# block 1

File: src/rtl/pwm_pkg.sv
`default_nettype none
// +----------------------------------------------------------------------+
// | pwm_pkg : shared constants and helpers for the pwm_multi block        |
// | Rev 1.0                                                              |
// +----------------------------------------------------------------------+
package pwm_pkg;

  localparam int PWM_EDGE   = 0;
  localparam int PWM_CENTER = 1;

  function automatic int ch_width(input int num_ch);
    return (num_ch > 1) ? $clog2(num_ch) : 1;
  endfunction

  function automatic int cnt_max(input int width);
    return (1 << width) - 1;
  endfunction

endpackage
`default_nettype wire

File: src/rtl/pwm_timebase.sv
`default_nettype none
// +----------------------------------------------------------------------+
// | pwm_timebase : prescaler plus sawtooth/triangle counter for PWM       |
// | Rev 1.0                                                              |
// +----------------------------------------------------------------------+
module pwm_timebase
  import pwm_pkg::*;
#(
  parameter int WIDTH          = 10,
  parameter int PRESCALE_W     = 8,
  parameter int CENTER_ALIGNED = PWM_EDGE
) (
  input  logic                  clk,
  input  logic                  rst_n,
  input  logic                  enable,
  input  logic [PRESCALE_W-1:0] prescale,
  output logic [WIDTH-1:0]      cnt,
  output logic                  tick,
  output logic                  boundary
);

  localparam logic [WIDTH-1:0] C_MAX = WIDTH'(cnt_max(WIDTH));
  localparam logic [WIDTH-1:0] C_ONE = WIDTH'(1);

  logic [PRESCALE_W-1:0] r_presc;
  logic [WIDTH-1:0]      r_cnt;
  logic                  r_up;
  logic                  w_tick;
  logic                  w_boundary;
  logic [WIDTH-1:0]      w_cnt_nxt;
  logic                  w_up_nxt;

  // Exact compare: a prescale lowered below r_presc lets it wrap through all-ones.
  assign w_tick = enable & (r_presc == prescale);

  generate
    if (CENTER_ALIGNED == PWM_CENTER) begin : g_center
      always_comb begin
        w_cnt_nxt = r_cnt;
        w_up_nxt  = r_up;
        if (r_up) begin
          w_cnt_nxt = r_cnt + C_ONE;
          if (r_cnt == C_MAX - C_ONE) w_up_nxt = 1'b0;
        end else begin
          w_cnt_nxt = r_cnt - C_ONE;
          if (r_cnt == C_ONE) w_up_nxt = 1'b1;
        end
      end
      assign w_boundary = w_tick & ~r_up & (r_cnt == C_ONE);
    end else begin : g_edge
      assign w_cnt_nxt  = (r_cnt == C_MAX) ? '0 : r_cnt + C_ONE;
      assign w_up_nxt   = 1'b1;
      assign w_boundary = w_tick & r_up & (r_cnt == C_MAX);
    end
  endgenerate

  always_ff @(posedge clk or negedge rst_n) begin
    if (!rst_n) begin
      r_presc <= '0;
      r_cnt   <= '0;
      r_up    <= 1'b1;
    end else if (!enable) begin
      r_presc <= '0;
      r_cnt   <= '0;
      r_up    <= 1'b1;
    end else begin
      r_presc <= w_tick ? '0 : r_presc + PRESCALE_W'(1);
      if (w_tick) begin
        r_cnt <= w_cnt_nxt;
        r_up  <= w_up_nxt;
      end
    end
  end

  assign cnt      = r_cnt;
  assign tick     = w_tick;
  assign boundary = w_boundary;

endmodule
`default_nettype wire

File: src/rtl/pwm_multi.sv
`default_nettype none
// +----------------------------------------------------------------------+
// | pwm_multi : multi-channel PWM with double-buffered duty registers     |
// | Rev 1.0                                                              |
// +----------------------------------------------------------------------+
module pwm_multi
  import pwm_pkg::*;
#(
  parameter int NUM_CH         = 2,
  parameter int WIDTH          = 10,
  parameter int PRESCALE_W     = 8,
  parameter int CENTER_ALIGNED = PWM_EDGE,
  parameter int CH_W           = ch_width(NUM_CH)
) (
  input  logic                  clk,
  input  logic                  rst_n,
  input  logic                  enable,
  input  logic [PRESCALE_W-1:0] prescale,
  input  logic                  wr_valid,
  output logic                  wr_ready,
  input  logic [CH_W-1:0]       wr_ch,
  input  logic [WIDTH-1:0]      wr_duty,
  output logic [NUM_CH-1:0]     pwm_out,
  output logic                  period_tick,
  output logic [NUM_CH-1:0]     pending
);

  logic [WIDTH-1:0]  w_cnt;
  logic              w_tick;
  logic              w_boundary;
  logic [NUM_CH-1:0] w_sel;
  logic              w_ch_busy;
  logic              w_accept;
  logic              r_period_tick;

  pwm_timebase #(
    .WIDTH          (WIDTH),
    .PRESCALE_W     (PRESCALE_W),
    .CENTER_ALIGNED (CENTER_ALIGNED)
  ) u_timebase (
    .clk      (clk),
    .rst_n    (rst_n),
    .enable   (enable),
    .prescale (prescale),
    .cnt      (w_cnt),
    .tick     (w_tick),
    .boundary (w_boundary)
  );

  // Out-of-range channels select nothing, so they are never busy and get dropped.
  assign w_ch_busy = |(pending & w_sel);
  assign wr_ready  = rst_n & ~w_ch_busy;
  assign w_accept  = wr_valid & wr_ready;

  generate
    for (genvar i = 0; i < NUM_CH; i++) begin : g_ch
      logic [WIDTH-1:0] r_shadow;
      logic [WIDTH-1:0] r_act;
      logic             r_pend;
      logic             r_pwm;
      logic             w_wr;

      assign w_sel[i] = (wr_ch == CH_W'(i));
      assign w_wr     = w_accept & w_sel[i];

      always_ff @(posedge clk or negedge rst_n) begin
        if (!rst_n) begin
          r_shadow <= '0;
          r_act    <= '0;
          r_pend   <= 1'b0;
          r_pwm    <= 1'b0;
        end else begin
          if (!enable) begin
            // Idle: flush any shadow, and let writes land directly.
            if (r_pend) begin
              r_act  <= r_shadow;
              r_pend <= 1'b0;
            end else if (w_wr) begin
              r_act <= wr_duty;
            end
          end else if (w_wr) begin
            r_shadow <= wr_duty;
            r_pend   <= 1'b1;
          end else if (w_boundary && r_pend) begin
            r_act  <= r_shadow;
            r_pend <= 1'b0;
          end
          r_pwm <= enable & (w_cnt < r_act);
        end
      end

      assign pwm_out[i] = r_pwm;
      assign pending[i] = r_pend;
    end
  endgenerate

  always_ff @(posedge clk or negedge rst_n) begin
    if (!rst_n) begin
      r_period_tick <= 1'b0;
    end else begin
      r_period_tick <= w_tick & w_boundary;
    end
  end

  assign period_tick = r_period_tick;

endmodule
`default_nettype wire

File: config.mk
export PLATFORM = sky130hd
export DESIGN_NAME = pwm_multi
export DESIGN_NICKNAME = d
export VERILOG_FILES = /design/src/rtl/pwm_pkg.sv /design/src/rtl/pwm_timebase.sv /design/src/rtl/pwm_multi.sv
export SDC_FILE = /design/constraint.sdc
export NUM_CORES = 1
export LEC_CHECK = 0
export CORE_ASPECT_RATIO = 0.5
export CORE_MARGIN = 4
export CORE_UTILIZATION = 52
export DETAILED_ROUTE_END_ITERATION = 10
export GPL_TIMING_DRIVEN = 1
export HOLD_SLACK_MARGIN = 0.1
export PLACE_DENSITY = 0.76
export SLEW_MARGIN = 20
export SYNTH_ARGS = -nofsm -noshare
export SYNTH_HDL_FRONTEND = slang
export SYNTH_SLANG_ARGS = --single-unit
File: constraint.sdc
create_clock -name clk -period 2.15 [get_ports clk]
set_clock_uncertainty 0.2 [all_clocks]
set_input_delay 0.5375 -clock clk [delete_from_list [all_inputs] [get_ports clk]]
set_output_delay 0.5375 -clock clk [all_outputs]
set_load 0.1 [all_outputs]
# block 2

**src/rtl/safe_pkg.sv**
```systemverilog
// safe_pkg: shared widths and FSM state encoding for the safe entry stage
package safe_pkg;
  localparam int PW_W = 4;
  localparam int FAIL_W = 2;
  typedef enum logic [2:0] {EMPTY, ARMED, CHECK, OPEN, LOCKED} safe_state_t;
endpackage

```
**src/rtl/btn_debounce.sv**
```systemverilog
// btn_debounce: 2-FF synchronizer, stable-sample debounce counter and one-cycle press pulse for an active-low button
module btn_debounce #(
  parameter int DEBOUNCE_CYCLES = 16
) (
  input  logic clk,
  input  logic rst,
  input  logic i_btn_n,
  output logic o_pulse
);
  localparam int CW = $clog2(DEBOUNCE_CYCLES + 1);
  localparam logic [CW-1:0] LAST = CW'(DEBOUNCE_CYCLES - 1);
  logic [1:0] r_sync;
  logic [CW-1:0] r_cnt;
  logic r_lvl, r_pulse;
  logic w_diff, w_done;
  assign w_diff = ~r_sync[1] != r_lvl;
  assign w_done = w_diff && r_cnt == LAST;
  assign o_pulse = r_pulse;
  always_ff @(posedge clk)
    if (rst) begin
      r_sync <= 2'b11;
      r_cnt <= '0;
      r_lvl <= 1'b0;
      r_pulse <= 1'b0;
    end else begin
      r_sync <= {r_sync[0], i_btn_n};
      r_cnt <= (w_diff && !w_done) ? r_cnt + 1'b1 : '0;
      r_lvl <= w_done ? ~r_lvl : r_lvl;
      r_pulse <= w_done && !r_lvl;
    end
endmodule

```
**src/rtl/safe_entry_ctrl.sv**
```systemverilog
// safe_entry_ctrl: debounced entry, password/attempt latching and attempt FSM; timed lockout built only with SAFE_LOCKOUT_EN
module safe_entry_ctrl
  import safe_pkg::*;
#(
  parameter int DEBOUNCE_CYCLES = 16,
  parameter int MAX_TRIES = 3,
  parameter int LOCK_CYCLES = 1000
) (
  input  logic              clk,
  input  logic              rst,
  input  logic              btn_store_n,
  input  logic              btn_try_n,
  input  logic [PW_W-1:0]   sw_new,
  input  logic [PW_W-1:0]   sw_try,
  input  logic              match,
  output logic [PW_W-1:0]   stored_pw,
  output logic [PW_W-1:0]   try_pw,
  output logic              try_valid,
  output logic              opened,
  output logic              locked,
  output logic [FAIL_W-1:0] fail_cnt
);
  if (MAX_TRIES < 1 || MAX_TRIES > 3 || LOCK_CYCLES < 1) begin : g_bad_cfg
    $error("safe_entry_ctrl: MAX_TRIES must be 1..3 and LOCK_CYCLES at least 1");
  end
  localparam logic [FAIL_W-1:0] FAIL_MAX = '1;
  safe_state_t r_state, w_nxt_state;
  logic [PW_W-1:0] r_stored, r_try, w_nxt_stored, w_nxt_try;
  logic [FAIL_W-1:0] r_fail, w_nxt_fail;
  logic r_valid, w_nxt_valid;
  logic w_store_p, w_try_p;
`ifdef SAFE_LOCKOUT_EN
  localparam int LW = LOCK_CYCLES > 1 ? $clog2(LOCK_CYCLES) : 1;
  localparam logic [LW-1:0] LOCK_LOAD = LW'(LOCK_CYCLES - 1);
  localparam logic [FAIL_W-1:0] FAIL_LAST = FAIL_W'(MAX_TRIES - 1);
  logic [LW-1:0] r_lock, w_nxt_lock;
`endif
  btn_debounce #(.DEBOUNCE_CYCLES(DEBOUNCE_CYCLES)) u_store (
    .clk(clk), .rst(rst), .i_btn_n(btn_store_n), .o_pulse(w_store_p)
  );
  btn_debounce #(.DEBOUNCE_CYCLES(DEBOUNCE_CYCLES)) u_try (
    .clk(clk), .rst(rst), .i_btn_n(btn_try_n), .o_pulse(w_try_p)
  );
  always_comb begin
    w_nxt_state = r_state;
    w_nxt_stored = r_stored;
    w_nxt_try = r_try;
    w_nxt_valid = r_valid;
    w_nxt_fail = r_fail;
`ifdef SAFE_LOCKOUT_EN
    w_nxt_lock = r_lock;
`endif
    case (r_state)
      EMPTY: if (w_store_p) begin
        w_nxt_stored = sw_new;
        w_nxt_state = ARMED;
      end
      ARMED: if (w_try_p) begin
        w_nxt_try = sw_try;
        w_nxt_valid = 1'b1;
        w_nxt_state = CHECK;
      end
      CHECK: if (match) begin
        w_nxt_fail = '0;
        w_nxt_state = OPEN;
`ifdef SAFE_LOCKOUT_EN
      end else if (r_fail == FAIL_LAST) begin
        w_nxt_lock = LOCK_LOAD;
        w_nxt_state = LOCKED;
      end else begin
        w_nxt_fail = r_fail + 1'b1;
        w_nxt_state = ARMED;
      end
`else
      end else begin
        w_nxt_fail = r_fail == FAIL_MAX ? r_fail : r_fail + 1'b1;
        w_nxt_state = ARMED;
      end
`endif
      OPEN: if (w_store_p) begin
        w_nxt_stored = sw_new;
        w_nxt_valid = 1'b0;
        w_nxt_state = ARMED;
      end else if (w_try_p) begin
        w_nxt_try = sw_try;
        w_nxt_state = CHECK;
      end
`ifdef SAFE_LOCKOUT_EN
      LOCKED: if (r_lock == '0) begin
        w_nxt_fail = '0;
        w_nxt_valid = 1'b0;
        w_nxt_state = ARMED;
      end else begin
        w_nxt_lock = r_lock - 1'b1;
      end
`endif
      default: w_nxt_state = EMPTY;
    endcase
  end
  always_ff @(posedge clk)
    if (rst) begin
      r_state <= EMPTY;
      r_stored <= '0;
      r_try <= '0;
      r_valid <= 1'b0;
      r_fail <= '0;
`ifdef SAFE_LOCKOUT_EN
      r_lock <= '0;
`endif
    end else begin
      r_state <= w_nxt_state;
      r_stored <= w_nxt_stored;
      r_try <= w_nxt_try;
      r_valid <= w_nxt_valid;
      r_fail <= w_nxt_fail;
`ifdef SAFE_LOCKOUT_EN
      r_lock <= w_nxt_lock;
`endif
    end
  assign stored_pw = r_stored;
  assign try_pw = r_try;
  assign try_valid = r_valid;
  assign fail_cnt = r_fail;
  assign opened = r_state == OPEN;
`ifdef SAFE_LOCKOUT_EN
  assign locked = r_state == LOCKED;
`else
  assign locked = 1'b0;
`endif
endmodule
```
**config.mk**
```make
export PLATFORM = sky130hd
export DESIGN_NAME = safe_entry_ctrl
export DESIGN_NICKNAME = d
export VERILOG_FILES = /design/src/rtl/safe_pkg.sv /design/src/rtl/btn_debounce.sv /design/src/rtl/safe_entry_ctrl.sv
export SDC_FILE = /design/constraint.sdc
export NUM_CORES = 1
export LEC_CHECK = 0
export ABC_AREA = 1
export CAP_MARGIN = 0
export CORE_MARGIN = 4
export CORE_UTILIZATION = 27
export CTS_CLUSTER_DIAMETER = 60
export DETAILED_ROUTE_END_ITERATION = 10
export PLACE_DENSITY = 0.5
export SLEW_MARGIN = 30
export SYNTH_ARGS = -nofsm -noshare
export SYNTH_HDL_FRONTEND = slang
export SYNTH_SLANG_ARGS = --single-unit
```
**constraint.sdc**
```tcl
create_clock -name clk -period 1.7 [get_ports clk]
set_clock_uncertainty 0.05 [all_clocks]
set_input_delay 0.51 -clock clk [delete_from_list [all_inputs] [get_ports clk]]
set_output_delay 0.51 -clock clk [all_outputs]
set_load 0.02 [all_outputs]
```

==> gallery <==
Congestion heat map.
image #1
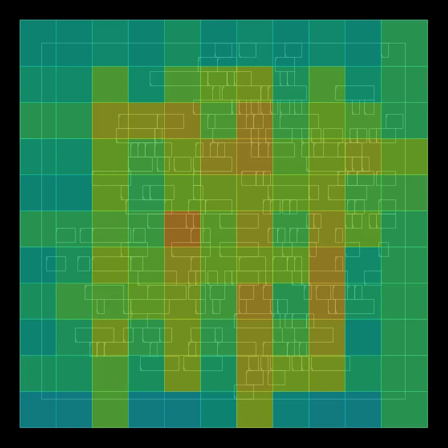
image #2
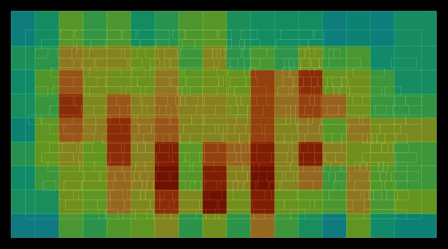
- image #2 = block 1
- image #1 = block 2
The one with the most wire per cell is image #2.
The one with the highest utilization is image #2.

Figure 1. Register map, names as in the netlist (block 2).
Scale: 4 px per um. Other sequential cells in the stronger gray, the rest of the logic in the fainter gray.
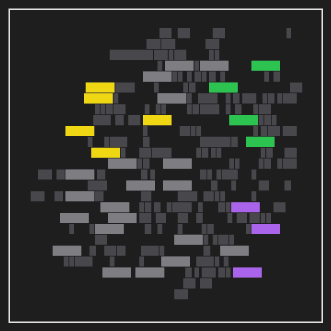
r_state -> purple  # placed flops 3
u_store.r_cnt -> yellow  # placed flops 5
try_pw -> green  # placed flops 4
fraction of the core area covered by cells at the end of the flow: 37.43%
flip-flop and latch area: 640.6 um^2
Flop+latch power: 0.762 mW
sequential fraction of total cell area: 36.23%

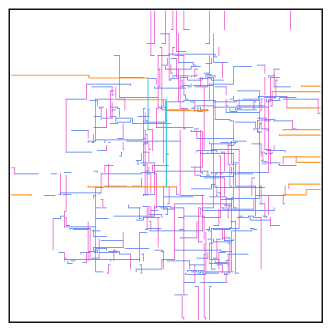
Figure 2: block 2, routed metal, one color a layer.
Scale: 4 px per um.
met2 -> magenta  # wire length 1110 um
met1 -> blue  # wire length 1110 um
met4 -> cyan  # wire length 34.7 um
met3 -> orange  # wire length 164 um
Final Routed Wirelength: 2.413 mm
routed len/inst: 9.037 um
Via Count: 1053
all-layer global routing usage: 9.208%

==> run_summary.xml, block 2 <==
<?xml version="1.0" encoding="UTF-8"?>
<metrics>
  <group name="setup_path">
    <metric name="critPathTopFamily" unit="">flip-flops</metric>
    <metric name="timing.critical_path.slowest_cell_delay" unit="ns">0.38</metric>
    <metric name="path_max_fanout" unit="">4</metric>
  </group>
  <group name="layout">
    <metric name="syn_to_final_growth" unit="%">34.19</metric>
    <metric name="comb_cells" unit="">106</metric>
    <metric name="layout_top_cells" unit="">dfxtp_1, nor2_1, inv_1</metric>
    <metric name="clock_cell_share_of_area" unit="%">7.148</metric>
    <metric name="antenna_diode_count" unit="">0</metric>
    <metric name="dominant-cell-class" unit="">sequential cells</metric>
    <metric name="layout.non_clock_buffers" unit="">30</metric>
  </group>
  <group name="die">
    <metric name="ioPinCount" unit="">26</metric>
    <metric name="die_w" unit="um">77.86</metric>
    <metric name="core_region_area" unit="um^2">4723</metric>
    <metric name="chip_area" unit="um^2">6061</metric>
  </group>
  <group name="yosys">
    <metric name="ys_top_cells_by_area" unit="">dfxtp_1, nor2_1, nand3_1</metric>
    <metric name="ys_async_sr_fraction" unit="%">0</metric>
    <metric name="enable_flop_cells" unit="">0</metric>
    <metric name="synthFlopType" unit="">dfxtp_1</metric>
    <metric name="synth_top_area_share" unit="%">48.62</metric>
    <metric name="common_cells" unit="">dfxtp_1, nor2_1, inv_1, nand2_1, nand3_1</metric>
    <metric name="library_cell_with_the_highest_instance_count_after_synthesis" unit="">dfxtp_1</metric>
  </group>
  <group name="worst_hold_path">
    <metric name="hold-path-cell-count" unit="">1</metric>
  </group>
  <group name="detailed_routing">
    <metric name="dr.first_iter.drc_count" unit="">32</metric>
    <metric name="detailroute.wirelength.met2" unit="mm">1.105</metric>
  </group>
  <group name="global_route">
    <metric name="antenna_found_initial" unit="">0</metric>
    <metric name="grt_first_pass_wirelength" unit="mm">4.388</metric>
    <metric name="use_met2" unit="%">14.98</metric>
    <metric name="met1_usage" unit="%">10.25</metric>
  </group>
  <group name="cts">
    <metric name="ctsRootBufferMaster" unit="">clkbuf_8</metric>
    <metric name="postCtsResizedCells" unit="">14</metric>
    <metric name="cts.clk_slew.worst_paths" unit="ns">0.07</metric>
  </group>
  <group name="timing">
    <metric name="finalHoldWorstSlack" unit="ns">0.3582</metric>
    <metric name="setup_viol" unit="">0</metric>
  </group>
  <group name="outcome">
    <metric name="run_status" unit="">finished, final reports clean</metric>
  </group>
  <group name="placed_design">
    <metric name="globalplace.congestion" unit="">0.7503</metric>
    <metric name="place_ws" unit="ns">0.005476</metric>
  </group>
  <group name="pwr">
    <metric name="internal_power" unit="mW">1.316</metric>
    <metric name="sequentialPowerShare" unit="%">46.8</metric>
  </group>
</metrics>
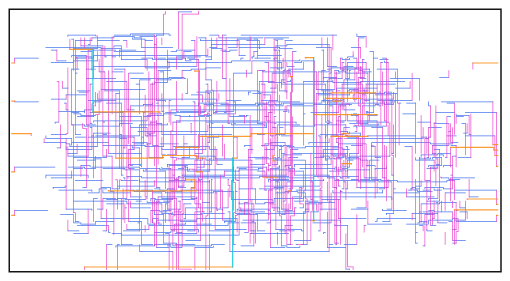
Figure 3: block 1, routed metal, one color a layer.
Scale: 4 px per um.
met3 -> orange  # wire length 258 um
met2 -> magenta  # wire length 3890 um
met1 -> blue  # wire length 3500 um
met4 -> cyan  # wire length 131 um
Via Count: 2475
Final Routed Wirelength: 7.780 mm
all-layer global routing usage: 21.38%

==> run_summary.xml, block 1 <==
<?xml version="1.0" encoding="UTF-8"?>
<metrics>
  <group name="timing">
    <metric name="finalClockPeriodUsage" unit="%">96.37</metric>
    <metric name="timing_worst_slew_pin_value" unit="ns">0.4630</metric>
    <metric name="setup_viol" unit="">0</metric>
  </group>
  <group name="layout">
    <metric name="mostFrequentLayoutCell" unit="">dfrtp_1</metric>
    <metric name="comb_cells" unit="">196</metric>
    <metric name="layout_top_cells" unit="">dfrtp_1, mux2i_1, buf_4</metric>
    <metric name="layout.sequential_cells" unit="">63</metric>
  </group>
  <group name="detailed_routing">
    <metric name="remaining_drc_errors" unit="">0</metric>
    <metric name="count_of_tritonroute_iterations_in_the_first_routing_pass" unit="">4</metric>
    <metric name="wl_met1" unit="mm">3.504</metric>
    <metric name="top_layer_used" unit="">met4</metric>
  </group>
  <group name="die">
    <metric name="chip_area" unit="um^2">7998</metric>
    <metric name="die_height" unit="um">65.27</metric>
  </group>
  <group name="global_route">
    <metric name="met1_usage" unit="%">27.27</metric>
    <metric name="antenna_found_initial" unit="">0</metric>
    <metric name="grt_busiest_layer" unit="">met2</metric>
  </group>
  <group name="cts">
    <metric name="clock_buffer_count_from_cts" unit="">9</metric>
  </group>
  <group name="yosys">
    <metric name="synth-seq-area-share" unit="%">46.22</metric>
    <metric name="common_cells" unit="">dfrtp_1, mux2i_1, mux2_2, inv_1, ha_1</metric>
    <metric name="syn-num-nets" unit="">335</metric>
  </group>
  <group name="setup_path">
    <metric name="timing.critical_path.depth" unit="">6</metric>
    <metric name="crit_chain" unit="">clkdlybuf4s50_1 -&gt; buf_4 -&gt; nor2_4 -&gt; buf_4 -&gt; mux2i_1 -&gt; mux2i_2</metric>
    <metric name="cp_arrival" unit="ns">2.06</metric>
    <metric name="crit_path_start" unit="">enable</metric>
  </group>
  <group name="pwr">
    <metric name="combinationalPower" unit="mW">0.934</metric>
    <metric name="power_density" unit="nW/um^2">918.2</metric>
  </group>
  <group name="outcome">
    <metric name="run_status" unit="">finished, final reports clean</metric>
  </group>
</metrics>

# block 3

Figure 4. Register map, names as in the netlist (block 3).
Scale: 3 px per um. Other sequential cells in the stronger gray, the rest of the logic in the fainter gray.
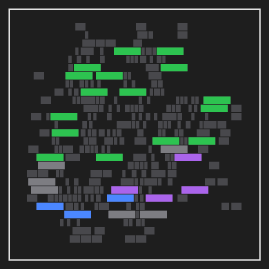

## config.mk

```make
export PLATFORM = sky130hd
export DESIGN_NAME = game_ctrl
export DESIGN_NICKNAME = d
export VERILOG_FILES = /design/src/rtl/game_ctrl_pkg.sv /design/src/rtl/game_ctrl_bcd_counter4.sv /design/src/rtl/game_ctrl.sv
export SDC_FILE = /design/constraint.sdc
export NUM_CORES = 1
export LEC_CHECK = 0
export ABC_AREA = 1
export CORE_MARGIN = 4
export CORE_UTILIZATION = 30
export CTS_CLUSTER_SIZE = 16
export DETAILED_ROUTE_END_ITERATION = 10
export MAX_ROUTING_LAYER = met4
export SETUP_SLACK_MARGIN = 0.2
export SLEW_MARGIN = 20
export SYNTH_ARGS = -nofsm -noshare
export SYNTH_HDL_FRONTEND = slang
export SYNTH_SLANG_ARGS = --single-unit
```

## constraint.sdc

```tcl
create_clock -name clk -period 3.8 [get_ports clk]
set_input_delay 0.38 -clock clk [delete_from_list [all_inputs] [get_ports clk]]
set_output_delay 0.38 -clock clk [all_outputs]
set_load 0.01 [all_outputs]
```

## src/rtl/game_ctrl_pkg.sv

```systemverilog
// Shared mode encoding and small helpers for the game sequencer.
package game_ctrl_pkg;

    localparam int BITS_MODE = 3;

    typedef enum logic [BITS_MODE-1:0] {
        MODE_IDLE  = 3'd0,
        MODE_START = 3'd1,
        MODE_PLAY  = 3'd2,
        MODE_PAUSE = 3'd3,
        MODE_OVER  = 3'd4
    } mode_e;

    // Increment a speed level, holding at the ceiling
    function automatic logic [1:0] speed_inc(input logic [1:0] speed,
                                             input logic [1:0] max_speed);
        if (speed >= max_speed)
            return max_speed;
        else
            return speed + 2'd1;
    endfunction

endpackage

```

## src/rtl/game_ctrl_bcd_counter4.sv

```systemverilog
// 4-digit BCD incrementer that holds at 9999, with synchronous clear.
module bcd_counter4 (
    input  logic        clk,
    input  logic        rst_n,
    input  logic        i_inc,
    input  logic        i_clr,
    output logic [15:0] o_bcd
);

    logic [15:0] r_bcd;
    logic [15:0] w_next;

    // Ripple a +1 through the digits, wrapping each 9 to 0 and carrying on
    always_comb begin
        logic carry;
        w_next = r_bcd;
        carry  = 1'b1;
        for (int i = 0; i < 4; i++) begin
            if (carry) begin
                if (r_bcd[i*4 +: 4] == 4'd9) begin
                    w_next[i*4 +: 4] = 4'd0;
                end else begin
                    w_next[i*4 +: 4] = r_bcd[i*4 +: 4] + 4'd1;
                    carry            = 1'b0;
                end
            end
        end
    end

    // Count register: clear wins, saturate at 9999 so nothing wraps to 0000
    always_ff @(posedge clk or negedge rst_n) begin
        if (!rst_n)
            r_bcd <= 16'h0000;
        else if (i_clr)
            r_bcd <= 16'h0000;
        else if (i_inc && (r_bcd != 16'h9999))
            r_bcd <= w_next;
    end

    assign o_bcd = r_bcd;

endmodule

```

## src/rtl/game_ctrl.sv

```systemverilog
// Tetris game sequencer: play-mode FSM, button edge detection, row score
// in BCD and fall-speed level derivation.
import game_ctrl_pkg::*;

module game_ctrl #(
    parameter int LINES_PER_LEVEL = 10,
    parameter int MAX_SPEED       = 3
) (
    input  logic                 clk,
    input  logic                 rst_n,
    input  logic                 pause_btn,
    input  logic                 restart_btn,
    input  logic                 spawn_blocked,
    input  logic                 get_score,
    output logic [BITS_MODE-1:0] mode,
    output logic                 game_start,
    output logic                 board_clear,
    output logic                 stack_commit_en,
    output logic [1:0]           fall_speed,
    output logic [15:0]          score_bcd,
    output logic [3:0]           lines_in_level
);

    localparam logic [3:0] L_LAST = 4'(LINES_PER_LEVEL - 1);
    localparam logic [1:0] S_MAX  = 2'(MAX_SPEED);

    logic  r_pause_q;
    logic  r_restart_q;
    logic  w_pause_rise;
    logic  w_restart_rise;
    mode_e r_state;
    logic  r_game_start;
    logic  r_board_clear;
    logic  [1:0] r_fall_speed;
    logic  [3:0] r_lines;
    logic  w_score_inc;
    logic  w_clr;

    // Previous button levels for rising-edge detection
    always_ff @(posedge clk or negedge rst_n) begin
        if (!rst_n) begin
            r_pause_q   <= 1'b0;
            r_restart_q <= 1'b0;
        end else begin
            r_pause_q   <= pause_btn;
            r_restart_q <= restart_btn;
        end
    end

    assign w_pause_rise   = pause_btn & ~r_pause_q;
    assign w_restart_rise = restart_btn & ~r_restart_q;

    // Rows only count while playing, and a restart in the same cycle discards them
    assign w_score_inc = (r_state == MODE_PLAY) & get_score & ~w_restart_rise;
    assign w_clr       = (r_state == MODE_START);

    // Mode FSM with registered one-cycle board_clear / game_start pulses
    always_ff @(posedge clk or negedge rst_n) begin
        if (!rst_n) begin
            r_state       <= MODE_IDLE;
            r_game_start  <= 1'b0;
            r_board_clear <= 1'b0;
        end else begin
            r_game_start  <= 1'b0;
            r_board_clear <= 1'b0;
            case (r_state)
                MODE_IDLE: begin
                    if (w_restart_rise) begin
                        r_state       <= MODE_START;
                        r_board_clear <= 1'b1;
                    end
                end
                MODE_START: begin
                    r_state      <= MODE_PLAY;
                    r_game_start <= 1'b1;
                end
                MODE_PLAY: begin
                    if (w_restart_rise) begin
                        r_state       <= MODE_START;
                        r_board_clear <= 1'b1;
                    end else if (spawn_blocked) begin
                        r_state <= MODE_OVER;
                    end else if (w_pause_rise) begin
                        r_state <= MODE_PAUSE;
                    end
                end
                MODE_PAUSE: begin
                    if (w_restart_rise) begin
                        r_state       <= MODE_START;
                        r_board_clear <= 1'b1;
                    end else if (w_pause_rise) begin
                        r_state <= MODE_PLAY;
                    end
                end
                MODE_OVER: begin
                    if (w_restart_rise) begin
                        r_state       <= MODE_START;
                        r_board_clear <= 1'b1;
                    end
                end
                default: begin
                    r_state <= MODE_IDLE;
                end
            endcase
        end
    end

    // Rows-per-level counter; each wrap bumps the fall speed up to its ceiling
    always_ff @(posedge clk or negedge rst_n) begin
        if (!rst_n) begin
            r_lines      <= 4'd0;
            r_fall_speed <= 2'd0;
        end else if (w_clr) begin
            r_lines      <= 4'd0;
            r_fall_speed <= 2'd0;
        end else if (w_score_inc) begin
            if (r_lines >= L_LAST) begin
                r_lines      <= 4'd0;
                r_fall_speed <= speed_inc(r_fall_speed, S_MAX);
            end else begin
                r_lines <= r_lines + 4'd1;
            end
        end
    end

    bcd_counter4 u_score (
        .clk   (clk),
        .rst_n (rst_n),
        .i_inc (w_score_inc),
        .i_clr (w_clr),
        .o_bcd (score_bcd)
    );

    assign mode            = r_state;
    assign game_start      = r_game_start;
    assign board_clear     = r_board_clear;
    assign stack_commit_en = (r_state == MODE_PLAY);
    assign fall_speed      = r_fall_speed;
    assign lines_in_level  = r_lines;

endmodule

```

# block 4

$ cat src/rtl/mc_ctrl_pkg.sv
// Shared encodings for the multi-cycle MIPS controller: states, instruction classes,
// opcode/funct constants and datapath select codes.
package mc_ctrl_pkg;

  typedef enum logic [3:0] {
    StFetch   = 4'd0,
    StDecode  = 4'd1,
    StExecR   = 4'd2,
    StExecI   = 4'd3,
    StMemAddr = 4'd4,
    StMemRd   = 4'd5,
    StMemWr   = 4'd6,
    StWbR     = 4'd7,
    StWbI     = 4'd8,
    StWbMem   = 4'd9,
    StBranch  = 4'd10,
    StJump    = 4'd11,
    StJal     = 4'd12,
    StJr      = 4'd13,
    StTrap    = 4'd14
  } mcState;

  typedef enum logic [3:0] {
    ClsR       = 4'd0,
    ClsI       = 4'd1,
    ClsLoad    = 4'd2,
    ClsStore   = 4'd3,
    ClsBranch  = 4'd4,
    ClsJ       = 4'd5,
    ClsJal     = 4'd6,
    ClsJr      = 4'd7,
    ClsNop     = 4'd8,
    ClsIllegal = 4'd9
  } instrClass;

  localparam logic [5:0] OpRtype = 6'h00;
  localparam logic [5:0] OpJ     = 6'h02;
  localparam logic [5:0] OpJal   = 6'h03;
  localparam logic [5:0] OpBeq   = 6'h04;
  localparam logic [5:0] OpBne   = 6'h05;
  localparam logic [5:0] OpAddi  = 6'h08;
  localparam logic [5:0] OpAddiu = 6'h09;
  localparam logic [5:0] OpSlti  = 6'h0A;
  localparam logic [5:0] OpAndi  = 6'h0C;
  localparam logic [5:0] OpOri   = 6'h0D;
  localparam logic [5:0] OpXori  = 6'h0E;
  localparam logic [5:0] OpLw    = 6'h23;
  localparam logic [5:0] OpSw    = 6'h2B;

  localparam logic [5:0] FnSll  = 6'h00;
  localparam logic [5:0] FnJr   = 6'h08;
  localparam logic [5:0] FnAdd  = 6'h20;
  localparam logic [5:0] FnAddu = 6'h21;
  localparam logic [5:0] FnSub  = 6'h22;
  localparam logic [5:0] FnSubu = 6'h23;
  localparam logic [5:0] FnAnd  = 6'h24;
  localparam logic [5:0] FnOr   = 6'h25;
  localparam logic [5:0] FnXor  = 6'h26;
  localparam logic [5:0] FnNor  = 6'h27;
  localparam logic [5:0] FnSlt  = 6'h2A;
  localparam logic [5:0] FnSltu = 6'h2B;

  localparam logic [3:0] AluAnd  = 4'd0;
  localparam logic [3:0] AluOr   = 4'd1;
  localparam logic [3:0] AluAdd  = 4'd2;
  localparam logic [3:0] AluNor  = 4'd3;
  localparam logic [3:0] AluXor  = 4'd4;
  localparam logic [3:0] AluSub  = 4'd6;
  localparam logic [3:0] AluSlt  = 4'd7;
  localparam logic [3:0] AluSll  = 4'd10;
  localparam logic [3:0] AluSltu = 4'd14;

  localparam logic [1:0] PcSrcAlu    = 2'd0;
  localparam logic [1:0] PcSrcAluOut = 2'd1;
  localparam logic [1:0] PcSrcJump   = 2'd2;
  localparam logic [1:0] PcSrcRs     = 2'd3;

  localparam logic [1:0] ASelRs = 2'd0;
  localparam logic [1:0] ASelRt = 2'd1;
  localparam logic [1:0] ASelPc = 2'd2;

  localparam logic [2:0] BSelRt     = 3'd0;
  localparam logic [2:0] BSelImm    = 3'd1;
  localparam logic [2:0] BSelZero   = 3'd2;
  localparam logic [2:0] BSelFour   = 3'd3;
  localparam logic [2:0] BSelShamt  = 3'd4;
  localparam logic [2:0] BSelImmSh2 = 3'd5;

  localparam logic [1:0] RegDstRt = 2'd0;
  localparam logic [1:0] RegDstRd = 2'd1;
  localparam logic [1:0] RegDstRa = 2'd2;

  localparam logic [1:0] RegDataAluOut = 2'd0;
  localparam logic [1:0] RegDataPc     = 2'd1;
  localparam logic [1:0] RegDataMdr    = 2'd2;

endpackage

$ cat src/rtl/mc_decode.sv
// Combinational instruction classifier: maps the IR contents to an instruction class,
// the ALU operation for the execute step and the immediate extension mode.
module mc_decode
  import mc_ctrl_pkg::*;
(
  input  logic [31:0] instruction,
  output instrClass   iClass,
  output logic [3:0]  aluControl,
  output logic        extendSign
);

  logic [5:0] opcode;
  logic [5:0] funct;

  assign opcode = instruction[31:26];
  assign funct  = instruction[5:0];

  always_comb begin
    iClass     = ClsIllegal;
    aluControl = AluAdd;
    extendSign = 1'b0;
    // An all-zero word would otherwise decode as SLL $0,$0,0.
    if (instruction == 32'd0) begin
      iClass = ClsNop;
    end else begin
      case (opcode)
        OpRtype: begin
          iClass = ClsR;
          case (funct)
            FnAdd, FnAddu: aluControl = AluAdd;
            FnSub, FnSubu: aluControl = AluSub;
            FnAnd:         aluControl = AluAnd;
            FnOr:          aluControl = AluOr;
            FnXor:         aluControl = AluXor;
            FnNor:         aluControl = AluNor;
            FnSlt:         aluControl = AluSlt;
            FnSltu:        aluControl = AluSltu;
            FnSll:         aluControl = AluSll;
            FnJr:          iClass = ClsJr;
            default:       iClass = ClsIllegal;
          endcase
        end
        OpAddi: begin
          iClass     = ClsI;
          aluControl = AluAdd;
          extendSign = 1'b1;
        end
        OpAddiu: begin
          iClass     = ClsI;
          aluControl = AluAdd;
        end
        OpSlti: begin
          iClass     = ClsI;
          aluControl = AluSlt;
          extendSign = 1'b1;
        end
        OpAndi: begin
          iClass     = ClsI;
          aluControl = AluAnd;
        end
        OpOri: begin
          iClass     = ClsI;
          aluControl = AluOr;
        end
        OpXori: begin
          iClass     = ClsI;
          aluControl = AluXor;
        end
        OpLw: begin
          iClass     = ClsLoad;
          extendSign = 1'b1;
        end
        OpSw: begin
          iClass     = ClsStore;
          extendSign = 1'b1;
        end
        OpBeq, OpBne: begin
          iClass     = ClsBranch;
          aluControl = AluSub;
          extendSign = 1'b1;
        end
        OpJ:     iClass = ClsJ;
        OpJal:   iClass = ClsJal;
        default: iClass = ClsIllegal;
      endcase
    end
  end

endmodule

$ cat src/rtl/multicycle_controller.sv
// Multi-cycle sequencing FSM for the MIPS datapath with a shared variable-latency memory.
// State is registered; datapath controls are decoded from state, Instruction and MemReady.
module multicycle_controller
  import mc_ctrl_pkg::*;
(
  input  logic        Clk,
  input  logic        Reset,
  input  logic [31:0] Instruction,
  input  logic        Zero,
  input  logic        MemReady,
  output logic        PCWrite,
  output logic [1:0]  PCSrc,
  output logic        IRWrite,
  output logic        IorD,
  output logic        MemRead,
  output logic        MemWrite,
  output logic [1:0]  ALUASel,
  output logic [2:0]  ALUBSel,
  output logic [3:0]  ALUControl,
  output logic        ExtendSign,
  output logic [1:0]  RegDst,
  output logic [1:0]  RegDataSel,
  output logic        RegWrite,
  output logic        IllegalOp,
  output logic [3:0]  State
);

  mcState     stateQ;
  logic       illegalQ;
  instrClass  decClass;
  logic [3:0] decAlu;
  logic       decExt;
  logic [5:0] opcode;
  logic [5:0] funct;

  assign opcode = Instruction[31:26];
  assign funct  = Instruction[5:0];

  mc_decode uDecode (
    .instruction (Instruction),
    .iClass      (decClass),
    .aluControl  (decAlu),
    .extendSign  (decExt)
  );

  always_ff @(posedge Clk) begin
    if (Reset) begin
      stateQ   <= StFetch;
      illegalQ <= 1'b0;
    end else begin
      case (stateQ)
        StFetch:   if (MemReady) stateQ <= StDecode;
        StDecode: begin
          case (decClass)
            ClsNop:             stateQ <= StFetch;
            ClsR:               stateQ <= StExecR;
            ClsJr:              stateQ <= StJr;
            ClsI:               stateQ <= StExecI;
            ClsLoad, ClsStore:  stateQ <= StMemAddr;
            ClsBranch:          stateQ <= StBranch;
            ClsJ:               stateQ <= StJump;
            ClsJal:             stateQ <= StJal;
            default: begin
              stateQ   <= StTrap;
              illegalQ <= 1'b1;
            end
          endcase
        end
        StExecR:   stateQ <= StWbR;
        StExecI:   stateQ <= StWbI;
        StMemAddr: stateQ <= (opcode == OpSw) ? StMemWr : StMemRd;
        StMemRd:   if (MemReady) stateQ <= StWbMem;
        StMemWr:   if (MemReady) stateQ <= StFetch;
        StWbR, StWbI, StWbMem, StBranch, StJump, StJal, StJr: stateQ <= StFetch;
        StTrap:    stateQ <= StTrap;
        default:   stateQ <= StFetch;
      endcase
    end
  end

  assign State     = stateQ;
  assign IllegalOp = illegalQ;

  // Reset overrides the state decode so an in-flight access is abandoned immediately.
  always_comb begin
    PCWrite    = 1'b0;
    PCSrc      = PcSrcAlu;
    IRWrite    = 1'b0;
    IorD       = 1'b0;
    MemRead    = 1'b0;
    MemWrite   = 1'b0;
    ALUASel    = ASelRs;
    ALUBSel    = BSelRt;
    ALUControl = AluAnd;
    ExtendSign = 1'b0;
    RegDst     = RegDstRt;
    RegDataSel = RegDataAluOut;
    RegWrite   = 1'b0;
    if (!Reset) begin
      case (stateQ)
        StFetch: begin
          MemRead    = 1'b1;
          ALUASel    = ASelPc;
          ALUBSel    = BSelFour;
          ALUControl = AluAdd;
          IRWrite    = MemReady;
          PCWrite    = MemReady;
          PCSrc      = PcSrcAlu;
        end
        StDecode: begin
          ALUASel    = ASelPc;
          ALUBSel    = BSelImmSh2;
          ExtendSign = 1'b1;
          ALUControl = AluAdd;
        end
        StExecR: begin
          ALUControl = decAlu;
          if (funct == FnSll) begin
            ALUASel = ASelRt;
            ALUBSel = BSelShamt;
          end else begin
            ALUASel = ASelRs;
            ALUBSel = BSelRt;
          end
        end
        StExecI: begin
          ALUASel    = ASelRs;
          ALUBSel    = BSelImm;
          ExtendSign = decExt;
          ALUControl = decAlu;
        end
        StMemAddr: begin
          ALUASel    = ASelRs;
          ALUBSel    = BSelImm;
          ExtendSign = 1'b1;
          ALUControl = AluAdd;
        end
        StMemRd: begin
          IorD    = 1'b1;
          MemRead = 1'b1;
        end
        StMemWr: begin
          IorD     = 1'b1;
          MemWrite = 1'b1;
        end
        StWbR: begin
          RegDst     = RegDstRd;
          RegDataSel = RegDataAluOut;
          RegWrite   = 1'b1;
        end
        StWbI: begin
          RegDst     = RegDstRt;
          RegDataSel = RegDataAluOut;
          RegWrite   = 1'b1;
        end
        StWbMem: begin
          RegDst     = RegDstRt;
          RegDataSel = RegDataMdr;
          RegWrite   = 1'b1;
        end
        StBranch: begin
          ALUASel    = ASelRs;
          ALUBSel    = BSelRt;
          ALUControl = AluSub;
          PCSrc      = PcSrcAluOut;
          PCWrite    = (opcode == OpBne) ? ~Zero : Zero;
        end
        StJump: begin
          PCWrite = 1'b1;
          PCSrc   = PcSrcJump;
        end
        StJal: begin
          PCWrite    = 1'b1;
          PCSrc      = PcSrcJump;
          RegDst     = RegDstRa;
          RegDataSel = RegDataPc;
          RegWrite   = 1'b1;
        end
        StJr: begin
          PCWrite = 1'b1;
          PCSrc   = PcSrcRs;
        end
        default: ;
      endcase
    end
  end

endmodule
$ cat config.mk
export PLATFORM = sky130hd
export DESIGN_NAME = multicycle_controller
export DESIGN_NICKNAME = d
export VERILOG_FILES = /design/src/rtl/mc_ctrl_pkg.sv /design/src/rtl/mc_decode.sv /design/src/rtl/multicycle_controller.sv
export SDC_FILE = /design/constraint.sdc
export NUM_CORES = 1
export LEC_CHECK = 0
export ABC_AREA = 0
export CORE_MARGIN = 2
export CORE_UTILIZATION = 40
export CTS_CLUSTER_DIAMETER = 200
export DETAILED_ROUTE_END_ITERATION = 10
export GPL_TIMING_DRIVEN = 1
export HOLD_SLACK_MARGIN = 0.15
export PLACE_DENSITY_LB_ADDON = 0.2
export SETUP_SLACK_MARGIN = 0.2
export SYNTH_ARGS = -nofsm -noshare
export SYNTH_HDL_FRONTEND = slang
export SYNTH_HIERARCHICAL = 1
export SYNTH_SLANG_ARGS = --single-unit
$ cat constraint.sdc
create_clock -name Clk -period 3.3 [get_ports Clk]
set_input_delay 0.66 -clock Clk [delete_from_list [all_inputs] [get_ports Clk]]
set_output_delay 0.66 -clock Clk [all_outputs]
set_load 0.01 [all_outputs]
# block 5

**src/rtl/hw_track_ctrl.sv**
```systemverilog
// IR line-tracking decoder: sync + debounce per sensor, steering decision, search/stop FSM.
// Optional build macro HW_POLARITY_INV_EN inverts raw sensor bits for white=1 boards.
module hw_track_ctrl #(
    parameter int unsigned N_SENS   = 4,
    parameter int unsigned DEB_CYC  = 16,
    parameter int unsigned LOST_CYC = 50000
) (
    input  logic              clk,
    input  logic              rst,
    input  logic [N_SENS-1:0] hwsignal,
    output logic [2:0]        ctr,
    output logic [N_SENS-1:0] leds_hw,
    output logic              lost
);

    localparam int unsigned HALF   = N_SENS / 2;
    localparam int unsigned CNT_W  = $clog2(DEB_CYC + 1);
    localparam int unsigned TMR_W  = $clog2(LOST_CYC + 1);
    localparam int unsigned CNTS_W = $clog2(HALF + 1);

    localparam logic [2:0] CODE_FWD   = 3'b000;
    localparam logic [2:0] CODE_LEFT  = 3'b101;
    localparam logic [2:0] CODE_RIGHT = 3'b110;
    localparam logic [2:0] CODE_STOP  = 3'b111;

    typedef enum logic [1:0] {ST_TRACK, ST_SEARCH, ST_STOP} state_t;
    typedef enum logic [1:0] {DIR_FWD, DIR_LEFT, DIR_RIGHT} dir_t;

    function automatic logic [2:0] dir_code(input dir_t d);
        case (d)
            DIR_LEFT:  dir_code = CODE_LEFT;
            DIR_RIGHT: dir_code = CODE_RIGHT;
            default:   dir_code = CODE_FWD;
        endcase
    endfunction

    logic [N_SENS-1:0] w_raw;
    logic [N_SENS-1:0] r_sync1;
    logic [N_SENS-1:0] r_sync2;
    logic [N_SENS-1:0] r_filt;
    logic [CNT_W-1:0]  r_cnt [N_SENS];
    logic [N_SENS-1:0] r_leds;
    logic [2:0]        r_ctr;
    logic              r_lost;
    logic [TMR_W-1:0]  r_timer;
    dir_t              r_last_dir;
    state_t            r_state;

    logic [CNTS_W-1:0] w_cnt_l;
    logic [CNTS_W-1:0] w_cnt_r;
    dir_t              w_dir;
    logic              w_all_white;
    state_t            w_state_nxt;
    logic [2:0]        w_ctr_nxt;
    logic              w_lost_nxt;
    logic [TMR_W-1:0]  w_timer_nxt;
    dir_t              w_last_dir_nxt;

`ifdef HW_POLARITY_INV_EN
    assign w_raw = ~hwsignal;
`else
    assign w_raw = hwsignal;
`endif

    // Two-flop synchroniser followed by a per-channel persistence filter
    always_ff @(posedge clk or posedge rst) begin
        if (rst) begin
            r_sync1 <= '0;
            r_sync2 <= '0;
            r_filt  <= '0;
            for (int unsigned i = 0; i < N_SENS; i++) begin
                r_cnt[i] <= '0;
            end
        end else begin
            r_sync1 <= w_raw;
            r_sync2 <= r_sync1;
            for (int unsigned i = 0; i < N_SENS; i++) begin
                if (r_sync2[i] == r_filt[i]) begin
                    r_cnt[i] <= '0;
                end else if (r_cnt[i] == CNT_W'(DEB_CYC - 1)) begin
                    r_filt[i] <= r_sync2[i];
                    r_cnt[i]  <= '0;
                end else begin
                    r_cnt[i] <= r_cnt[i] + CNT_W'(1);
                end
            end
        end
    end

    // Left/right balance of dark sensors decides the steering direction
    always_comb begin
        w_cnt_l = '0;
        w_cnt_r = '0;
        for (int unsigned i = 0; i < HALF; i++) begin
            w_cnt_r = w_cnt_r + CNTS_W'(r_filt[i]);
        end
        for (int unsigned i = HALF; i < N_SENS; i++) begin
            w_cnt_l = w_cnt_l + CNTS_W'(r_filt[i]);
        end
        if (w_cnt_l > w_cnt_r) begin
            w_dir = DIR_LEFT;
        end else if (w_cnt_r > w_cnt_l) begin
            w_dir = DIR_RIGHT;
        end else begin
            w_dir = DIR_FWD;
        end
        w_all_white = (r_filt == '0);
    end

    always_ff @(posedge clk or posedge rst) begin
        if (rst) begin
            r_state    <= ST_TRACK;
            r_ctr      <= CODE_FWD;
            r_lost     <= 1'b0;
            r_timer    <= '0;
            r_last_dir <= DIR_FWD;
            r_leds     <= '0;
        end else begin
            r_state    <= w_state_nxt;
            r_ctr      <= w_ctr_nxt;
            r_lost     <= w_lost_nxt;
            r_timer    <= w_timer_nxt;
            r_last_dir <= w_last_dir_nxt;
            r_leds     <= r_filt;
        end
    end

    always_comb begin
        w_state_nxt = r_state;
        case (r_state)
            ST_TRACK: begin
                if (w_all_white) w_state_nxt = ST_SEARCH;
            end
            ST_SEARCH: begin
                if (!w_all_white) begin
                    w_state_nxt = ST_TRACK;
                end else if (r_timer == TMR_W'(LOST_CYC - 1)) begin
                    w_state_nxt = ST_STOP;
                end
            end
            ST_STOP: begin
                if (!w_all_white) w_state_nxt = ST_TRACK;
            end
            default: w_state_nxt = ST_TRACK;
        endcase
    end

    always_comb begin
        w_ctr_nxt      = r_ctr;
        w_lost_nxt     = r_lost;
        w_timer_nxt    = r_timer;
        w_last_dir_nxt = r_last_dir;
        case (r_state)
            ST_TRACK: begin
                if (!w_all_white) begin
                    w_ctr_nxt      = dir_code(w_dir);
                    w_last_dir_nxt = w_dir;
                end else begin
                    w_timer_nxt = '0;
                    w_ctr_nxt   = dir_code(r_last_dir);
                    w_lost_nxt  = 1'b1;
                end
            end
            ST_SEARCH: begin
                if (!w_all_white) begin
                    w_ctr_nxt   = dir_code(w_dir);
                    w_lost_nxt  = 1'b0;
                    w_timer_nxt = '0;
                end else begin
                    w_ctr_nxt = (r_timer == TMR_W'(LOST_CYC - 1)) ? CODE_STOP : dir_code(r_last_dir);
                    if (r_timer != TMR_W'(LOST_CYC)) begin
                        w_timer_nxt = r_timer + TMR_W'(1);
                    end
                end
            end
            ST_STOP: begin
                if (!w_all_white) begin
                    w_ctr_nxt   = dir_code(w_dir);
                    w_lost_nxt  = 1'b0;
                    w_timer_nxt = '0;
                end else begin
                    w_ctr_nxt  = CODE_STOP;
                    w_lost_nxt = 1'b1;
                end
            end
            default: begin
                w_ctr_nxt  = CODE_FWD;
                w_lost_nxt = 1'b0;
            end
        endcase
    end

    assign ctr     = r_ctr;
    assign leds_hw = r_leds;
    assign lost    = r_lost;

endmodule

```
**config.mk**
```make
export PLATFORM = sky130hd
export DESIGN_NAME = hw_track_ctrl
export DESIGN_NICKNAME = d
export VERILOG_FILES = /design/src/rtl/hw_track_ctrl.sv
export SDC_FILE = /design/constraint.sdc
export NUM_CORES = 1
export LEC_CHECK = 0
export ABC_AREA = 1
export CORE_MARGIN = 3
export CORE_UTILIZATION = 50
export DETAILED_ROUTE_END_ITERATION = 8
export GPL_TIMING_DRIVEN = 0
export PLACE_DENSITY = 0.67
export SKIP_CTS_REPAIR_TIMING = 1
export SYNTH_ARGS = -nofsm -noshare
export SYNTH_HDL_FRONTEND = slang
export SYNTH_SLANG_ARGS = --single-unit
```
**constraint.sdc**
```tcl
create_clock -name clk -period 5.2 [get_ports clk]
set_clock_uncertainty 0.15 [all_clocks]
set_input_delay 1.04 -clock clk [delete_from_list [all_inputs] [get_ports clk]]
set_output_delay 1.04 -clock clk [all_outputs]
set_load 0.02 [all_outputs]
```
# block 6

### config.mk
export PLATFORM = sky130hd
export DESIGN_NAME = robot_cmd_sched
export DESIGN_NICKNAME = d
export VERILOG_FILES = /design/src/rtl/robot_pkg.sv /design/src/rtl/sched_hold_timer.sv /design/src/rtl/robot_cmd_sched.sv
export SDC_FILE = /design/constraint.sdc
export NUM_CORES = 1
export LEC_CHECK = 0
export ABC_AREA = 1
export CORE_MARGIN = 2
export CORE_UTILIZATION = 54
export DETAILED_ROUTE_END_ITERATION = 12
export MAX_ROUTING_LAYER = met4
export PLACE_DENSITY = 0.93
export SYNTH_ARGS = -nofsm -noshare
export SYNTH_HDL_FRONTEND = slang
export SYNTH_SLANG_ARGS = --single-unit
export TNS_END_PERCENT = 30
### constraint.sdc
create_clock -name clk_i -period 3.8 [get_ports clk_i]
set_input_delay 0.95 -clock clk_i [delete_from_list [all_inputs] [get_ports clk_i]]
set_output_delay 0.95 -clock clk_i [all_outputs]
set_load 0.05 [all_outputs]
### src/rtl/robot_pkg.sv
// Shared encodings for the robot motion interface and the command scheduler.
package robot_pkg;

    localparam logic [2:0] MV_STOP  = 3'b000;
    localparam logic [2:0] MV_FWD   = 3'b111;
    localparam logic [2:0] MV_LEFT  = 3'b101;
    localparam logic [2:0] MV_RIGHT = 3'b110;
    localparam logic [2:0] MV_BACK  = 3'b011;

    // ST_OBST is the single stop cycle between an obstacle hit and backing up;
    // ST_ABORT is the single stop cycle between an enable drop and power-down.
    localparam logic [3:0] ST_OFF      = 4'd0;
    localparam logic [3:0] ST_PWR_UP   = 4'd1;
    localparam logic [3:0] ST_IDLE     = 4'd2;
    localparam logic [3:0] ST_EXEC     = 4'd3;
    localparam logic [3:0] ST_OBST     = 4'd4;
    localparam logic [3:0] ST_RET_BACK = 4'd5;
    localparam logic [3:0] ST_RET_TURN = 4'd6;
    localparam logic [3:0] ST_ABORT    = 4'd7;
    localparam logic [3:0] ST_PWR_DN   = 4'd8;

    localparam logic SRC_RC   = 1'b0;
    localparam logic SRC_AUTO = 1'b1;

endpackage

### src/rtl/sched_hold_timer.sv
// Loadable down-counter that times how long a move is held on the robot.
module sched_hold_timer #(
    parameter int DUR_W = 8
) (
    input  logic             clk_i,
    input  logic             rstn_i,
    input  logic             load_i,
    input  logic [DUR_W-1:0] load_val_i,
    output logic             done_o
);

    logic [DUR_W-1:0] count_q;

    always_ff @(posedge clk_i or negedge rstn_i) begin
        if (!rstn_i) begin
            count_q <= '0;
        end else if (load_i) begin
            count_q <= load_val_i;
        end else if (count_q != '0) begin
            count_q <= count_q - 1'b1;
        end
    end

    // Done on the last held cycle; an idle zero count also reads as done.
    assign done_o = (count_q <= DUR_W'(1));

endmodule

### src/rtl/robot_cmd_sched.sv
// Arbitrates RC/AUTO motion requests, sequences motor power and inserts an
// automatic back-then-turn retreat when a forward move hits an obstacle.
module robot_cmd_sched
    import robot_pkg::*;
#(
    parameter int DUR_W    = 8,
    parameter int BACK_CYC = 16,
    parameter int TURN_CYC = 8
) (
    input  logic             clk_i,
    input  logic             rstn_i,
    input  logic             enable_i,
    input  logic             motor_status_i,
    input  logic             tracker_status_i,
    output logic             motor_on_o,
    output logic [2:0]       move_o,
    input  logic             rc_valid_i,
    input  logic [2:0]       rc_cmd_i,
    input  logic [DUR_W-1:0] rc_dur_i,
    output logic             rc_ready_o,
    input  logic             auto_valid_i,
    input  logic [2:0]       auto_cmd_i,
    input  logic [DUR_W-1:0] auto_dur_i,
    output logic             auto_ready_o,
    output logic             busy_o,
    output logic             src_o,
    output logic             retreat_o
);

    logic [3:0]       state_q, state_d;
    logic [2:0]       cmd_q, cmd_d;
    logic             src_q, src_d;
    logic             tmr_load;
    logic [DUR_W-1:0] tmr_val;
    logic             tmr_done;
    logic             rc_hs, auto_hs;
    logic             motor_on_d, busy_d, retreat_d, src_out_d;
    logic [2:0]       move_d;

    function automatic logic [DUR_W-1:0] clamp_dur(input logic [DUR_W-1:0] d);
        return (d == '0) ? DUR_W'(1) : d;
    endfunction

    assign rc_ready_o   = (state_q == ST_IDLE) || ((state_q == ST_EXEC) && (src_q == SRC_AUTO));
    assign auto_ready_o = (state_q == ST_IDLE);
    assign rc_hs        = rc_valid_i & rc_ready_o;
    assign auto_hs      = auto_valid_i & auto_ready_o;

    sched_hold_timer #(.DUR_W(DUR_W)) u_timer (
        .clk_i      (clk_i),
        .rstn_i     (rstn_i),
        .load_i     (tmr_load),
        .load_val_i (tmr_val),
        .done_o     (tmr_done)
    );

    // In EXEC an RC handshake is honoured before the obstacle check so that a
    // request seeing rc_ready_o high is never silently dropped.
    always_comb begin
        state_d  = state_q;
        cmd_d    = cmd_q;
        src_d    = src_q;
        tmr_load = 1'b0;
        tmr_val  = '0;
        case (state_q)
            ST_OFF: begin
                if (enable_i) state_d = ST_PWR_UP;
            end
            ST_PWR_UP: begin
                if (!enable_i)          state_d = ST_OFF;
                else if (motor_status_i) state_d = ST_IDLE;
            end
            ST_IDLE: begin
                if (!enable_i) begin
                    state_d = ST_PWR_DN;
                end else if (rc_hs) begin
                    cmd_d    = rc_cmd_i;
                    src_d    = SRC_RC;
                    tmr_load = 1'b1;
                    tmr_val  = clamp_dur(rc_dur_i);
                    state_d  = ST_EXEC;
                end else if (auto_hs) begin
                    cmd_d    = auto_cmd_i;
                    src_d    = SRC_AUTO;
                    tmr_load = 1'b1;
                    tmr_val  = clamp_dur(auto_dur_i);
                    state_d  = ST_EXEC;
                end
            end
            ST_EXEC: begin
                if (!enable_i) begin
                    state_d = ST_ABORT;
                end else if (rc_hs) begin
                    cmd_d    = rc_cmd_i;
                    src_d    = SRC_RC;
                    tmr_load = 1'b1;
                    tmr_val  = clamp_dur(rc_dur_i);
                end else if ((cmd_q == MV_FWD) && tracker_status_i) begin
                    state_d = ST_OBST;
                end else if (tmr_done) begin
                    state_d = ST_IDLE;
                end
            end
            ST_OBST: begin
                if (!enable_i) begin
                    state_d = ST_ABORT;
                end else begin
                    tmr_load = 1'b1;
                    tmr_val  = DUR_W'(BACK_CYC);
                    state_d  = ST_RET_BACK;
                end
            end
            ST_RET_BACK: begin
                if (!enable_i) begin
                    state_d = ST_ABORT;
                end else if (tmr_done) begin
                    tmr_load = 1'b1;
                    tmr_val  = DUR_W'(TURN_CYC);
                    state_d  = ST_RET_TURN;
                end
            end
            ST_RET_TURN: begin
                if (!enable_i)     state_d = ST_ABORT;
                else if (tmr_done) state_d = ST_IDLE;
            end
            ST_ABORT: begin
                state_d = ST_PWR_DN;
            end
            ST_PWR_DN: begin
                if (!motor_status_i) state_d = ST_OFF;
            end
            default: begin
                state_d = ST_OFF;
            end
        endcase
    end

    // Outputs are registered images of the next state so they line up with it.
    always_comb begin
        motor_on_d = (state_d != ST_OFF) && (state_d != ST_PWR_DN);
        busy_d     = (state_d == ST_EXEC) || (state_d == ST_OBST) ||
                     (state_d == ST_RET_BACK) || (state_d == ST_RET_TURN);
        retreat_d  = (state_d == ST_OBST) || (state_d == ST_RET_BACK) ||
                     (state_d == ST_RET_TURN);
        src_out_d  = (state_d == ST_EXEC) ? src_d : SRC_RC;
        case (state_d)
            ST_EXEC:     move_d = cmd_d;
            ST_RET_BACK: move_d = MV_BACK;
            ST_RET_TURN: move_d = MV_RIGHT;
            default:     move_d = MV_STOP;
        endcase
    end

    always_ff @(posedge clk_i or negedge rstn_i) begin
        if (!rstn_i) begin
            state_q    <= ST_OFF;
            cmd_q      <= MV_STOP;
            src_q      <= SRC_RC;
            motor_on_o <= 1'b0;
            move_o     <= MV_STOP;
            busy_o     <= 1'b0;
            retreat_o  <= 1'b0;
            src_o      <= 1'b0;
        end else begin
            state_q    <= state_d;
            cmd_q      <= cmd_d;
            src_q      <= src_d;
            motor_on_o <= motor_on_d;
            move_o     <= move_d;
            busy_o     <= busy_d;
            retreat_o  <= retreat_d;
            src_o      <= src_out_d;
        end
    end

endmodule


## Gallery

Routed metal, one color a layer.
panel A
Scale: 4 px per um.
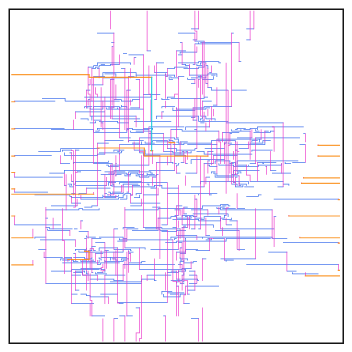
panel B
Scale: 4 px per um.
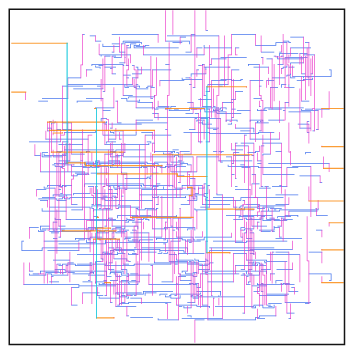
panel C
Scale: 6 px per um.
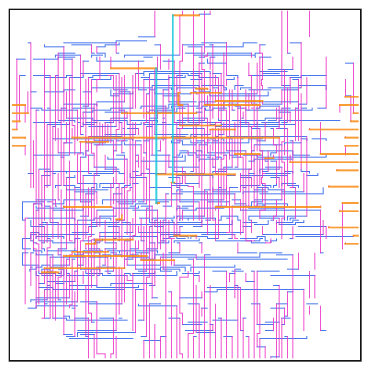
panel D
Scale: 6 px per um.
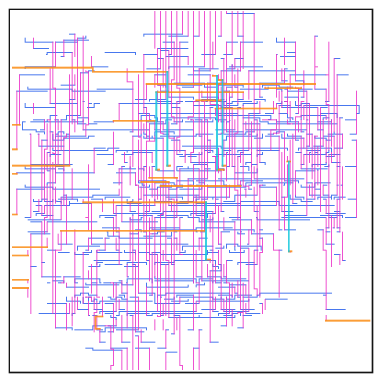
- most wire: panel B
panel A: block 3
panel C: block 4
panel B: block 5
panel D: block 6

Figure 5. Wires at chosen ports, followed through buffers (block 5).
Scale: 4 px per um.
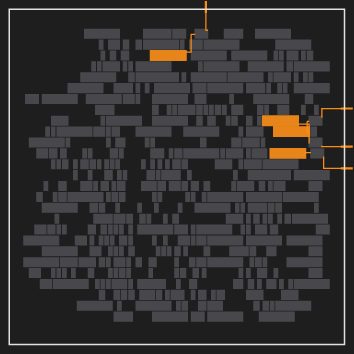
leds_hw -> orange  # direction output, end cells 4, buffers 4, wire 45.7 um
number of buffers inserted by port buffering: 13
count of boundary I/O pins: 14

==> run_summary.xml, block 5 <==
<?xml version="1.0" encoding="UTF-8"?>
<metrics>
  <group name="pwr">
    <metric name="report.power.total" unit="mW">1.179</metric>
    <metric name="sequentialPowerShare" unit="%">46.5</metric>
    <metric name="internal_power" unit="mW">0.8446</metric>
    <metric name="peakVddDrop" unit="mV">0.2162</metric>
    <metric name="combinationalPowerShare" unit="%">13.6</metric>
  </group>
  <group name="setup_path">
    <metric name="setup.worst_path.end_class" unit="">output pin</metric>
    <metric name="critPathTopFamily" unit="">buffers and inverters</metric>
    <metric name="reg2reg_setup_slack" unit="ns">3.17</metric>
    <metric name="cp_arrival" unit="ns">1.27</metric>
  </group>
  <group name="yosys">
    <metric name="synth_top_area_share" unit="%">50.06</metric>
  </group>
  <group name="flow_run">
    <metric name="log.warning_count" unit="">30</metric>
  </group>
  <group name="detailed_routing">
    <metric name="top_layer_used" unit="">met4</metric>
    <metric name="routedWlPerCell" unit="um">12.44</metric>
    <metric name="dr.first_iter.drc_count" unit="">162</metric>
    <metric name="final_antenna_net_count" unit="">0</metric>
    <metric name="finalWirelength" unit="mm">5.485</metric>
  </group>
  <group name="layout">
    <metric name="drive_gt1_share" unit="%">14.09</metric>
    <metric name="clock_cell_share_of_area" unit="%">6.433</metric>
    <metric name="mostFrequentLayoutCell" unit="">nand2_1</metric>
    <metric name="layout.sequential_cells" unit="">60</metric>
  </group>
  <group name="worst_hold_path">
    <metric name="hold_path_class" unit="">reg2reg</metric>
    <metric name="hold_path_startpoint" unit="">r_sync1[2]</metric>
    <metric name="hold_end" unit="">r_sync2[2]</metric>
  </group>
  <group name="timing">
    <metric name="timing.fmax" unit="GHz">0.4065</metric>
  </group>
  <group name="outcome">
    <metric name="run_status" unit="">finished, final reports clean</metric>
  </group>
  <group name="die">
    <metric name="tapcell.inserted" unit="">72</metric>
  </group>
  <group name="cts">
    <metric name="clock_tree.buffer_depth" unit="">2</metric>
  </group>
</metrics>
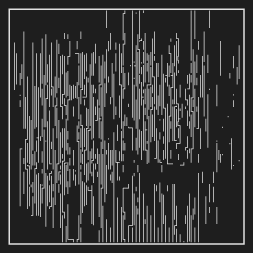
Figure 6: block 4, signal wires on met2.
Scale: 4 px per um.
share of all routed wire = 52%
wire length on this layer = 2490 um
nets with wire on the layer = 281
met2 Resource Use GR: 48.48%
Final Routed Wirelength: 4.759 mm
Via Count: 1827

==> run_summary.xml, block 4 <==
<?xml version="1.0" encoding="UTF-8"?>
<metrics>
  <group name="outcome">
    <metric name="run_status" unit="">finished, final reports clean</metric>
  </group>
  <group name="setup_path">
    <metric name="cp_num_buf_inv" unit="">3</metric>
    <metric name="critical_path.reg2reg.endpoint" unit="">State[3]</metric>
    <metric name="crit_chain" unit="">clkdlybuf4s50_1 -&gt; buf_4 -&gt; nor4bb_2 -&gt; a31oi_1 -&gt; o21ai_0 -&gt; and3_1 -&gt; and3_1 -&gt; dlygate4sd2_1</metric>
  </group>
  <group name="global_route">
    <metric name="globalRouteOverflowTotal" unit="">0</metric>
    <metric name="met1_usage" unit="%">32.71</metric>
  </group>
  <group name="pwr">
    <metric name="top_power_group" unit="">combinational cells</metric>
    <metric name="sequentialPowerShare" unit="%">14.5</metric>
    <metric name="report.power.total" unit="mW">0.9500</metric>
    <metric name="p_clk_share" unit="%">8.1</metric>
  </group>
  <group name="cts">
    <metric name="ctsRootBufferMaster" unit="">clkbuf_4</metric>
    <metric name="cts-htree-levels" unit="">1</metric>
    <metric name="cts-hold-fix-buffers" unit="">0</metric>
    <metric name="post_cts_buffers" unit="">2</metric>
  </group>
  <group name="yosys">
    <metric name="library_cell_with_the_highest_instance_count_after_synthesis" unit="">nor2_1</metric>
    <metric name="synth.yosys.chip_area" unit="um^2">1181</metric>
    <metric name="ys_top_cells_by_area" unit="">dfxtp_1, nor2_1, nor3_1</metric>
    <metric name="syn-num-nets" unit="">228</metric>
  </group>
  <group name="worst_hold_path">
    <metric name="hold_path_startpoint" unit="">IllegalOp</metric>
  </group>
  <group name="detailed_routing">
    <metric name="detailroute.wirelength.met2" unit="mm">2.493</metric>
    <metric name="met3WireLength" unit="um">269</metric>
    <metric name="routedWlPerCell" unit="um">15.20</metric>
  </group>
  <group name="timing">
    <metric name="finalHoldWorstSlack" unit="ns">0.4762</metric>
    <metric name="finalClockPeriodUsage" unit="%">94.40</metric>
  </group>
  <group name="layout">
    <metric name="syn_to_final_growth" unit="%">88.35</metric>
    <metric name="fin_area" unit="um^2">2225</metric>
    <metric name="clock_cell_share_of_area" unit="%">1.181</metric>
    <metric name="mostFrequentLayoutCell" unit="">clkdlybuf4s50_1</metric>
    <metric name="final_core_utilization" unit="%">79.98</metric>
    <metric name="nNonClkInverters" unit="">7</metric>
    <metric name="drive_gt1_share" unit="%">25.18</metric>
    <metric name="layoutNonFillerInstCount" unit="">313</metric>
  </group>
  <group name="die">
    <metric name="ioPinCount" unit="">63</metric>
    <metric name="chip_area" unit="um^2">3404</metric>
  </group>
  <group name="placed_design">
    <metric name="numPortBuffers" unit="">62</metric>
  </group>
</metrics>
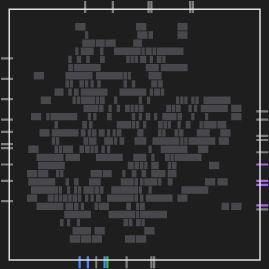
Figure 7: block 3, pin placement.
Scale: 3 px per um. Pins as bars across the die edge, other pins in gray.
lines_in_level -> purple  # pins 4, direction output, edge right
stack_commit_en -> green  # pins 1, direction output, edge bottom
mode -> blue  # pins 3, direction output, edge bottom
all pins by edge = 10 left, 10 right, 8 bottom, 6 top

## Picture notes: Figure 4
u_score.o_bcd -> green  # placed flops 16
mode -> blue  # placed flops 3
lines_in_level -> purple  # placed flops 4
Flop+latch power: 0.527 mW
sequential fraction of total cell area: 33.16%
flip-flop and latch area: 725.7 um^2

==> run_summary.xml, block 3 <==
<?xml version="1.0" encoding="UTF-8"?>
<metrics>
  <group name="timing">
    <metric name="setup_viol" unit="">0</metric>
    <metric name="setup_slack" unit="ns">1.806</metric>
    <metric name="final_hold_viol_count" unit="">0</metric>
    <metric name="rsz0062_at_grt" unit="">no</metric>
  </group>
  <group name="setup_path">
    <metric name="crit_path_start" unit="">mode[2]</metric>
    <metric name="crit_chain" unit="">inv_2 -&gt; nand3_2 -&gt; inv_1 -&gt; clkdlybuf4s50_1</metric>
    <metric name="category_of_the_critical_setup_timing_path" unit="">reg2out</metric>
    <metric name="cp_arrival" unit="ns">1.61</metric>
    <metric name="r2r_start" unit="">u_score.o_bcd[1]</metric>
    <metric name="timing.critical_path.slowest_cell_delay" unit="ns">0.55</metric>
    <metric name="setup.worst_path.start_class" unit="">register</metric>
  </group>
  <group name="placed_design">
    <metric name="placed_area" unit="um^2">2102</metric>
    <metric name="dp.cells" unit="">323</metric>
    <metric name="numPortBuffers" unit="">33</metric>
  </group>
  <group name="global_route">
    <metric name="grt_busiest_layer" unit="">met1</metric>
  </group>
  <group name="yosys">
    <metric name="ys_async_sr_fraction" unit="%">100.0</metric>
    <metric name="post_synth_num_cell_types" unit="">24</metric>
    <metric name="synthFlopType" unit="">dfrtp_1</metric>
  </group>
  <group name="pwr">
    <metric name="top_power_group" unit="">combinational cells</metric>
    <metric name="swShare" unit="%">43.06</metric>
    <metric name="power_density" unit="nW/um^2">713.8</metric>
    <metric name="peakVddDrop" unit="mV">0.2713</metric>
    <metric name="combinationalPower" unit="mW">0.778</metric>
  </group>
  <group name="layout">
    <metric name="layout.non_clock_buffers" unit="">34</metric>
    <metric name="largest_register_ff_count" unit="">16</metric>
    <metric name="dominant-cell-class" unit="">multi-input combinational cells</metric>
    <metric name="signal_buffer_area_fraction" unit="%">15.44</metric>
    <metric name="antenna_diode_count" unit="">0</metric>
    <metric name="nNonClkInverters" unit="">23</metric>
  </group>
  <group name="detailed_routing">
    <metric name="finalWirelength" unit="mm">3.697</metric>
  </group>
  <group name="cts">
    <metric name="clkSinkCount" unit="">29</metric>
    <metric name="clock_tree.buffer_depth" unit="">2</metric>
    <metric name="tritoncts" unit="">yes</metric>
  </group>
  <group name="outcome">
    <metric name="run_status" unit="">finished, final reports clean</metric>
  </group>
  <group name="die">
    <metric name="floorplan.core_util" unit="%">30.74</metric>
  </group>
</metrics>
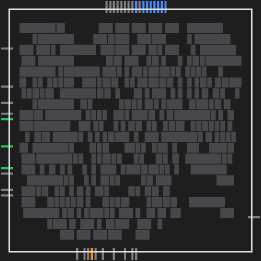
Figure 8: block 6, pin placement.
Scale: 4 px per um. Pins as bars across the die edge, other pins in gray.
move_o -> green  # pins 3, direction output, edge left
auto_valid_i -> orange  # pins 1, direction input, edge bottom
rc_dur_i -> blue  # pins 8, direction input, edge top
all pins by edge = 17 top, 10 bottom, 10 left, 1 right

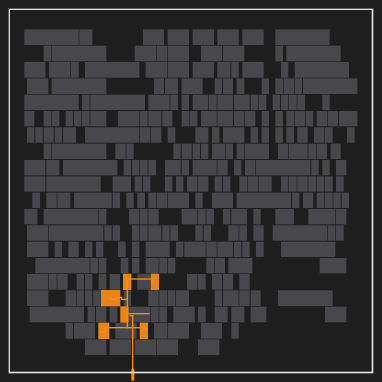
Figure 9: block 6, wires at chosen ports, followed through buffers.
Scale: 6 px per um.
auto_valid_i -> orange  # direction input, end cells 7, buffers 1, wire 39.7 um
count of boundary I/O pins: 38
number of buffers inserted by port buffering: 37

==> run_summary.xml, block 6 <==
<?xml version="1.0" encoding="UTF-8"?>
<metrics>
  <group name="yosys">
    <metric name="synth.yosys.chip_area" unit="um^2">1710</metric>
    <metric name="synth-seq-area-share" unit="%">33.65</metric>
    <metric name="ys_cells" unit="">259</metric>
  </group>
  <group name="setup_path">
    <metric name="reg2reg_setup_slack" unit="ns">1.70</metric>
    <metric name="cpMostUsedCell" unit="">nor2_4</metric>
    <metric name="crit_path_start" unit="">state_q[2]</metric>
    <metric name="critical_path.reg2reg.endpoint" unit="">u_timer.count_q[2]</metric>
    <metric name="category_of_the_critical_setup_timing_path" unit="">reg2out</metric>
  </group>
  <group name="global_route">
    <metric name="antenna_found_initial" unit="">0</metric>
    <metric name="grt_first_pass_wirelength" unit="mm">7.024</metric>
  </group>
  <group name="cts">
    <metric name="tritoncts" unit="">yes</metric>
    <metric name="cts-hold-fix-buffers" unit="">0</metric>
    <metric name="clock_tree.buffer_depth" unit="">2</metric>
    <metric name="post_cts_buffers" unit="">0</metric>
  </group>
  <group name="timing">
    <metric name="timing.clock.skew" unit="ns">0.006394</metric>
    <metric name="post-route-min-period" unit="ns">3.044</metric>
  </group>
  <group name="outcome">
    <metric name="run_status" unit="">finished, final reports clean</metric>
  </group>
  <group name="layout">
    <metric name="nNonClkInverters" unit="">40</metric>
    <metric name="sh_comb_area" unit="%">44.86</metric>
    <metric name="layout.non_clock_buffers" unit="">38</metric>
    <metric name="final_core_utilization" unit="%">71.20</metric>
    <metric name="flop_area" unit="um^2">575.6</metric>
    <metric name="layout_top_cells" unit="">nand2_1, clkdlybuf4s50_1, inv_1</metric>
  </group>
  <group name="pwr">
    <metric name="report.power.total" unit="mW">1.661</metric>
    <metric name="seq-power" unit="mW">0.454</metric>
    <metric name="internal_power" unit="mW">0.7692</metric>
    <metric name="power.leakage" unit="nW">1.071</metric>
    <metric name="switching_power" unit="mW">0.8921</metric>
    <metric name="power_attributed_to_the_clock_group" unit="mW">0.114</metric>
    <metric name="top_power_group" unit="">combinational cells</metric>
  </group>
  <group name="placed_design">
    <metric name="placed_area" unit="um^2">2126</metric>
    <metric name="dp.cells" unit="">338</metric>
  </group>
  <group name="flow_run">
    <metric name="maxCapViolCount" unit="">0</metric>
  </group>
  <group name="die">
    <metric name="chip_area" unit="um^2">3634</metric>
    <metric name="core_region_area" unit="um^2">3028</metric>
  </group>
</metrics>

# block 7

==> src/rtl/feistel_decrypt_iter.sv <==
// Iterative DES decryption engine: one Feistel round per clock with subkeys 15 down to 0.
// The block is accepted 16 cycles before out_valid. One block is in flight at a time, and the result is held until out_ready.

module initial_permutation (
  input  logic [63:0] din,
  output logic [63:0] dout
);
  localparam int IP_T [64] = '{
    58, 50, 42, 34, 26, 18, 10, 2, 60, 52, 44, 36, 28, 20, 12, 4,
    62, 54, 46, 38, 30, 22, 14, 6, 64, 56, 48, 40, 32, 24, 16, 8,
    57, 49, 41, 33, 25, 17,  9, 1, 59, 51, 43, 35, 27, 19, 11, 3,
    61, 53, 45, 37, 29, 21, 13, 5, 63, 55, 47, 39, 31, 23, 15, 7};

  // Table entries are 1-based bit numbers counted from the MSB.
  always_comb begin
    dout = '0;
    for (int i = 0; i < 64; i++) dout[6'(63 - i)] = din[6'(64 - IP_T[i])];
  end
endmodule

module inv_permutation (
  input  logic [63:0] din,
  output logic [63:0] dout
);
  localparam int FP_T [64] = '{
    40, 8, 48, 16, 56, 24, 64, 32, 39, 7, 47, 15, 55, 23, 63, 31,
    38, 6, 46, 14, 54, 22, 62, 30, 37, 5, 45, 13, 53, 21, 61, 29,
    36, 4, 44, 12, 52, 20, 60, 28, 35, 3, 43, 11, 51, 19, 59, 27,
    34, 2, 42, 10, 50, 18, 58, 26, 33, 1, 41,  9, 49, 17, 57, 25};

  always_comb begin
    dout = '0;
    for (int i = 0; i < 64; i++) dout[6'(63 - i)] = din[6'(64 - FP_T[i])];
  end
endmodule

module round (
  input  logic [31:0] in_left,
  input  logic [31:0] in_right,
  input  logic [47:0] subkey,
  output logic [31:0] out_left,
  output logic [31:0] out_right
);
  localparam int E_T [48] = '{
    32,  1,  2,  3,  4,  5,  4,  5,  6,  7,  8,  9,  8,  9, 10, 11,
    12, 13, 12, 13, 14, 15, 16, 17, 16, 17, 18, 19, 20, 21, 20, 21,
    22, 23, 24, 25, 24, 25, 26, 27, 28, 29, 28, 29, 30, 31, 32,  1};
  localparam int P_T [32] = '{
    16,  7, 20, 21, 29, 12, 28, 17,  1, 15, 23, 26,  5, 18, 31, 10,
     2,  8, 24, 14, 32, 27,  3,  9, 19, 13, 30,  6, 22, 11,  4, 25};
  // Each S-box is 64 nibbles in row-major order (row = outer bits, col = inner bits).
  localparam logic [255:0] SBOX [8] = '{
    256'hE4D12FB83A6C5907_0F74E2D1A6CB9538_41E8D62BFC973A50_FC8249175B3EA06D,
    256'hF18E6B34972DC05A_3D47F28EC01A69B5_0E7BA4D158C6932F_D8A13F42B67C05E9,
    256'hA09E63F51DC7B428_D709346A285ECBF1_D6498F30B12C5AE7_1AD069874FE3B52C,
    256'h7DE3069A1285BC4F_D8B56F03472C1AE9_A690CB7DF13E5284_3F06A1D8945BC72E,
    256'h2C417AB6853FD0E9_EB2C47D150FA3986_421BAD78F9C5630E_B8C71E2D6F09A453,
    256'hC1AF92680D34E75B_AF427C9561DE0B38_9EF528C3704A1DB6_432C95FABE17608D,
    256'h4B2EF08D3C975A61_D0B7491AE35C2F86_14BDC37EAF680592_6BD814A7950FE23C,
    256'hD2846FB1A93E50C7_1FD8A374C56B0E92_7B419CE206ADF358_21E74A8DFC90356B};

  logic [47:0] ex;
  logic [47:0] xk;
  logic [5:0]  six;
  logic [5:0]  sidx;
  logic [31:0] sout;
  logic [31:0] fout;

  always_comb begin
    ex   = '0;
    sout = '0;
    fout = '0;
    six  = '0;
    sidx = '0;
    for (int i = 0; i < 48; i++) ex[6'(47 - i)] = in_right[5'(32 - E_T[i])];
    for (int j = 0; j < 8; j++) begin
      six  = xk[6'(47 - 6 * j) -: 6];
      sidx = {six[5], six[0], six[4:1]};
      sout[5'(31 - 4 * j) -: 4] = SBOX[j][8'(255 - 4 * int'(sidx)) -: 4];
    end
    for (int i = 0; i < 32; i++) fout[5'(31 - i)] = sout[5'(32 - P_T[i])];
  end

  assign xk        = ex ^ subkey;
  assign out_left  = in_right;
  assign out_right = in_left ^ fout;
endmodule

module feistel_decrypt_iter (
  input  logic        clk,
  input  logic        rst_n,
  input  logic        in_valid,
  output logic        in_ready,
  input  logic [63:0] cphrtxt,
  input  logic [47:0] subkey_0,
  input  logic [47:0] subkey_1,
  input  logic [47:0] subkey_2,
  input  logic [47:0] subkey_3,
  input  logic [47:0] subkey_4,
  input  logic [47:0] subkey_5,
  input  logic [47:0] subkey_6,
  input  logic [47:0] subkey_7,
  input  logic [47:0] subkey_8,
  input  logic [47:0] subkey_9,
  input  logic [47:0] subkey_10,
  input  logic [47:0] subkey_11,
  input  logic [47:0] subkey_12,
  input  logic [47:0] subkey_13,
  input  logic [47:0] subkey_14,
  input  logic [47:0] subkey_15,
  output logic        out_valid,
  input  logic        out_ready,
  output logic [63:0] plntxt,
  output logic        busy
);
  typedef enum logic [1:0] {IDLE, ROUND, DONE} state_t;

  state_t      state, state_nxt;
  logic [3:0]  cnt;
  logic [63:0] rnd_q;
  logic [63:0] ip_dat;
  logic [63:0] fp_dat;
  logic [31:0] rnd_l, rnd_r;
  logic [47:0] key_sel;

  always_comb begin
    key_sel = subkey_0;
    case (cnt)
      4'd1:  key_sel = subkey_1;
      4'd2:  key_sel = subkey_2;
      4'd3:  key_sel = subkey_3;
      4'd4:  key_sel = subkey_4;
      4'd5:  key_sel = subkey_5;
      4'd6:  key_sel = subkey_6;
      4'd7:  key_sel = subkey_7;
      4'd8:  key_sel = subkey_8;
      4'd9:  key_sel = subkey_9;
      4'd10: key_sel = subkey_10;
      4'd11: key_sel = subkey_11;
      4'd12: key_sel = subkey_12;
      4'd13: key_sel = subkey_13;
      4'd14: key_sel = subkey_14;
      4'd15: key_sel = subkey_15;
      default: key_sel = subkey_0;
    endcase
  end

  initial_permutation u_ip (.din(cphrtxt), .dout(ip_dat));

  round u_round (
    .in_left  (rnd_q[63:32]),
    .in_right (rnd_q[31:0]),
    .subkey   (key_sel),
    .out_left (rnd_l),
    .out_right(rnd_r)
  );

  // The final round output is half-swapped before the inverse permutation.
  inv_permutation u_fp (.din({rnd_r, rnd_l}), .dout(fp_dat));

  always_ff @(posedge clk or negedge rst_n) begin
    if (!rst_n) state <= IDLE;
    else        state <= state_nxt;
  end

  always_comb begin
    state_nxt = state;
    in_ready  = 1'b0;
    out_valid = 1'b0;
    busy      = 1'b1;
    case (state)
      IDLE: begin
        in_ready = 1'b1;
        busy     = 1'b0;
        if (in_valid) state_nxt = ROUND;
      end
      ROUND: if (cnt == 4'd0) state_nxt = DONE;
      DONE: begin
        out_valid = 1'b1;
        if (out_ready) state_nxt = IDLE;
      end
      default: state_nxt = IDLE;
    endcase
  end

  always_ff @(posedge clk or negedge rst_n) begin
    if (!rst_n) begin
      cnt    <= 4'd0;
      rnd_q  <= '0;
      plntxt <= '0;
    end else begin
      case (state)
        IDLE: if (in_valid) begin
          // The ciphertext carries {L16,R16} with no pre-output swap; start from {R16,L16}.
          rnd_q <= {ip_dat[31:0], ip_dat[63:32]};
          cnt   <= 4'd15;
        end
        ROUND: begin
          rnd_q <= {rnd_l, rnd_r};
          if (cnt == 4'd0) plntxt <= fp_dat;
          else             cnt    <= cnt - 4'd1;
        end
        default: ;
      endcase
    end
  end
endmodule

==> config.mk <==
export PLATFORM = sky130hd
export DESIGN_NAME = feistel_decrypt_iter
export DESIGN_NICKNAME = d
export VERILOG_FILES = /design/src/rtl/feistel_decrypt_iter.sv
export SDC_FILE = /design/constraint.sdc
export NUM_CORES = 1
export LEC_CHECK = 0
export ABC_AREA = 1
export CORE_AREA = 2 2 350 352
export DETAILED_ROUTE_END_ITERATION = 10
export DIE_AREA = 0 0 352 354
export MAX_ROUTING_LAYER = met4
export PLACE_DENSITY_LB_ADDON = 0.12
export SLEW_MARGIN = 20
export SYNTH_ARGS = -nofsm -noshare
export SYNTH_HDL_FRONTEND = slang
export SYNTH_SLANG_ARGS = --single-unit
export TNS_END_PERCENT = 100
==> constraint.sdc <==
create_clock -name clk -period 2.2 [get_ports clk]
set_input_delay 0.44 -clock clk [delete_from_list [all_inputs] [get_ports clk]]
set_output_delay 0.44 -clock clk [all_outputs]
set_load 0.03 [all_outputs]
# block 8

File: src/rtl/mult_share_arbiter.sv
// mult_share_arbiter: shares one 8x8 signed shift-add multiplier between two
// requesters using round-robin grant, a start pulse, a done wait and a response.
//
// Ports:
//   Clk, Reset          clock (rising edge), synchronous active-high reset
//   req{0,1}_valid/a/b  operand request (a = multiplicand, b = multiplier)
//   req{0,1}_ready      operands accepted this cycle (IDLE, granted side only)
//   rsp{0,1}_valid/data product response for that requester
//   rsp{0,1}_ready      requester takes the response
//   rsp_err             qualifies the active rsp*_valid; 1 = job aborted
//   mult_start          one-cycle start pulse to the datapath
//   mult_a, mult_b      operands to the datapath, stable ISSUE through WAIT
//   mult_done           datapath completion pulse
//   mult_result         datapath product, valid with mult_done
//   busy                high whenever the arbiter is not IDLE
//
// Optional build macro: MULT_SHARE_TIMEOUT_EN adds a WAIT watchdog that aborts
// the job after TIMEOUT cycles and returns result 0 with rsp_err=1.

module mult_share_arbiter #(
    parameter int DATA_W  = 8,
    parameter int TIMEOUT = 32
) (
    input  logic                  Clk,
    input  logic                  Reset,

    input  logic                  req0_valid,
    input  logic [DATA_W-1:0]     req0_a,
    input  logic [DATA_W-1:0]     req0_b,
    output logic                  req0_ready,

    input  logic                  req1_valid,
    input  logic [DATA_W-1:0]     req1_a,
    input  logic [DATA_W-1:0]     req1_b,
    output logic                  req1_ready,

    output logic                  rsp0_valid,
    output logic [2*DATA_W-1:0]   rsp0_data,
    input  logic                  rsp0_ready,

    output logic                  rsp1_valid,
    output logic [2*DATA_W-1:0]   rsp1_data,
    input  logic                  rsp1_ready,

    output logic                  rsp_err,

    output logic                  mult_start,
    output logic [DATA_W-1:0]     mult_a,
    output logic [DATA_W-1:0]     mult_b,
    input  logic                  mult_done,
    input  logic [2*DATA_W-1:0]   mult_result,

    output logic                  busy
);

    typedef enum logic [1:0] {
        IDLE,
        ISSUE,
        WAIT,
        RESP
    } state_t;

    state_t state;
    state_t state_next;

    logic [DATA_W-1:0]   op_a;
    logic [DATA_W-1:0]   op_b;
    logic [2*DATA_W-1:0] result;
    logic                owner;
    logic                last_grant;
    logic                err;

    logic grant0;
    logic grant1;
    logic accept;
    logic rsp_hs;
    logic timeout;

    // Grant only in IDLE. On contention the side that did not win last
    // time gets it; last_grant resets to 1 so requester 0 wins first.
    always_comb begin
        grant0 = 1'b0;
        grant1 = 1'b0;
        if (state == IDLE) begin
            if (req0_valid && req1_valid) begin
                grant0 = last_grant;
                grant1 = ~last_grant;
            end else begin
                grant0 = req0_valid;
                grant1 = req1_valid;
            end
        end
    end

    // A grant is only raised toward a valid requester, so grant == handshake.
    assign accept = grant0 | grant1;

    assign rsp_hs = (state == RESP) &&
                    (owner ? rsp1_ready : rsp0_ready);

`ifdef MULT_SHARE_TIMEOUT_EN
    localparam int CNT_W = $clog2(TIMEOUT + 1);

    logic [CNT_W-1:0] wait_cnt;

    always_ff @(posedge Clk) begin
        if (Reset) begin
            wait_cnt <= '0;
        end else if (state == ISSUE) begin
            wait_cnt <= '0;
        end else if (state == WAIT) begin
            wait_cnt <= wait_cnt + CNT_W'(1);
        end
    end

    // Fires on the TIMEOUT-th WAIT cycle; mult_done in that cycle still wins.
    assign timeout = (state == WAIT) &&
                     (wait_cnt == CNT_W'(TIMEOUT - 1));
`else
    assign timeout = 1'b0;
`endif

    always_ff @(posedge Clk) begin
        if (Reset) begin
            state <= IDLE;
        end else begin
            state <= state_next;
        end
    end

    always_comb begin
        state_next = state;
        unique case (state)
            IDLE: begin
                if (accept) begin
                    state_next = ISSUE;
                end
            end
            ISSUE: begin
                state_next = WAIT;
            end
            WAIT: begin
                if (mult_done || timeout) begin
                    state_next = RESP;
                end
            end
            RESP: begin
                if (rsp_hs) begin
                    state_next = IDLE;
                end
            end
            default: begin
                state_next = IDLE;
            end
        endcase
    end

    // Job data. Operand registers hold their last value across IDLE so the
    // datapath inputs never glitch between jobs.
    always_ff @(posedge Clk) begin
        if (Reset) begin
            op_a       <= '0;
            op_b       <= '0;
            result     <= '0;
            owner      <= 1'b0;
            last_grant <= 1'b1;
            err        <= 1'b0;
        end else begin
            unique case (state)
                IDLE: begin
                    if (accept) begin
                        op_a  <= grant1 ? req1_a : req0_a;
                        op_b  <= grant1 ? req1_b : req0_b;
                        owner <= grant1;
                    end
                end
                WAIT: begin
                    if (mult_done) begin
                        result <= mult_result;
                        err    <= 1'b0;
                    end else if (timeout) begin
                        result <= '0;
                        err    <= 1'b1;
                    end
                end
                RESP: begin
                    if (rsp_hs) begin
                        last_grant <= owner;
                    end
                end
                default: begin
                end
            endcase
        end
    end

    assign req0_ready = grant0;
    assign req1_ready = grant1;

    assign rsp0_valid = (state == RESP) && !owner;
    assign rsp1_valid = (state == RESP) && owner;
    assign rsp0_data  = result;
    assign rsp1_data  = result;
    assign rsp_err    = err;

    assign mult_start = (state == ISSUE);
    assign mult_a     = op_a;
    assign mult_b     = op_b;

    assign busy = (state != IDLE);

endmodule

File: config.mk
export PLATFORM = sky130hd
export DESIGN_NAME = mult_share_arbiter
export DESIGN_NICKNAME = d
export VERILOG_FILES = /design/src/rtl/mult_share_arbiter.sv
export SDC_FILE = /design/constraint.sdc
export NUM_CORES = 1
export LEC_CHECK = 0
export CAP_MARGIN = 20
export CORE_MARGIN = 2
export CORE_UTILIZATION = 30
export DETAILED_ROUTE_END_ITERATION = 7
export MAX_ROUTING_LAYER = met4
export PLACE_DENSITY_LB_ADDON = 0.05
export SLEW_MARGIN = 5
export SYNTH_ARGS = -nofsm -noshare
export SYNTH_HDL_FRONTEND = slang
export SYNTH_SLANG_ARGS = --single-unit
File: constraint.sdc
create_clock -name Clk -period 1.36 [get_ports Clk]
set_input_delay 0.136 -clock Clk [delete_from_list [all_inputs] [get_ports Clk]]
set_output_delay 0.136 -clock Clk [all_outputs]
set_load 0.005 [all_outputs]
# block 9

===== src/rtl/core_pkg.sv =====
// Shared core types for the fetch/decode slice.
//   word_t      : one XLEN-bit machine word (pc or instruction)
//   fetch_pkt_t : {pc, instr} pair carried from fetch to decode
//   IBUF_DEPTH  : default instruction buffer depth
package core_pkg;

  localparam int unsigned XLEN       = 32;
  localparam int unsigned IBUF_DEPTH = 4;

  typedef logic [XLEN-1:0] word_t;

  typedef struct packed {
    word_t pc;
    word_t instr;
  } fetch_pkt_t;

endpackage


===== src/rtl/instr_buffer.sv =====
// Fetch-to-decode instruction queue.
// A DEPTH-entry circular FIFO of {pc, instr} pairs. The pointers carry an
// extra wrap bit so that full and empty are told apart without a counter.
// A flush empties the queue in one cycle so that no wrong-path
// instructions reach decode.
//
// Ports:
//   clk, reset        clock; synchronous active-high reset
//   flush             discard every queued entry (branch redirect)
//   in_valid/in_ready fetch handshake; in_pc/in_instr is the offered pair
//   out_valid/out_ready decode handshake; out_pc/out_instr is the head
//   count             occupancy, 0..DEPTH
//   perf_full_cycles  (IBUF_PERF_EN only) cycles where fetch offered while full
//   perf_flushes      (IBUF_PERF_EN only) cycles with flush asserted
//
// Build option: define IBUF_PERF_EN to add the two saturating perf counters.
module instr_buffer
  import core_pkg::*;
#(
  parameter int unsigned XLEN  = core_pkg::XLEN,
  parameter int unsigned DEPTH = core_pkg::IBUF_DEPTH
) (
  input  logic                     clk,
  input  logic                     reset,
  input  logic                     flush,
  input  logic                     in_valid,
  output logic                     in_ready,
  input  logic [XLEN-1:0]          in_pc,
  input  logic [XLEN-1:0]          in_instr,
  output logic                     out_valid,
  input  logic                     out_ready,
  output logic [XLEN-1:0]          out_pc,
  output logic [XLEN-1:0]          out_instr,
  output logic [$clog2(DEPTH):0]   count
`ifdef IBUF_PERF_EN
  ,
  output logic [31:0]              perf_full_cycles,
  output logic [31:0]              perf_flushes
`endif
);

  localparam int unsigned AW = $clog2(DEPTH);
  localparam int unsigned PW = AW + 1;

  // Same layout as fetch_pkt_t, sized by this instance's XLEN.
  typedef struct packed {
    logic [XLEN-1:0] pc;
    logic [XLEN-1:0] instr;
  } entry_t;

  entry_t          mem_q [DEPTH];
  logic [PW-1:0]   rd_ptr_q, rd_ptr_d;
  logic [PW-1:0]   wr_ptr_q, wr_ptr_d;
  logic [AW-1:0]   rd_idx, wr_idx;
  logic            empty, full, push, pop;

  assign rd_idx = rd_ptr_q[AW-1:0];
  assign wr_idx = wr_ptr_q[AW-1:0];

  assign empty = (rd_ptr_q == wr_ptr_q);
  assign full  = (rd_idx == wr_idx) && (rd_ptr_q[AW] != wr_ptr_q[AW]);

  // in_ready depends only on state and flush, never on out_ready.
  assign in_ready  = !full && !flush;
  assign out_valid = !empty && !flush;

  assign push = in_valid && in_ready;
  assign pop  = out_valid && out_ready;

  assign out_pc    = mem_q[rd_idx].pc;
  assign out_instr = mem_q[rd_idx].instr;
  assign count     = wr_ptr_q - rd_ptr_q;

  always_comb begin
    rd_ptr_d = rd_ptr_q;
    wr_ptr_d = wr_ptr_q;
    if (flush) begin
      // Emptying by catching the read pointer up keeps wr_ptr continuous.
      rd_ptr_d = wr_ptr_q;
    end else begin
      if (push) wr_ptr_d = wr_ptr_q + PW'(1);
      if (pop)  rd_ptr_d = rd_ptr_q + PW'(1);
    end
  end

  always_ff @(posedge clk) begin
    if (reset) begin
      rd_ptr_q <= '0;
      wr_ptr_q <= '0;
    end else begin
      rd_ptr_q <= rd_ptr_d;
      wr_ptr_q <= wr_ptr_d;
    end
  end

  // Storage is not reset; the pointers alone define which entries are live.
  always_ff @(posedge clk) begin
    if (push) begin
      mem_q[wr_idx] <= '{pc: in_pc, instr: in_instr};
    end
  end

`ifdef IBUF_PERF_EN
  logic [31:0] full_cyc_q, full_cyc_d;
  logic [31:0] flushes_q, flushes_d;

  always_comb begin
    full_cyc_d = full_cyc_q;
    flushes_d  = flushes_q;
    if (in_valid && full && (full_cyc_q != '1)) full_cyc_d = full_cyc_q + 32'd1;
    if (flush && (flushes_q != '1))             flushes_d  = flushes_q + 32'd1;
  end

  always_ff @(posedge clk) begin
    if (reset) begin
      full_cyc_q <= '0;
      flushes_q  <= '0;
    end else begin
      full_cyc_q <= full_cyc_d;
      flushes_q  <= flushes_d;
    end
  end

  assign perf_full_cycles = full_cyc_q;
  assign perf_flushes     = flushes_q;
`endif

endmodule


===== config.mk =====
export PLATFORM = sky130hd
export DESIGN_NAME = instr_buffer
export DESIGN_NICKNAME = d
export VERILOG_FILES = /design/src/rtl/core_pkg.sv /design/src/rtl/instr_buffer.sv
export SDC_FILE = /design/constraint.sdc
export NUM_CORES = 1
export LEC_CHECK = 0
export ABC_CLOCK_PERIOD_IN_PS = 6400
export CAP_MARGIN = 20
export CORE_AREA = 2 2 108 214
export CTS_BUF_LIST = sky130_fd_sc_hd__clkbuf_4
export DETAILED_ROUTE_END_ITERATION = 12
export DIE_AREA = 0 0 110 216
export HOLD_SLACK_MARGIN = 0.1
export PLACE_DENSITY = 0.76
export SLEW_MARGIN = 20
export SYNTH_ARGS = -nofsm -noshare
export SYNTH_HDL_FRONTEND = slang
export SYNTH_SLANG_ARGS = --single-unit

===== constraint.sdc =====
create_clock -name clk -period 6.4 [get_ports clk]
set_input_delay 1.92 -clock clk [delete_from_list [all_inputs] [get_ports clk]]
set_output_delay 1.92 -clock clk [all_outputs]
set_load 0.01 [all_outputs]

# block 10

[src/rtl/wb_arbiter2.sv]
// wb_arbiter2: two-master, one-slave Wishbone classic arbiter with
// round-robin grant. The owner keeps the bus for its whole cyc. When the
// owner releases and the other master is waiting, the bus passes straight
// across with no idle cycle.
// Optional ack timeout: define WB_ARB_TIMEOUT_EN to build it.
module wb_arbiter2 #(
  parameter int AW      = 32,
  parameter int DW      = 32,
  parameter int TIMEOUT = 16
) (
  input  logic            wb_clk_i,
  input  logic            wb_rst_i,
  input  logic            m0_cyc_i,
  input  logic            m0_stb_i,
  input  logic            m0_we_i,
  input  logic [DW/8-1:0] m0_sel_i,
  input  logic [AW-1:0]   m0_adr_i,
  input  logic [DW-1:0]   m0_dat_i,
  output logic [DW-1:0]   m0_dat_o,
  output logic            m0_ack_o,
  output logic            m0_err_o,
  input  logic            m1_cyc_i,
  input  logic            m1_stb_i,
  input  logic            m1_we_i,
  input  logic [DW/8-1:0] m1_sel_i,
  input  logic [AW-1:0]   m1_adr_i,
  input  logic [DW-1:0]   m1_dat_i,
  output logic [DW-1:0]   m1_dat_o,
  output logic            m1_ack_o,
  output logic            m1_err_o,
  output logic            s_cyc_o,
  output logic            s_stb_o,
  output logic            s_we_o,
  output logic [DW/8-1:0] s_sel_o,
  output logic [AW-1:0]   s_adr_o,
  output logic [DW-1:0]   s_dat_o,
  input  logic [DW-1:0]   s_dat_i,
  input  logic            s_ack_i,
  output logic [1:0]      grant_o
);

  typedef enum logic [1:0] {
    IDLE = 2'd0,
    OWN0 = 2'd1,
    OWN1 = 2'd2
  } state_t;

  state_t     state_q, state_d;
  logic       last_q, last_d;
  logic [1:0] grant_q;
  logic       timeoutHit;

`ifdef WB_ARB_TIMEOUT_EN
  localparam int CW = (TIMEOUT > 1) ? $clog2(TIMEOUT) : 1;

  logic [CW-1:0] cnt_q, cnt_d;

  // The ack wins over a timeout landing in the same cycle.
  assign timeoutHit = s_stb_o & ~s_ack_i & (cnt_q == CW'(TIMEOUT - 1));

  // Count consecutive unacked strobe cycles; restart on ack, stb low or owner change.
  always_comb begin
    cnt_d = cnt_q;
    if ((state_d != state_q) || !s_stb_o || s_ack_i) begin
      cnt_d = '0;
    end else begin
      cnt_d = cnt_q + 1'b1;
    end
  end

  // Timeout counter register.
  always_ff @(posedge wb_clk_i) begin
    if (wb_rst_i) begin
      cnt_q <= '0;
    end else begin
      cnt_q <= cnt_d;
    end
  end
`else
  // Counter compiled out: no error can ever fire. TIMEOUT is referenced
  // only so that both builds share one parameter list.
  assign timeoutHit = 1'b0 & (TIMEOUT != 0);
`endif

  // Round-robin arbitration and the owner-release / timeout-abort transitions.
  always_comb begin
    state_d = state_q;
    last_d  = last_q;
    case (state_q)
      IDLE: begin
        if (m0_cyc_i && m1_cyc_i) begin
          state_d = last_q ? OWN0 : OWN1;
        end else if (m0_cyc_i) begin
          state_d = OWN0;
        end else if (m1_cyc_i) begin
          state_d = OWN1;
        end
      end
      OWN0: begin
        if (timeoutHit) begin
          state_d = IDLE;
          last_d  = 1'b0;
        end else if (!m0_cyc_i) begin
          last_d  = 1'b0;
          state_d = m1_cyc_i ? OWN1 : IDLE;
        end
      end
      OWN1: begin
        if (timeoutHit) begin
          state_d = IDLE;
          last_d  = 1'b1;
        end else if (!m1_cyc_i) begin
          last_d  = 1'b1;
          state_d = m0_cyc_i ? OWN0 : IDLE;
        end
      end
      default: state_d = IDLE;
    endcase
  end

  // State, last-owner and one-hot grant registers; last resets to 1 so m0 wins the first tie.
  always_ff @(posedge wb_clk_i) begin
    if (wb_rst_i) begin
      state_q <= IDLE;
      last_q  <= 1'b1;
      grant_q <= 2'b00;
    end else begin
      state_q <= state_d;
      last_q  <= last_d;
      grant_q <= {state_d == OWN1, state_d == OWN0};
    end
  end

  assign grant_o = grant_q;

  // Route the owner's request to the slave and return ack/data/err only to the owner.
  always_comb begin
    s_cyc_o  = 1'b0;
    s_stb_o  = 1'b0;
    s_we_o   = 1'b0;
    s_sel_o  = '0;
    s_adr_o  = '0;
    s_dat_o  = '0;
    m0_dat_o = '0;
    m0_ack_o = 1'b0;
    m0_err_o = 1'b0;
    m1_dat_o = '0;
    m1_ack_o = 1'b0;
    m1_err_o = 1'b0;
    case (state_q)
      OWN0: begin
        s_cyc_o  = m0_cyc_i;
        s_stb_o  = m0_stb_i;
        s_we_o   = m0_we_i;
        s_sel_o  = m0_sel_i;
        s_adr_o  = m0_adr_i;
        s_dat_o  = m0_dat_i;
        m0_dat_o = s_dat_i;
        m0_ack_o = s_ack_i & m0_stb_i;
        m0_err_o = timeoutHit;
      end
      OWN1: begin
        s_cyc_o  = m1_cyc_i;
        s_stb_o  = m1_stb_i;
        s_we_o   = m1_we_i;
        s_sel_o  = m1_sel_i;
        s_adr_o  = m1_adr_i;
        s_dat_o  = m1_dat_i;
        m1_dat_o = s_dat_i;
        m1_ack_o = s_ack_i & m1_stb_i;
        m1_err_o = timeoutHit;
      end
      default: ;
    endcase
  end

endmodule

[config.mk]
export PLATFORM = sky130hd
export DESIGN_NAME = wb_arbiter2
export DESIGN_NICKNAME = d
export VERILOG_FILES = /design/src/rtl/wb_arbiter2.sv
export SDC_FILE = /design/constraint.sdc
export NUM_CORES = 1
export LEC_CHECK = 0
export ABC_AREA = 1
export CORE_AREA = 8 8 117 119
export CTS_CLUSTER_SIZE = 8
export DETAILED_ROUTE_END_ITERATION = 8
export DIE_AREA = 0 0 125 127
export PLACE_DENSITY = 0.68
export SYNTH_ARGS = -nofsm -noshare
export SYNTH_HDL_FRONTEND = slang
export SYNTH_SLANG_ARGS = --single-unit
[constraint.sdc]
create_clock -name wb_clk_i -period 1.4 [get_ports wb_clk_i]
set_input_delay 0.14 -clock wb_clk_i [delete_from_list [all_inputs] [get_ports wb_clk_i]]
set_output_delay 0.14 -clock wb_clk_i [all_outputs]
set_load 0.005 [all_outputs]

==> gallery <==
Congestion heat map.
(a)
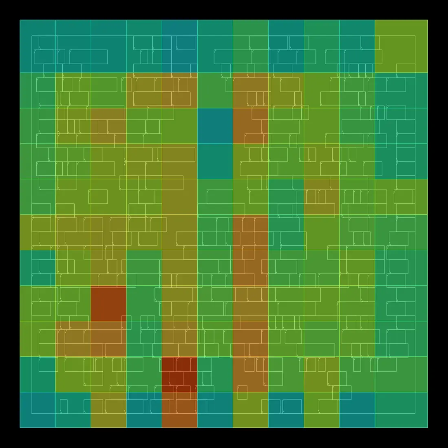
(b)
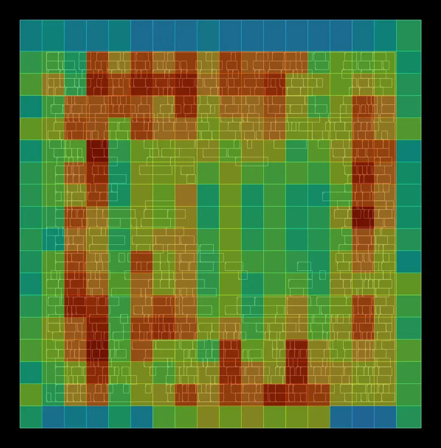
(c)
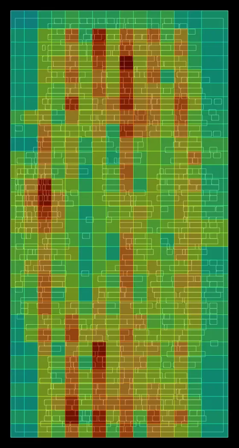
(d)
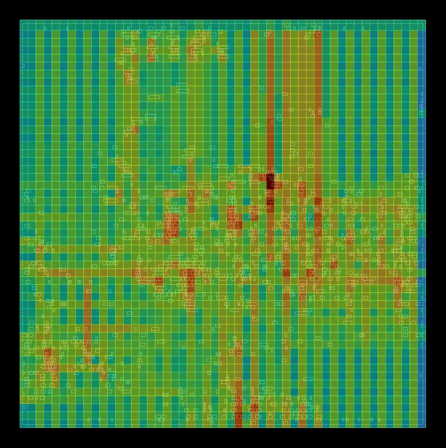
- (d) = block 7
- (a) = block 8
- (b) = block 10
- (c) = block 9
Of these, highest track usage: (b)

Figure 10. Pin placement (block 7).
Pins as bars across the die edge, other pins in gray.
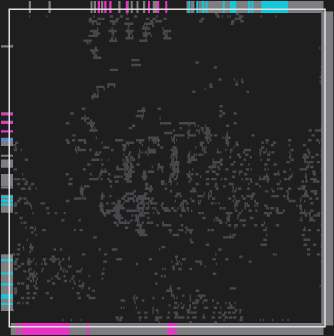
out_ready -> blue  # pins 1, direction input, edge left
cphrtxt -> magenta  # pins 64, direction input, edge 54 bottom, 7 top, 3 left
subkey_8 -> cyan  # pins 48, direction input, edge 39 top, 9 left
all pins by edge = 379 bottom, 258 right, 177 top, 89 left
number of buffers inserted by port buffering: 298
die x size: 352 um
die outline height: 354 um

==> run_summary.xml, block 7 <==
<?xml version="1.0" encoding="UTF-8"?>
<metrics>
  <group name="yosys">
    <metric name="post_synth_fa_ha_maj_area_fraction" unit="%">1.139</metric>
    <metric name="compound_area_share" unit="%">8.907</metric>
    <metric name="netlist_instances" unit="">943</metric>
    <metric name="enable_flop_cells" unit="">0</metric>
  </group>
  <group name="layout">
    <metric name="clock_buf_count" unit="">5</metric>
    <metric name="fin_area" unit="um^2">12580</metric>
    <metric name="clock_cell_share_of_area" unit="%">1.333</metric>
    <metric name="mostFrequentLayoutCell" unit="">nand2_1</metric>
    <metric name="design.final.nets" unit="">2211</metric>
    <metric name="layoutNonFillerInstCount" unit="">3031</metric>
    <metric name="fillerInstances" unit="">14120</metric>
  </group>
  <group name="pwr">
    <metric name="top_power_group" unit="">combinational cells</metric>
    <metric name="swShare" unit="%">55.50</metric>
    <metric name="switching_power" unit="mW">9.634</metric>
  </group>
  <group name="setup_path">
    <metric name="crit_path_start" unit="">cnt[0]</metric>
    <metric name="cp_num_buf_inv" unit="">6</metric>
  </group>
  <group name="detailed_routing">
    <metric name="finalWirelength" unit="mm">59.26</metric>
    <metric name="met3WireLength" unit="mm">4.255</metric>
    <metric name="dr.first_iter.drc_count" unit="">302</metric>
  </group>
  <group name="timing">
    <metric name="setup_slack" unit="ns">-0.5293</metric>
    <metric name="setup_viol" unit="">6</metric>
    <metric name="timing.clock.skew" unit="ns">0.009790</metric>
    <metric name="timing.fmax" unit="GHz">0.3664</metric>
  </group>
  <group name="outcome">
    <metric name="run_status" unit="">finished, violations left</metric>
    <metric name="failing_checks" unit="">negative setup slack</metric>
  </group>
  <group name="cts">
    <metric name="cts-htree-levels" unit="">2</metric>
  </group>
</metrics>
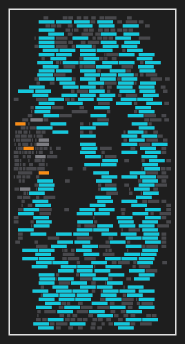
Figure 11: block 9, register map, names as in the netlist.
Scale: 1.5 px per um. Other sequential cells in the stronger gray, the rest of the logic in the fainter gray.
mem_q -> cyan  # placed flops 256, where spread over the die
rd_ptr_q -> orange  # placed flops 3
not colored = 5
flip-flop and latch area: 7855 um^2
sequential fraction of total cell area: 64.31%

==> run_summary.xml, block 9 <==
<?xml version="1.0" encoding="UTF-8"?>
<metrics>
  <group name="yosys">
    <metric name="synth.yosys.chip_area" unit="um^2">9802</metric>
    <metric name="ys_cells" unit="">401</metric>
    <metric name="yosysTopAreaCell" unit="">edfxtp_1</metric>
    <metric name="synth-seq-area-share" unit="%">80.06</metric>
    <metric name="synth-simple-area-share" unit="%">1.340</metric>
    <metric name="syn-num-nets" unit="">478</metric>
    <metric name="enable_flop_cells" unit="">256</metric>
    <metric name="synth.cell_area" unit="um^2">9802</metric>
    <metric name="post_synth_fa_ha_maj_area_fraction" unit="%">1.098</metric>
  </group>
  <group name="cts">
    <metric name="cts-hold-fix-buffers" unit="">0</metric>
    <metric name="cts.clk_slew.worst_paths" unit="ns">0.09</metric>
    <metric name="clock_buffer_count_from_cts" unit="">54</metric>
  </group>
  <group name="outcome">
    <metric name="run_status" unit="">finished, final reports clean</metric>
  </group>
  <group name="setup_path">
    <metric name="timing.critical_path.depth" unit="">3</metric>
    <metric name="category_of_the_critical_setup_timing_path" unit="">in2out</metric>
    <metric name="critical_path.slowest_cell" unit="">clkdlybuf4s50_1</metric>
    <metric name="path_max_fanout" unit="">11</metric>
    <metric name="crit_chain" unit="">clkdlybuf4s50_1 -&gt; a21oi_1 -&gt; clkdlybuf4s50_1</metric>
    <metric name="crit_required" unit="ns">4.48</metric>
  </group>
  <group name="layout">
    <metric name="design.final.nets" unit="">661</metric>
    <metric name="layout.area.comb" unit="um^2">1863</metric>
    <metric name="drive_gt1_share" unit="%">24.64</metric>
    <metric name="largest_register_ff_count" unit="">256</metric>
  </group>
  <group name="worst_hold_path">
    <metric name="hold_end" unit="">wr_ptr_q[1]</metric>
  </group>
  <group name="placed_design">
    <metric name="numPortBuffers" unit="">137</metric>
  </group>
  <group name="detailed_routing">
    <metric name="routedWlPerCell" unit="um">20.51</metric>
    <metric name="remaining_drc_errors" unit="">0</metric>
    <metric name="dr.first_iter.drc_count" unit="">193</metric>
  </group>
  <group name="global_route">
    <metric name="antenna_found_initial" unit="">1</metric>
    <metric name="use_met2" unit="%">30.25</metric>
    <metric name="met1_usage" unit="%">16.25</metric>
  </group>
  <group name="pwr">
    <metric name="power_density" unit="nW/um^2">292.4</metric>
    <metric name="sequentialPowerShare" unit="%">55.2</metric>
    <metric name="top_power_group" unit="">registers</metric>
    <metric name="swShare" unit="%">22.50</metric>
    <metric name="power_attributed_to_the_clock_group" unit="mW">1.20</metric>
    <metric name="peakVddDrop" unit="mV">0.1465</metric>
  </group>
  <group name="timing">
    <metric name="timing.fmax" unit="GHz">0.1945</metric>
    <metric name="finalHoldWorstSlack" unit="ns">0.5807</metric>
    <metric name="setup_viol" unit="">0</metric>
    <metric name="final_hold_viol_count" unit="">0</metric>
  </group>
  <group name="flow_run">
    <metric name="log.warning_count" unit="">30</metric>
  </group>
  <group name="die">
    <metric name="floorplan.core_util" unit="%">44.43</metric>
  </group>
</metrics>
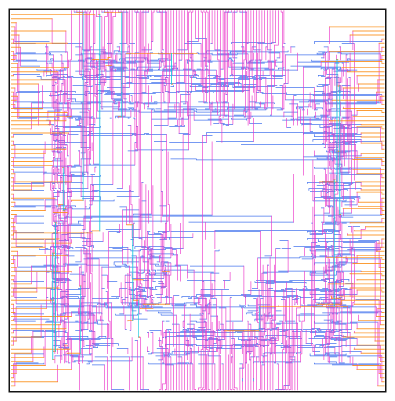
Figure 12: block 10, routed metal, one color a layer.
Scale: 3 px per um.
met4 -> cyan  # wire length 473 um
met1 -> blue  # wire length 6370 um
met2 -> magenta  # wire length 9010 um
met3 -> orange  # wire length 1570 um

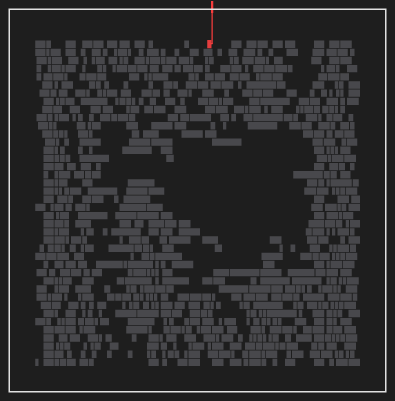
Figure 13: block 10, wires at chosen ports, followed through buffers.
Scale: 3 px per um.
m0_err_o -> red  # direction output, end cells 1, buffers 0, wire 11.5 um

==> run_summary.xml, block 10 <==
<?xml version="1.0" encoding="UTF-8"?>
<metrics>
  <group name="outcome">
    <metric name="run_status" unit="">finished, violations left</metric>
    <metric name="failing_checks" unit="">negative setup slack</metric>
  </group>
  <group name="timing">
    <metric name="setup_viol" unit="">135</metric>
    <metric name="post-route-min-period" unit="ns">1.735</metric>
    <metric name="setup_slack" unit="ns">-0.3353</metric>
  </group>
  <group name="yosys">
    <metric name="post_synth_num_cell_types" unit="">19</metric>
    <metric name="enable_flop_cells" unit="">0</metric>
    <metric name="mux_area_share" unit="%">0</metric>
  </group>
  <group name="pwr">
    <metric name="power_attributed_to_the_clock_group" unit="mW">0.474</metric>
  </group>
  <group name="layout">
    <metric name="fin_area" unit="um^2">6943</metric>
    <metric name="layout.area.comb" unit="um^2">2262</metric>
  </group>
  <group name="setup_path">
    <metric name="crit_path_start" unit="">state_q[0]</metric>
    <metric name="cp_arrival" unit="ns">1.60</metric>
    <metric name="crit_required" unit="ns">1.26</metric>
  </group>
  <group name="cts">
    <metric name="clock_buffer_count_from_cts" unit="">3</metric>
    <metric name="cts.clk_slew.worst_paths" unit="ns">0.03</metric>
  </group>
  <group name="detailed_routing">
    <metric name="met3WireLength" unit="mm">1.564</metric>
  </group>
</metrics>
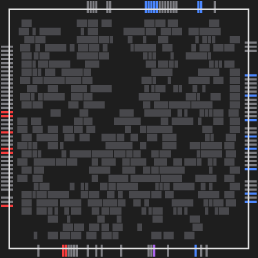
Figure 14: block 8, pin placement.
Scale: 3 px per um. Pins as bars across the die edge, other pins in gray.
req1_b -> red  # pins 8, direction input, edge 6 left, 2 bottom
rsp1_ready -> purple  # pins 1, direction input, edge bottom
mult_result -> blue  # pins 16, direction input, edge 8 right, 7 top, 1 bottom
all pins by edge = 39 left, 32 right, 21 top, 18 bottom
number of buffers inserted by port buffering: 108
die outline height: 79.23 um
die x size: 79.23 um

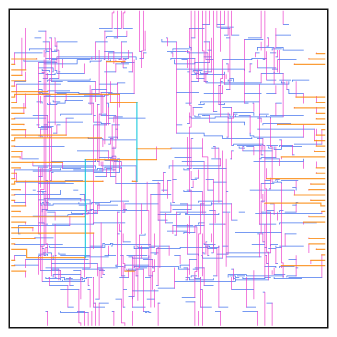
Figure 15: block 8, routed metal, one color a layer.
Scale: 4 px per um.
met2 -> magenta  # wire length 2130 um
met4 -> cyan  # wire length 44.2 um
met1 -> blue  # wire length 1960 um
met3 -> orange  # wire length 434 um
Final Routed Wirelength: 4.571 mm
Via Count: 1705
routed len/inst: 12.12 um
all-layer global routing usage: 15.18%

==> run_summary.xml, block 8 <==
<?xml version="1.0" encoding="UTF-8"?>
<metrics>
  <group name="outcome">
    <metric name="run_status" unit="">finished, violations left</metric>
    <metric name="failing_checks" unit="">negative setup slack</metric>
  </group>
  <group name="yosys">
    <metric name="post_synth_num_cell_types" unit="">33</metric>
    <metric name="synth.cell_area" unit="um^2">1698</metric>
    <metric name="yosys.area_share.xor_xnor" unit="%">0</metric>
    <metric name="synth.yosys.chip_area" unit="um^2">1698</metric>
    <metric name="compound_area_share" unit="%">20.27</metric>
    <metric name="common_cells" unit="">dfxtp_1, nand2_1, a21oi_1, buf_4, inv_1</metric>
  </group>
  <group name="cts">
    <metric name="clock_latency_on_the_worst_skew_pair" unit="ns">0.28</metric>
  </group>
  <group name="timing">
    <metric name="timing.clock.skew" unit="ns">0.006170</metric>
    <metric name="setup_slack" unit="ns">-0.08109</metric>
    <metric name="setup_viol" unit="">16</metric>
  </group>
  <group name="pwr">
    <metric name="sequentialPowerShare" unit="%">33.8</metric>
    <metric name="power_attributed_to_the_clock_group" unit="mW">0.797</metric>
    <metric name="top_power_group" unit="">combinational cells</metric>
  </group>
  <group name="detailed_routing">
    <metric name="dr.first_iter.drc_count" unit="">46</metric>
    <metric name="wl_met1" unit="mm">1.960</metric>
  </group>
  <group name="layout">
    <metric name="dominant-cell-class" unit="">buffers</metric>
    <metric name="nNonClkInverters" unit="">16</metric>
    <metric name="flop_area" unit="um^2">728.2</metric>
    <metric name="layout.area.comb" unit="um^2">804.5</metric>
    <metric name="signal_buffer_area_fraction" unit="%">42.52</metric>
  </group>
  <group name="worst_hold_path">
    <metric name="hold_path_startpoint" unit="">mult_result[1]</metric>
  </group>
  <group name="setup_path">
    <metric name="crit_path_start" unit="">state[1]</metric>
    <metric name="category_of_the_critical_setup_timing_path" unit="">reg2reg</metric>
  </group>
  <group name="global_route">
    <metric name="met1_usage" unit="%">16.99</metric>
    <metric name="met3_usage" unit="%">5.455</metric>
  </group>
</metrics>

# block 11

**src/rtl/parity_pkg.sv**
```systemverilog
// Shared definitions for the parity serial link (transmitter and receive-side checker).
package parity_pkg;

    typedef enum logic [2:0] {
        IDLE   = 3'd0,
        START  = 3'd1,
        DATA   = 3'd2,
        PARITY = 3'd3,
        STOP   = 3'd4
    } state_t;

    localparam int DEFAULT_DATA_WIDTH = 8;
    localparam int FRAME_BITS         = DEFAULT_DATA_WIDTH + 3;

    // Start + data + parity + stop, for widths other than the default.
    function automatic int frame_bits(input int data_width);
        return data_width + 3;
    endfunction

endpackage

```
**src/rtl/parity_generator.sv**
```systemverilog
// Even-parity generator: output is the XOR of all data bits.
module parity_generator #(
    parameter int DATA_WIDTH = 8
) (
    input  logic [DATA_WIDTH-1:0] i_data,
    output logic                  o_parity
);

    assign o_parity = ^i_data;

endmodule

```
**src/rtl/parity_frame_tx.sv**
```systemverilog
// Serial frame transmitter: start bit, data LSB first, even parity, stop bit.
// Optional macro PARITY_ERR_INJECT_EN adds err_inject to invert one frame's parity.
//
// state  | meaning
// IDLE   | line high, in_ready asserted, waiting for a word
// START  | driving the start bit (0)
// DATA   | driving shift register LSB, one bit per bit period
// PARITY | driving the latched parity bit
// STOP   | driving the stop bit (1); frame_done on its last cycle
module parity_frame_tx
    import parity_pkg::*;
#(
    parameter int DATA_WIDTH   = 8,
    parameter int CLKS_PER_BIT = 16
) (
    input  logic                  clk,
    input  logic                  rst,
`ifdef PARITY_ERR_INJECT_EN
    input  logic                  err_inject,
`endif
    input  logic [DATA_WIDTH-1:0] in_data,
    input  logic                  in_valid,
    output logic                  in_ready,
    output logic                  tx_out,
    output logic                  busy,
    output logic                  frame_done
);

    localparam int CW = $clog2(CLKS_PER_BIT);
    localparam int BW = $clog2(DATA_WIDTH + 1);

    localparam logic [CW-1:0] CLK_LAST   = CW'(CLKS_PER_BIT - 1);
    localparam logic [CW-1:0] CLK_PENULT = CW'(CLKS_PER_BIT - 2);
    localparam logic [BW-1:0] BIT_LAST   = BW'(DATA_WIDTH - 1);

    state_t                r_state;
    logic [CW-1:0]         r_clk_cnt;
    logic [BW-1:0]         r_bit_cnt;
    logic [DATA_WIDTH-1:0] r_shift;
    logic                  r_parity;
    logic                  r_tx;
    logic                  r_busy;
    logic                  r_done;

    logic                  w_parity;
    logic                  w_parity_latch;
    logic                  w_bit_end;
    logic                  w_accept;
    logic [DATA_WIDTH-1:0] w_shift_next;

    parity_generator #(.DATA_WIDTH(DATA_WIDTH)) u_parity_gen (
        .i_data   (in_data),
        .o_parity (w_parity)
    );

`ifdef PARITY_ERR_INJECT_EN
    assign w_parity_latch = w_parity ^ err_inject;
`else
    assign w_parity_latch = w_parity;
`endif

    assign w_bit_end    = (r_clk_cnt == CLK_LAST);
    assign w_accept     = in_valid && (r_state == IDLE);
    assign w_shift_next = r_shift >> 1;

    always_ff @(posedge clk or posedge rst) begin
        if (rst) begin
            r_state   <= IDLE;
            r_clk_cnt <= '0;
            r_bit_cnt <= '0;
            r_shift   <= '0;
            r_parity  <= 1'b0;
            r_tx      <= 1'b1;
            r_busy    <= 1'b0;
            r_done    <= 1'b0;
        end else begin
            r_done <= 1'b0;
            if (r_state != IDLE) begin
                r_clk_cnt <= w_bit_end ? '0 : r_clk_cnt + 1'b1;
            end
            case (r_state)
                IDLE: begin
                    r_tx      <= 1'b1;
                    r_busy    <= 1'b0;
                    r_clk_cnt <= '0;
                    r_bit_cnt <= '0;
                    if (w_accept) begin
                        r_shift  <= in_data;
                        r_parity <= w_parity_latch;
                        r_tx     <= 1'b0;
                        r_busy   <= 1'b1;
                        r_state  <= START;
                    end
                end
                START: begin
                    if (w_bit_end) begin
                        r_tx    <= r_shift[0];
                        r_state <= DATA;
                    end
                end
                DATA: begin
                    if (w_bit_end) begin
                        if (r_bit_cnt == BIT_LAST) begin
                            r_bit_cnt <= '0;
                            r_tx      <= r_parity;
                            r_state   <= PARITY;
                        end else begin
                            r_bit_cnt <= r_bit_cnt + 1'b1;
                            r_shift   <= w_shift_next;
                            r_tx      <= w_shift_next[0];
                        end
                    end
                end
                PARITY: begin
                    if (w_bit_end) begin
                        r_tx    <= 1'b1;
                        r_state <= STOP;
                    end
                end
                STOP: begin
                    // Registered pulse, so raise it one cycle ahead to land on the last stop cycle.
                    if (r_clk_cnt == CLK_PENULT) begin
                        r_done <= 1'b1;
                    end
                    if (w_bit_end) begin
                        r_busy  <= 1'b0;
                        r_state <= IDLE;
                    end
                end
                default: begin
                    r_tx    <= 1'b1;
                    r_busy  <= 1'b0;
                    r_state <= IDLE;
                end
            endcase
        end
    end

    assign in_ready   = (r_state == IDLE);
    assign tx_out     = r_tx;
    assign busy       = r_busy;
    assign frame_done = r_done;

endmodule
```
**config.mk**
```make
export PLATFORM = sky130hd
export DESIGN_NAME = parity_frame_tx
export DESIGN_NICKNAME = d
export VERILOG_FILES = /design/src/rtl/parity_pkg.sv /design/src/rtl/parity_generator.sv /design/src/rtl/parity_frame_tx.sv
export SDC_FILE = /design/constraint.sdc
export NUM_CORES = 1
export LEC_CHECK = 0
export CAP_MARGIN = 10
export CORE_ASPECT_RATIO = 0.7
export CORE_MARGIN = 5
export CORE_UTILIZATION = 45
export CTS_CLUSTER_DIAMETER = 150
export CTS_CLUSTER_SIZE = 40
export DETAILED_ROUTE_END_ITERATION = 6
export PLACE_DENSITY = 0.67
export REMOVE_ABC_BUFFERS = 1
export SYNTH_ARGS = -nofsm -noshare
export SYNTH_HDL_FRONTEND = slang
export SYNTH_HIERARCHICAL = 1
export SYNTH_SLANG_ARGS = --single-unit
```
**constraint.sdc**
```tcl
create_clock -name clk -period 4.2 [get_ports clk]
set_input_delay 1.05 -clock clk [delete_from_list [all_inputs] [get_ports clk]]
set_output_delay 1.05 -clock clk [all_outputs]
set_load 0.03 [all_outputs]
```
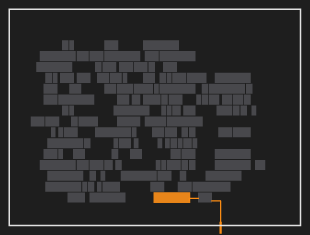
Figure 16: block 11, wires at chosen ports, followed through buffers.
Scale: 4 px per um.
frame_done -> orange  # direction output, end cells 1, buffers 1, wire 10.9 um
number of buffers inserted by port buffering: 14
count of boundary I/O pins: 15

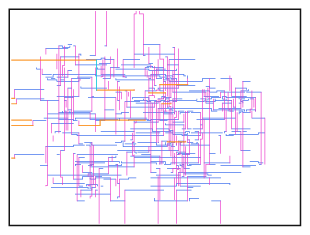
Figure 17: block 11, routed metal, one color a layer.
Scale: 4 px per um.
met2 -> magenta  # wire length 1050 um
met3 -> orange  # wire length 79.1 um
met1 -> blue  # wire length 1150 um
met4 -> cyan  # wire length 7.50 um
all-layer global routing usage: 12.96%
Via Count: 887

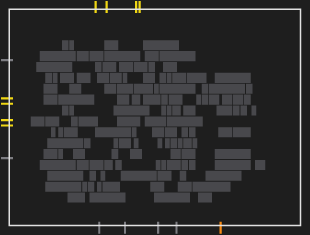
Figure 18: block 11, pin placement.
Scale: 4 px per um. Pins as bars across the die edge, other pins in gray.
in_data -> yellow  # pins 8, direction input, edge 4 top, 4 left
frame_done -> orange  # pins 1, direction output, edge bottom
die x size: 72.42 um
die outline height: 53.70 um

==> run_summary.xml <==
<?xml version="1.0" encoding="UTF-8"?>
<metrics>
  <group name="flow_run">
    <metric name="maxCapViolCount" unit="">0</metric>
  </group>
  <group name="outcome">
    <metric name="run_status" unit="">finished, final reports clean</metric>
  </group>
  <group name="pwr">
    <metric name="combinationalPower" unit="mW">0.0335</metric>
    <metric name="swShare" unit="%">21.33</metric>
  </group>
  <group name="yosys">
    <metric name="ys_top_cells_by_area" unit="">dfrtp_1, mux2i_1, xnor2_1</metric>
  </group>
  <group name="layout">
    <metric name="mostFrequentLayoutCell" unit="">dfrtp_1</metric>
    <metric name="fin_area" unit="um^2">1419</metric>
    <metric name="layout.non_clock_buffers" unit="">14</metric>
    <metric name="layout_top_cells" unit="">dfrtp_1, clkdlybuf4s50_1, nand2_1</metric>
  </group>
  <group name="detailed_routing">
    <metric name="final_antenna_net_count" unit="">0</metric>
    <metric name="routedWlPerCell" unit="um">13.73</metric>
    <metric name="detail_route.vias_per_cell" unit="">5.343</metric>
  </group>
  <group name="setup_path">
    <metric name="setup.worst_path.start_class" unit="">register</metric>
    <metric name="worst-r2r-cell-count" unit="">4</metric>
    <metric name="timing.critical_path.to" unit="">in_ready</metric>
  </group>
  <group name="global_route">
    <metric name="met3_usage" unit="%">4.478</metric>
  </group>
  <group name="timing">
    <metric name="setup_tns" unit="ns">0</metric>
  </group>
  <group name="worst_hold_path">
    <metric name="hold_path_startpoint" unit="">r_shift[7]</metric>
  </group>
</metrics>


==> layout pictures side by side <==
Congestion heat map.
picture 1
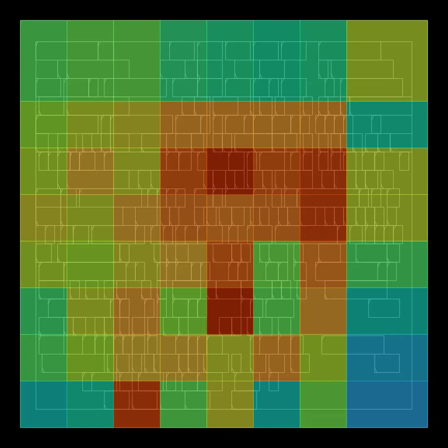
picture 2
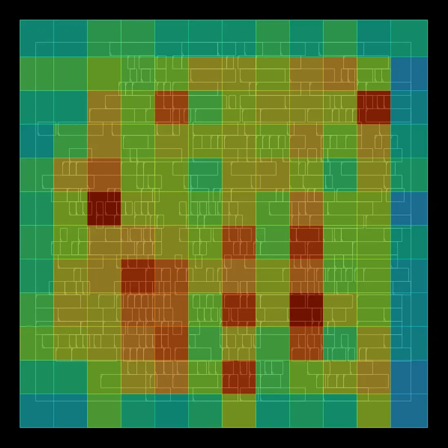
picture 3
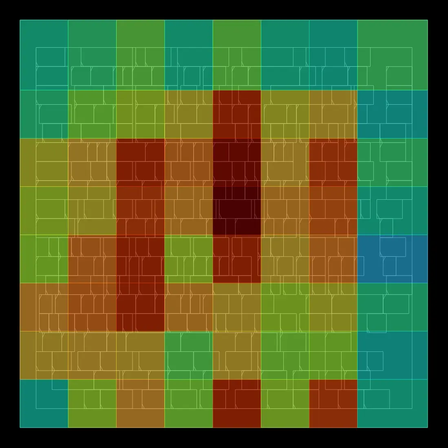
picture 4
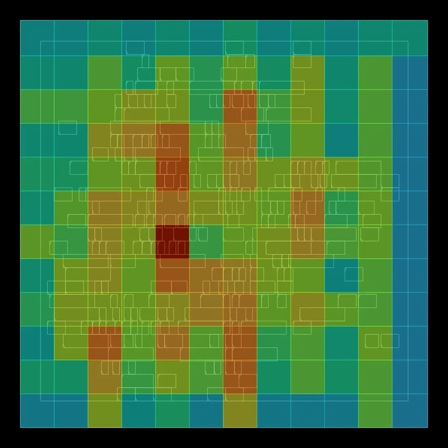
- most wire per cell: picture 3
picture 1: block 6
picture 2: block 5
picture 4: block 3
picture 3: block 4


==> layout pictures side by side <==
Wires at chosen ports, followed through buffers.
Plate I
Scale: 1 px per um.
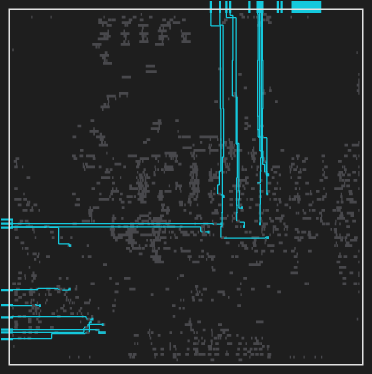
Plate II
Scale: 2 px per um.
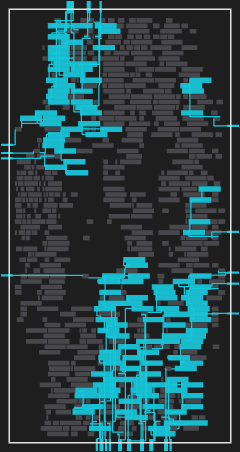
Plate III
Scale: 4 px per um.
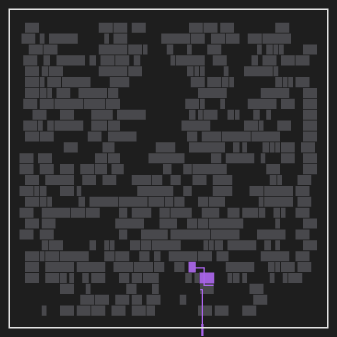
Plate IV
Scale: 6 px per um.
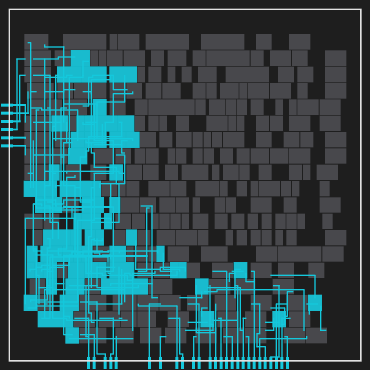
Plate V
Scale: 4 px per um.
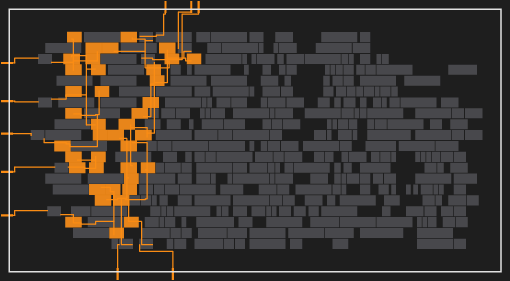
Plate VI
Scale: 4 px per um.
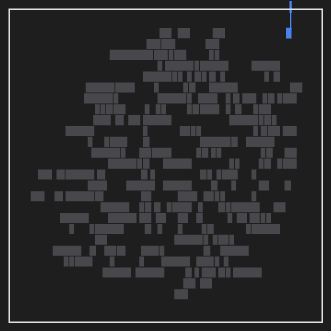
Plate I comes from block 7.
Plate II comes from block 9.
Plate VI comes from block 2.
Plate V comes from block 1.
Plate III comes from block 8.
Plate IV comes from block 4.
The one with the largest die is Plate I.
The one with the smallest die is Plate IV.

Power figures rest on the tool's default switching activity, not on a simulated workload.
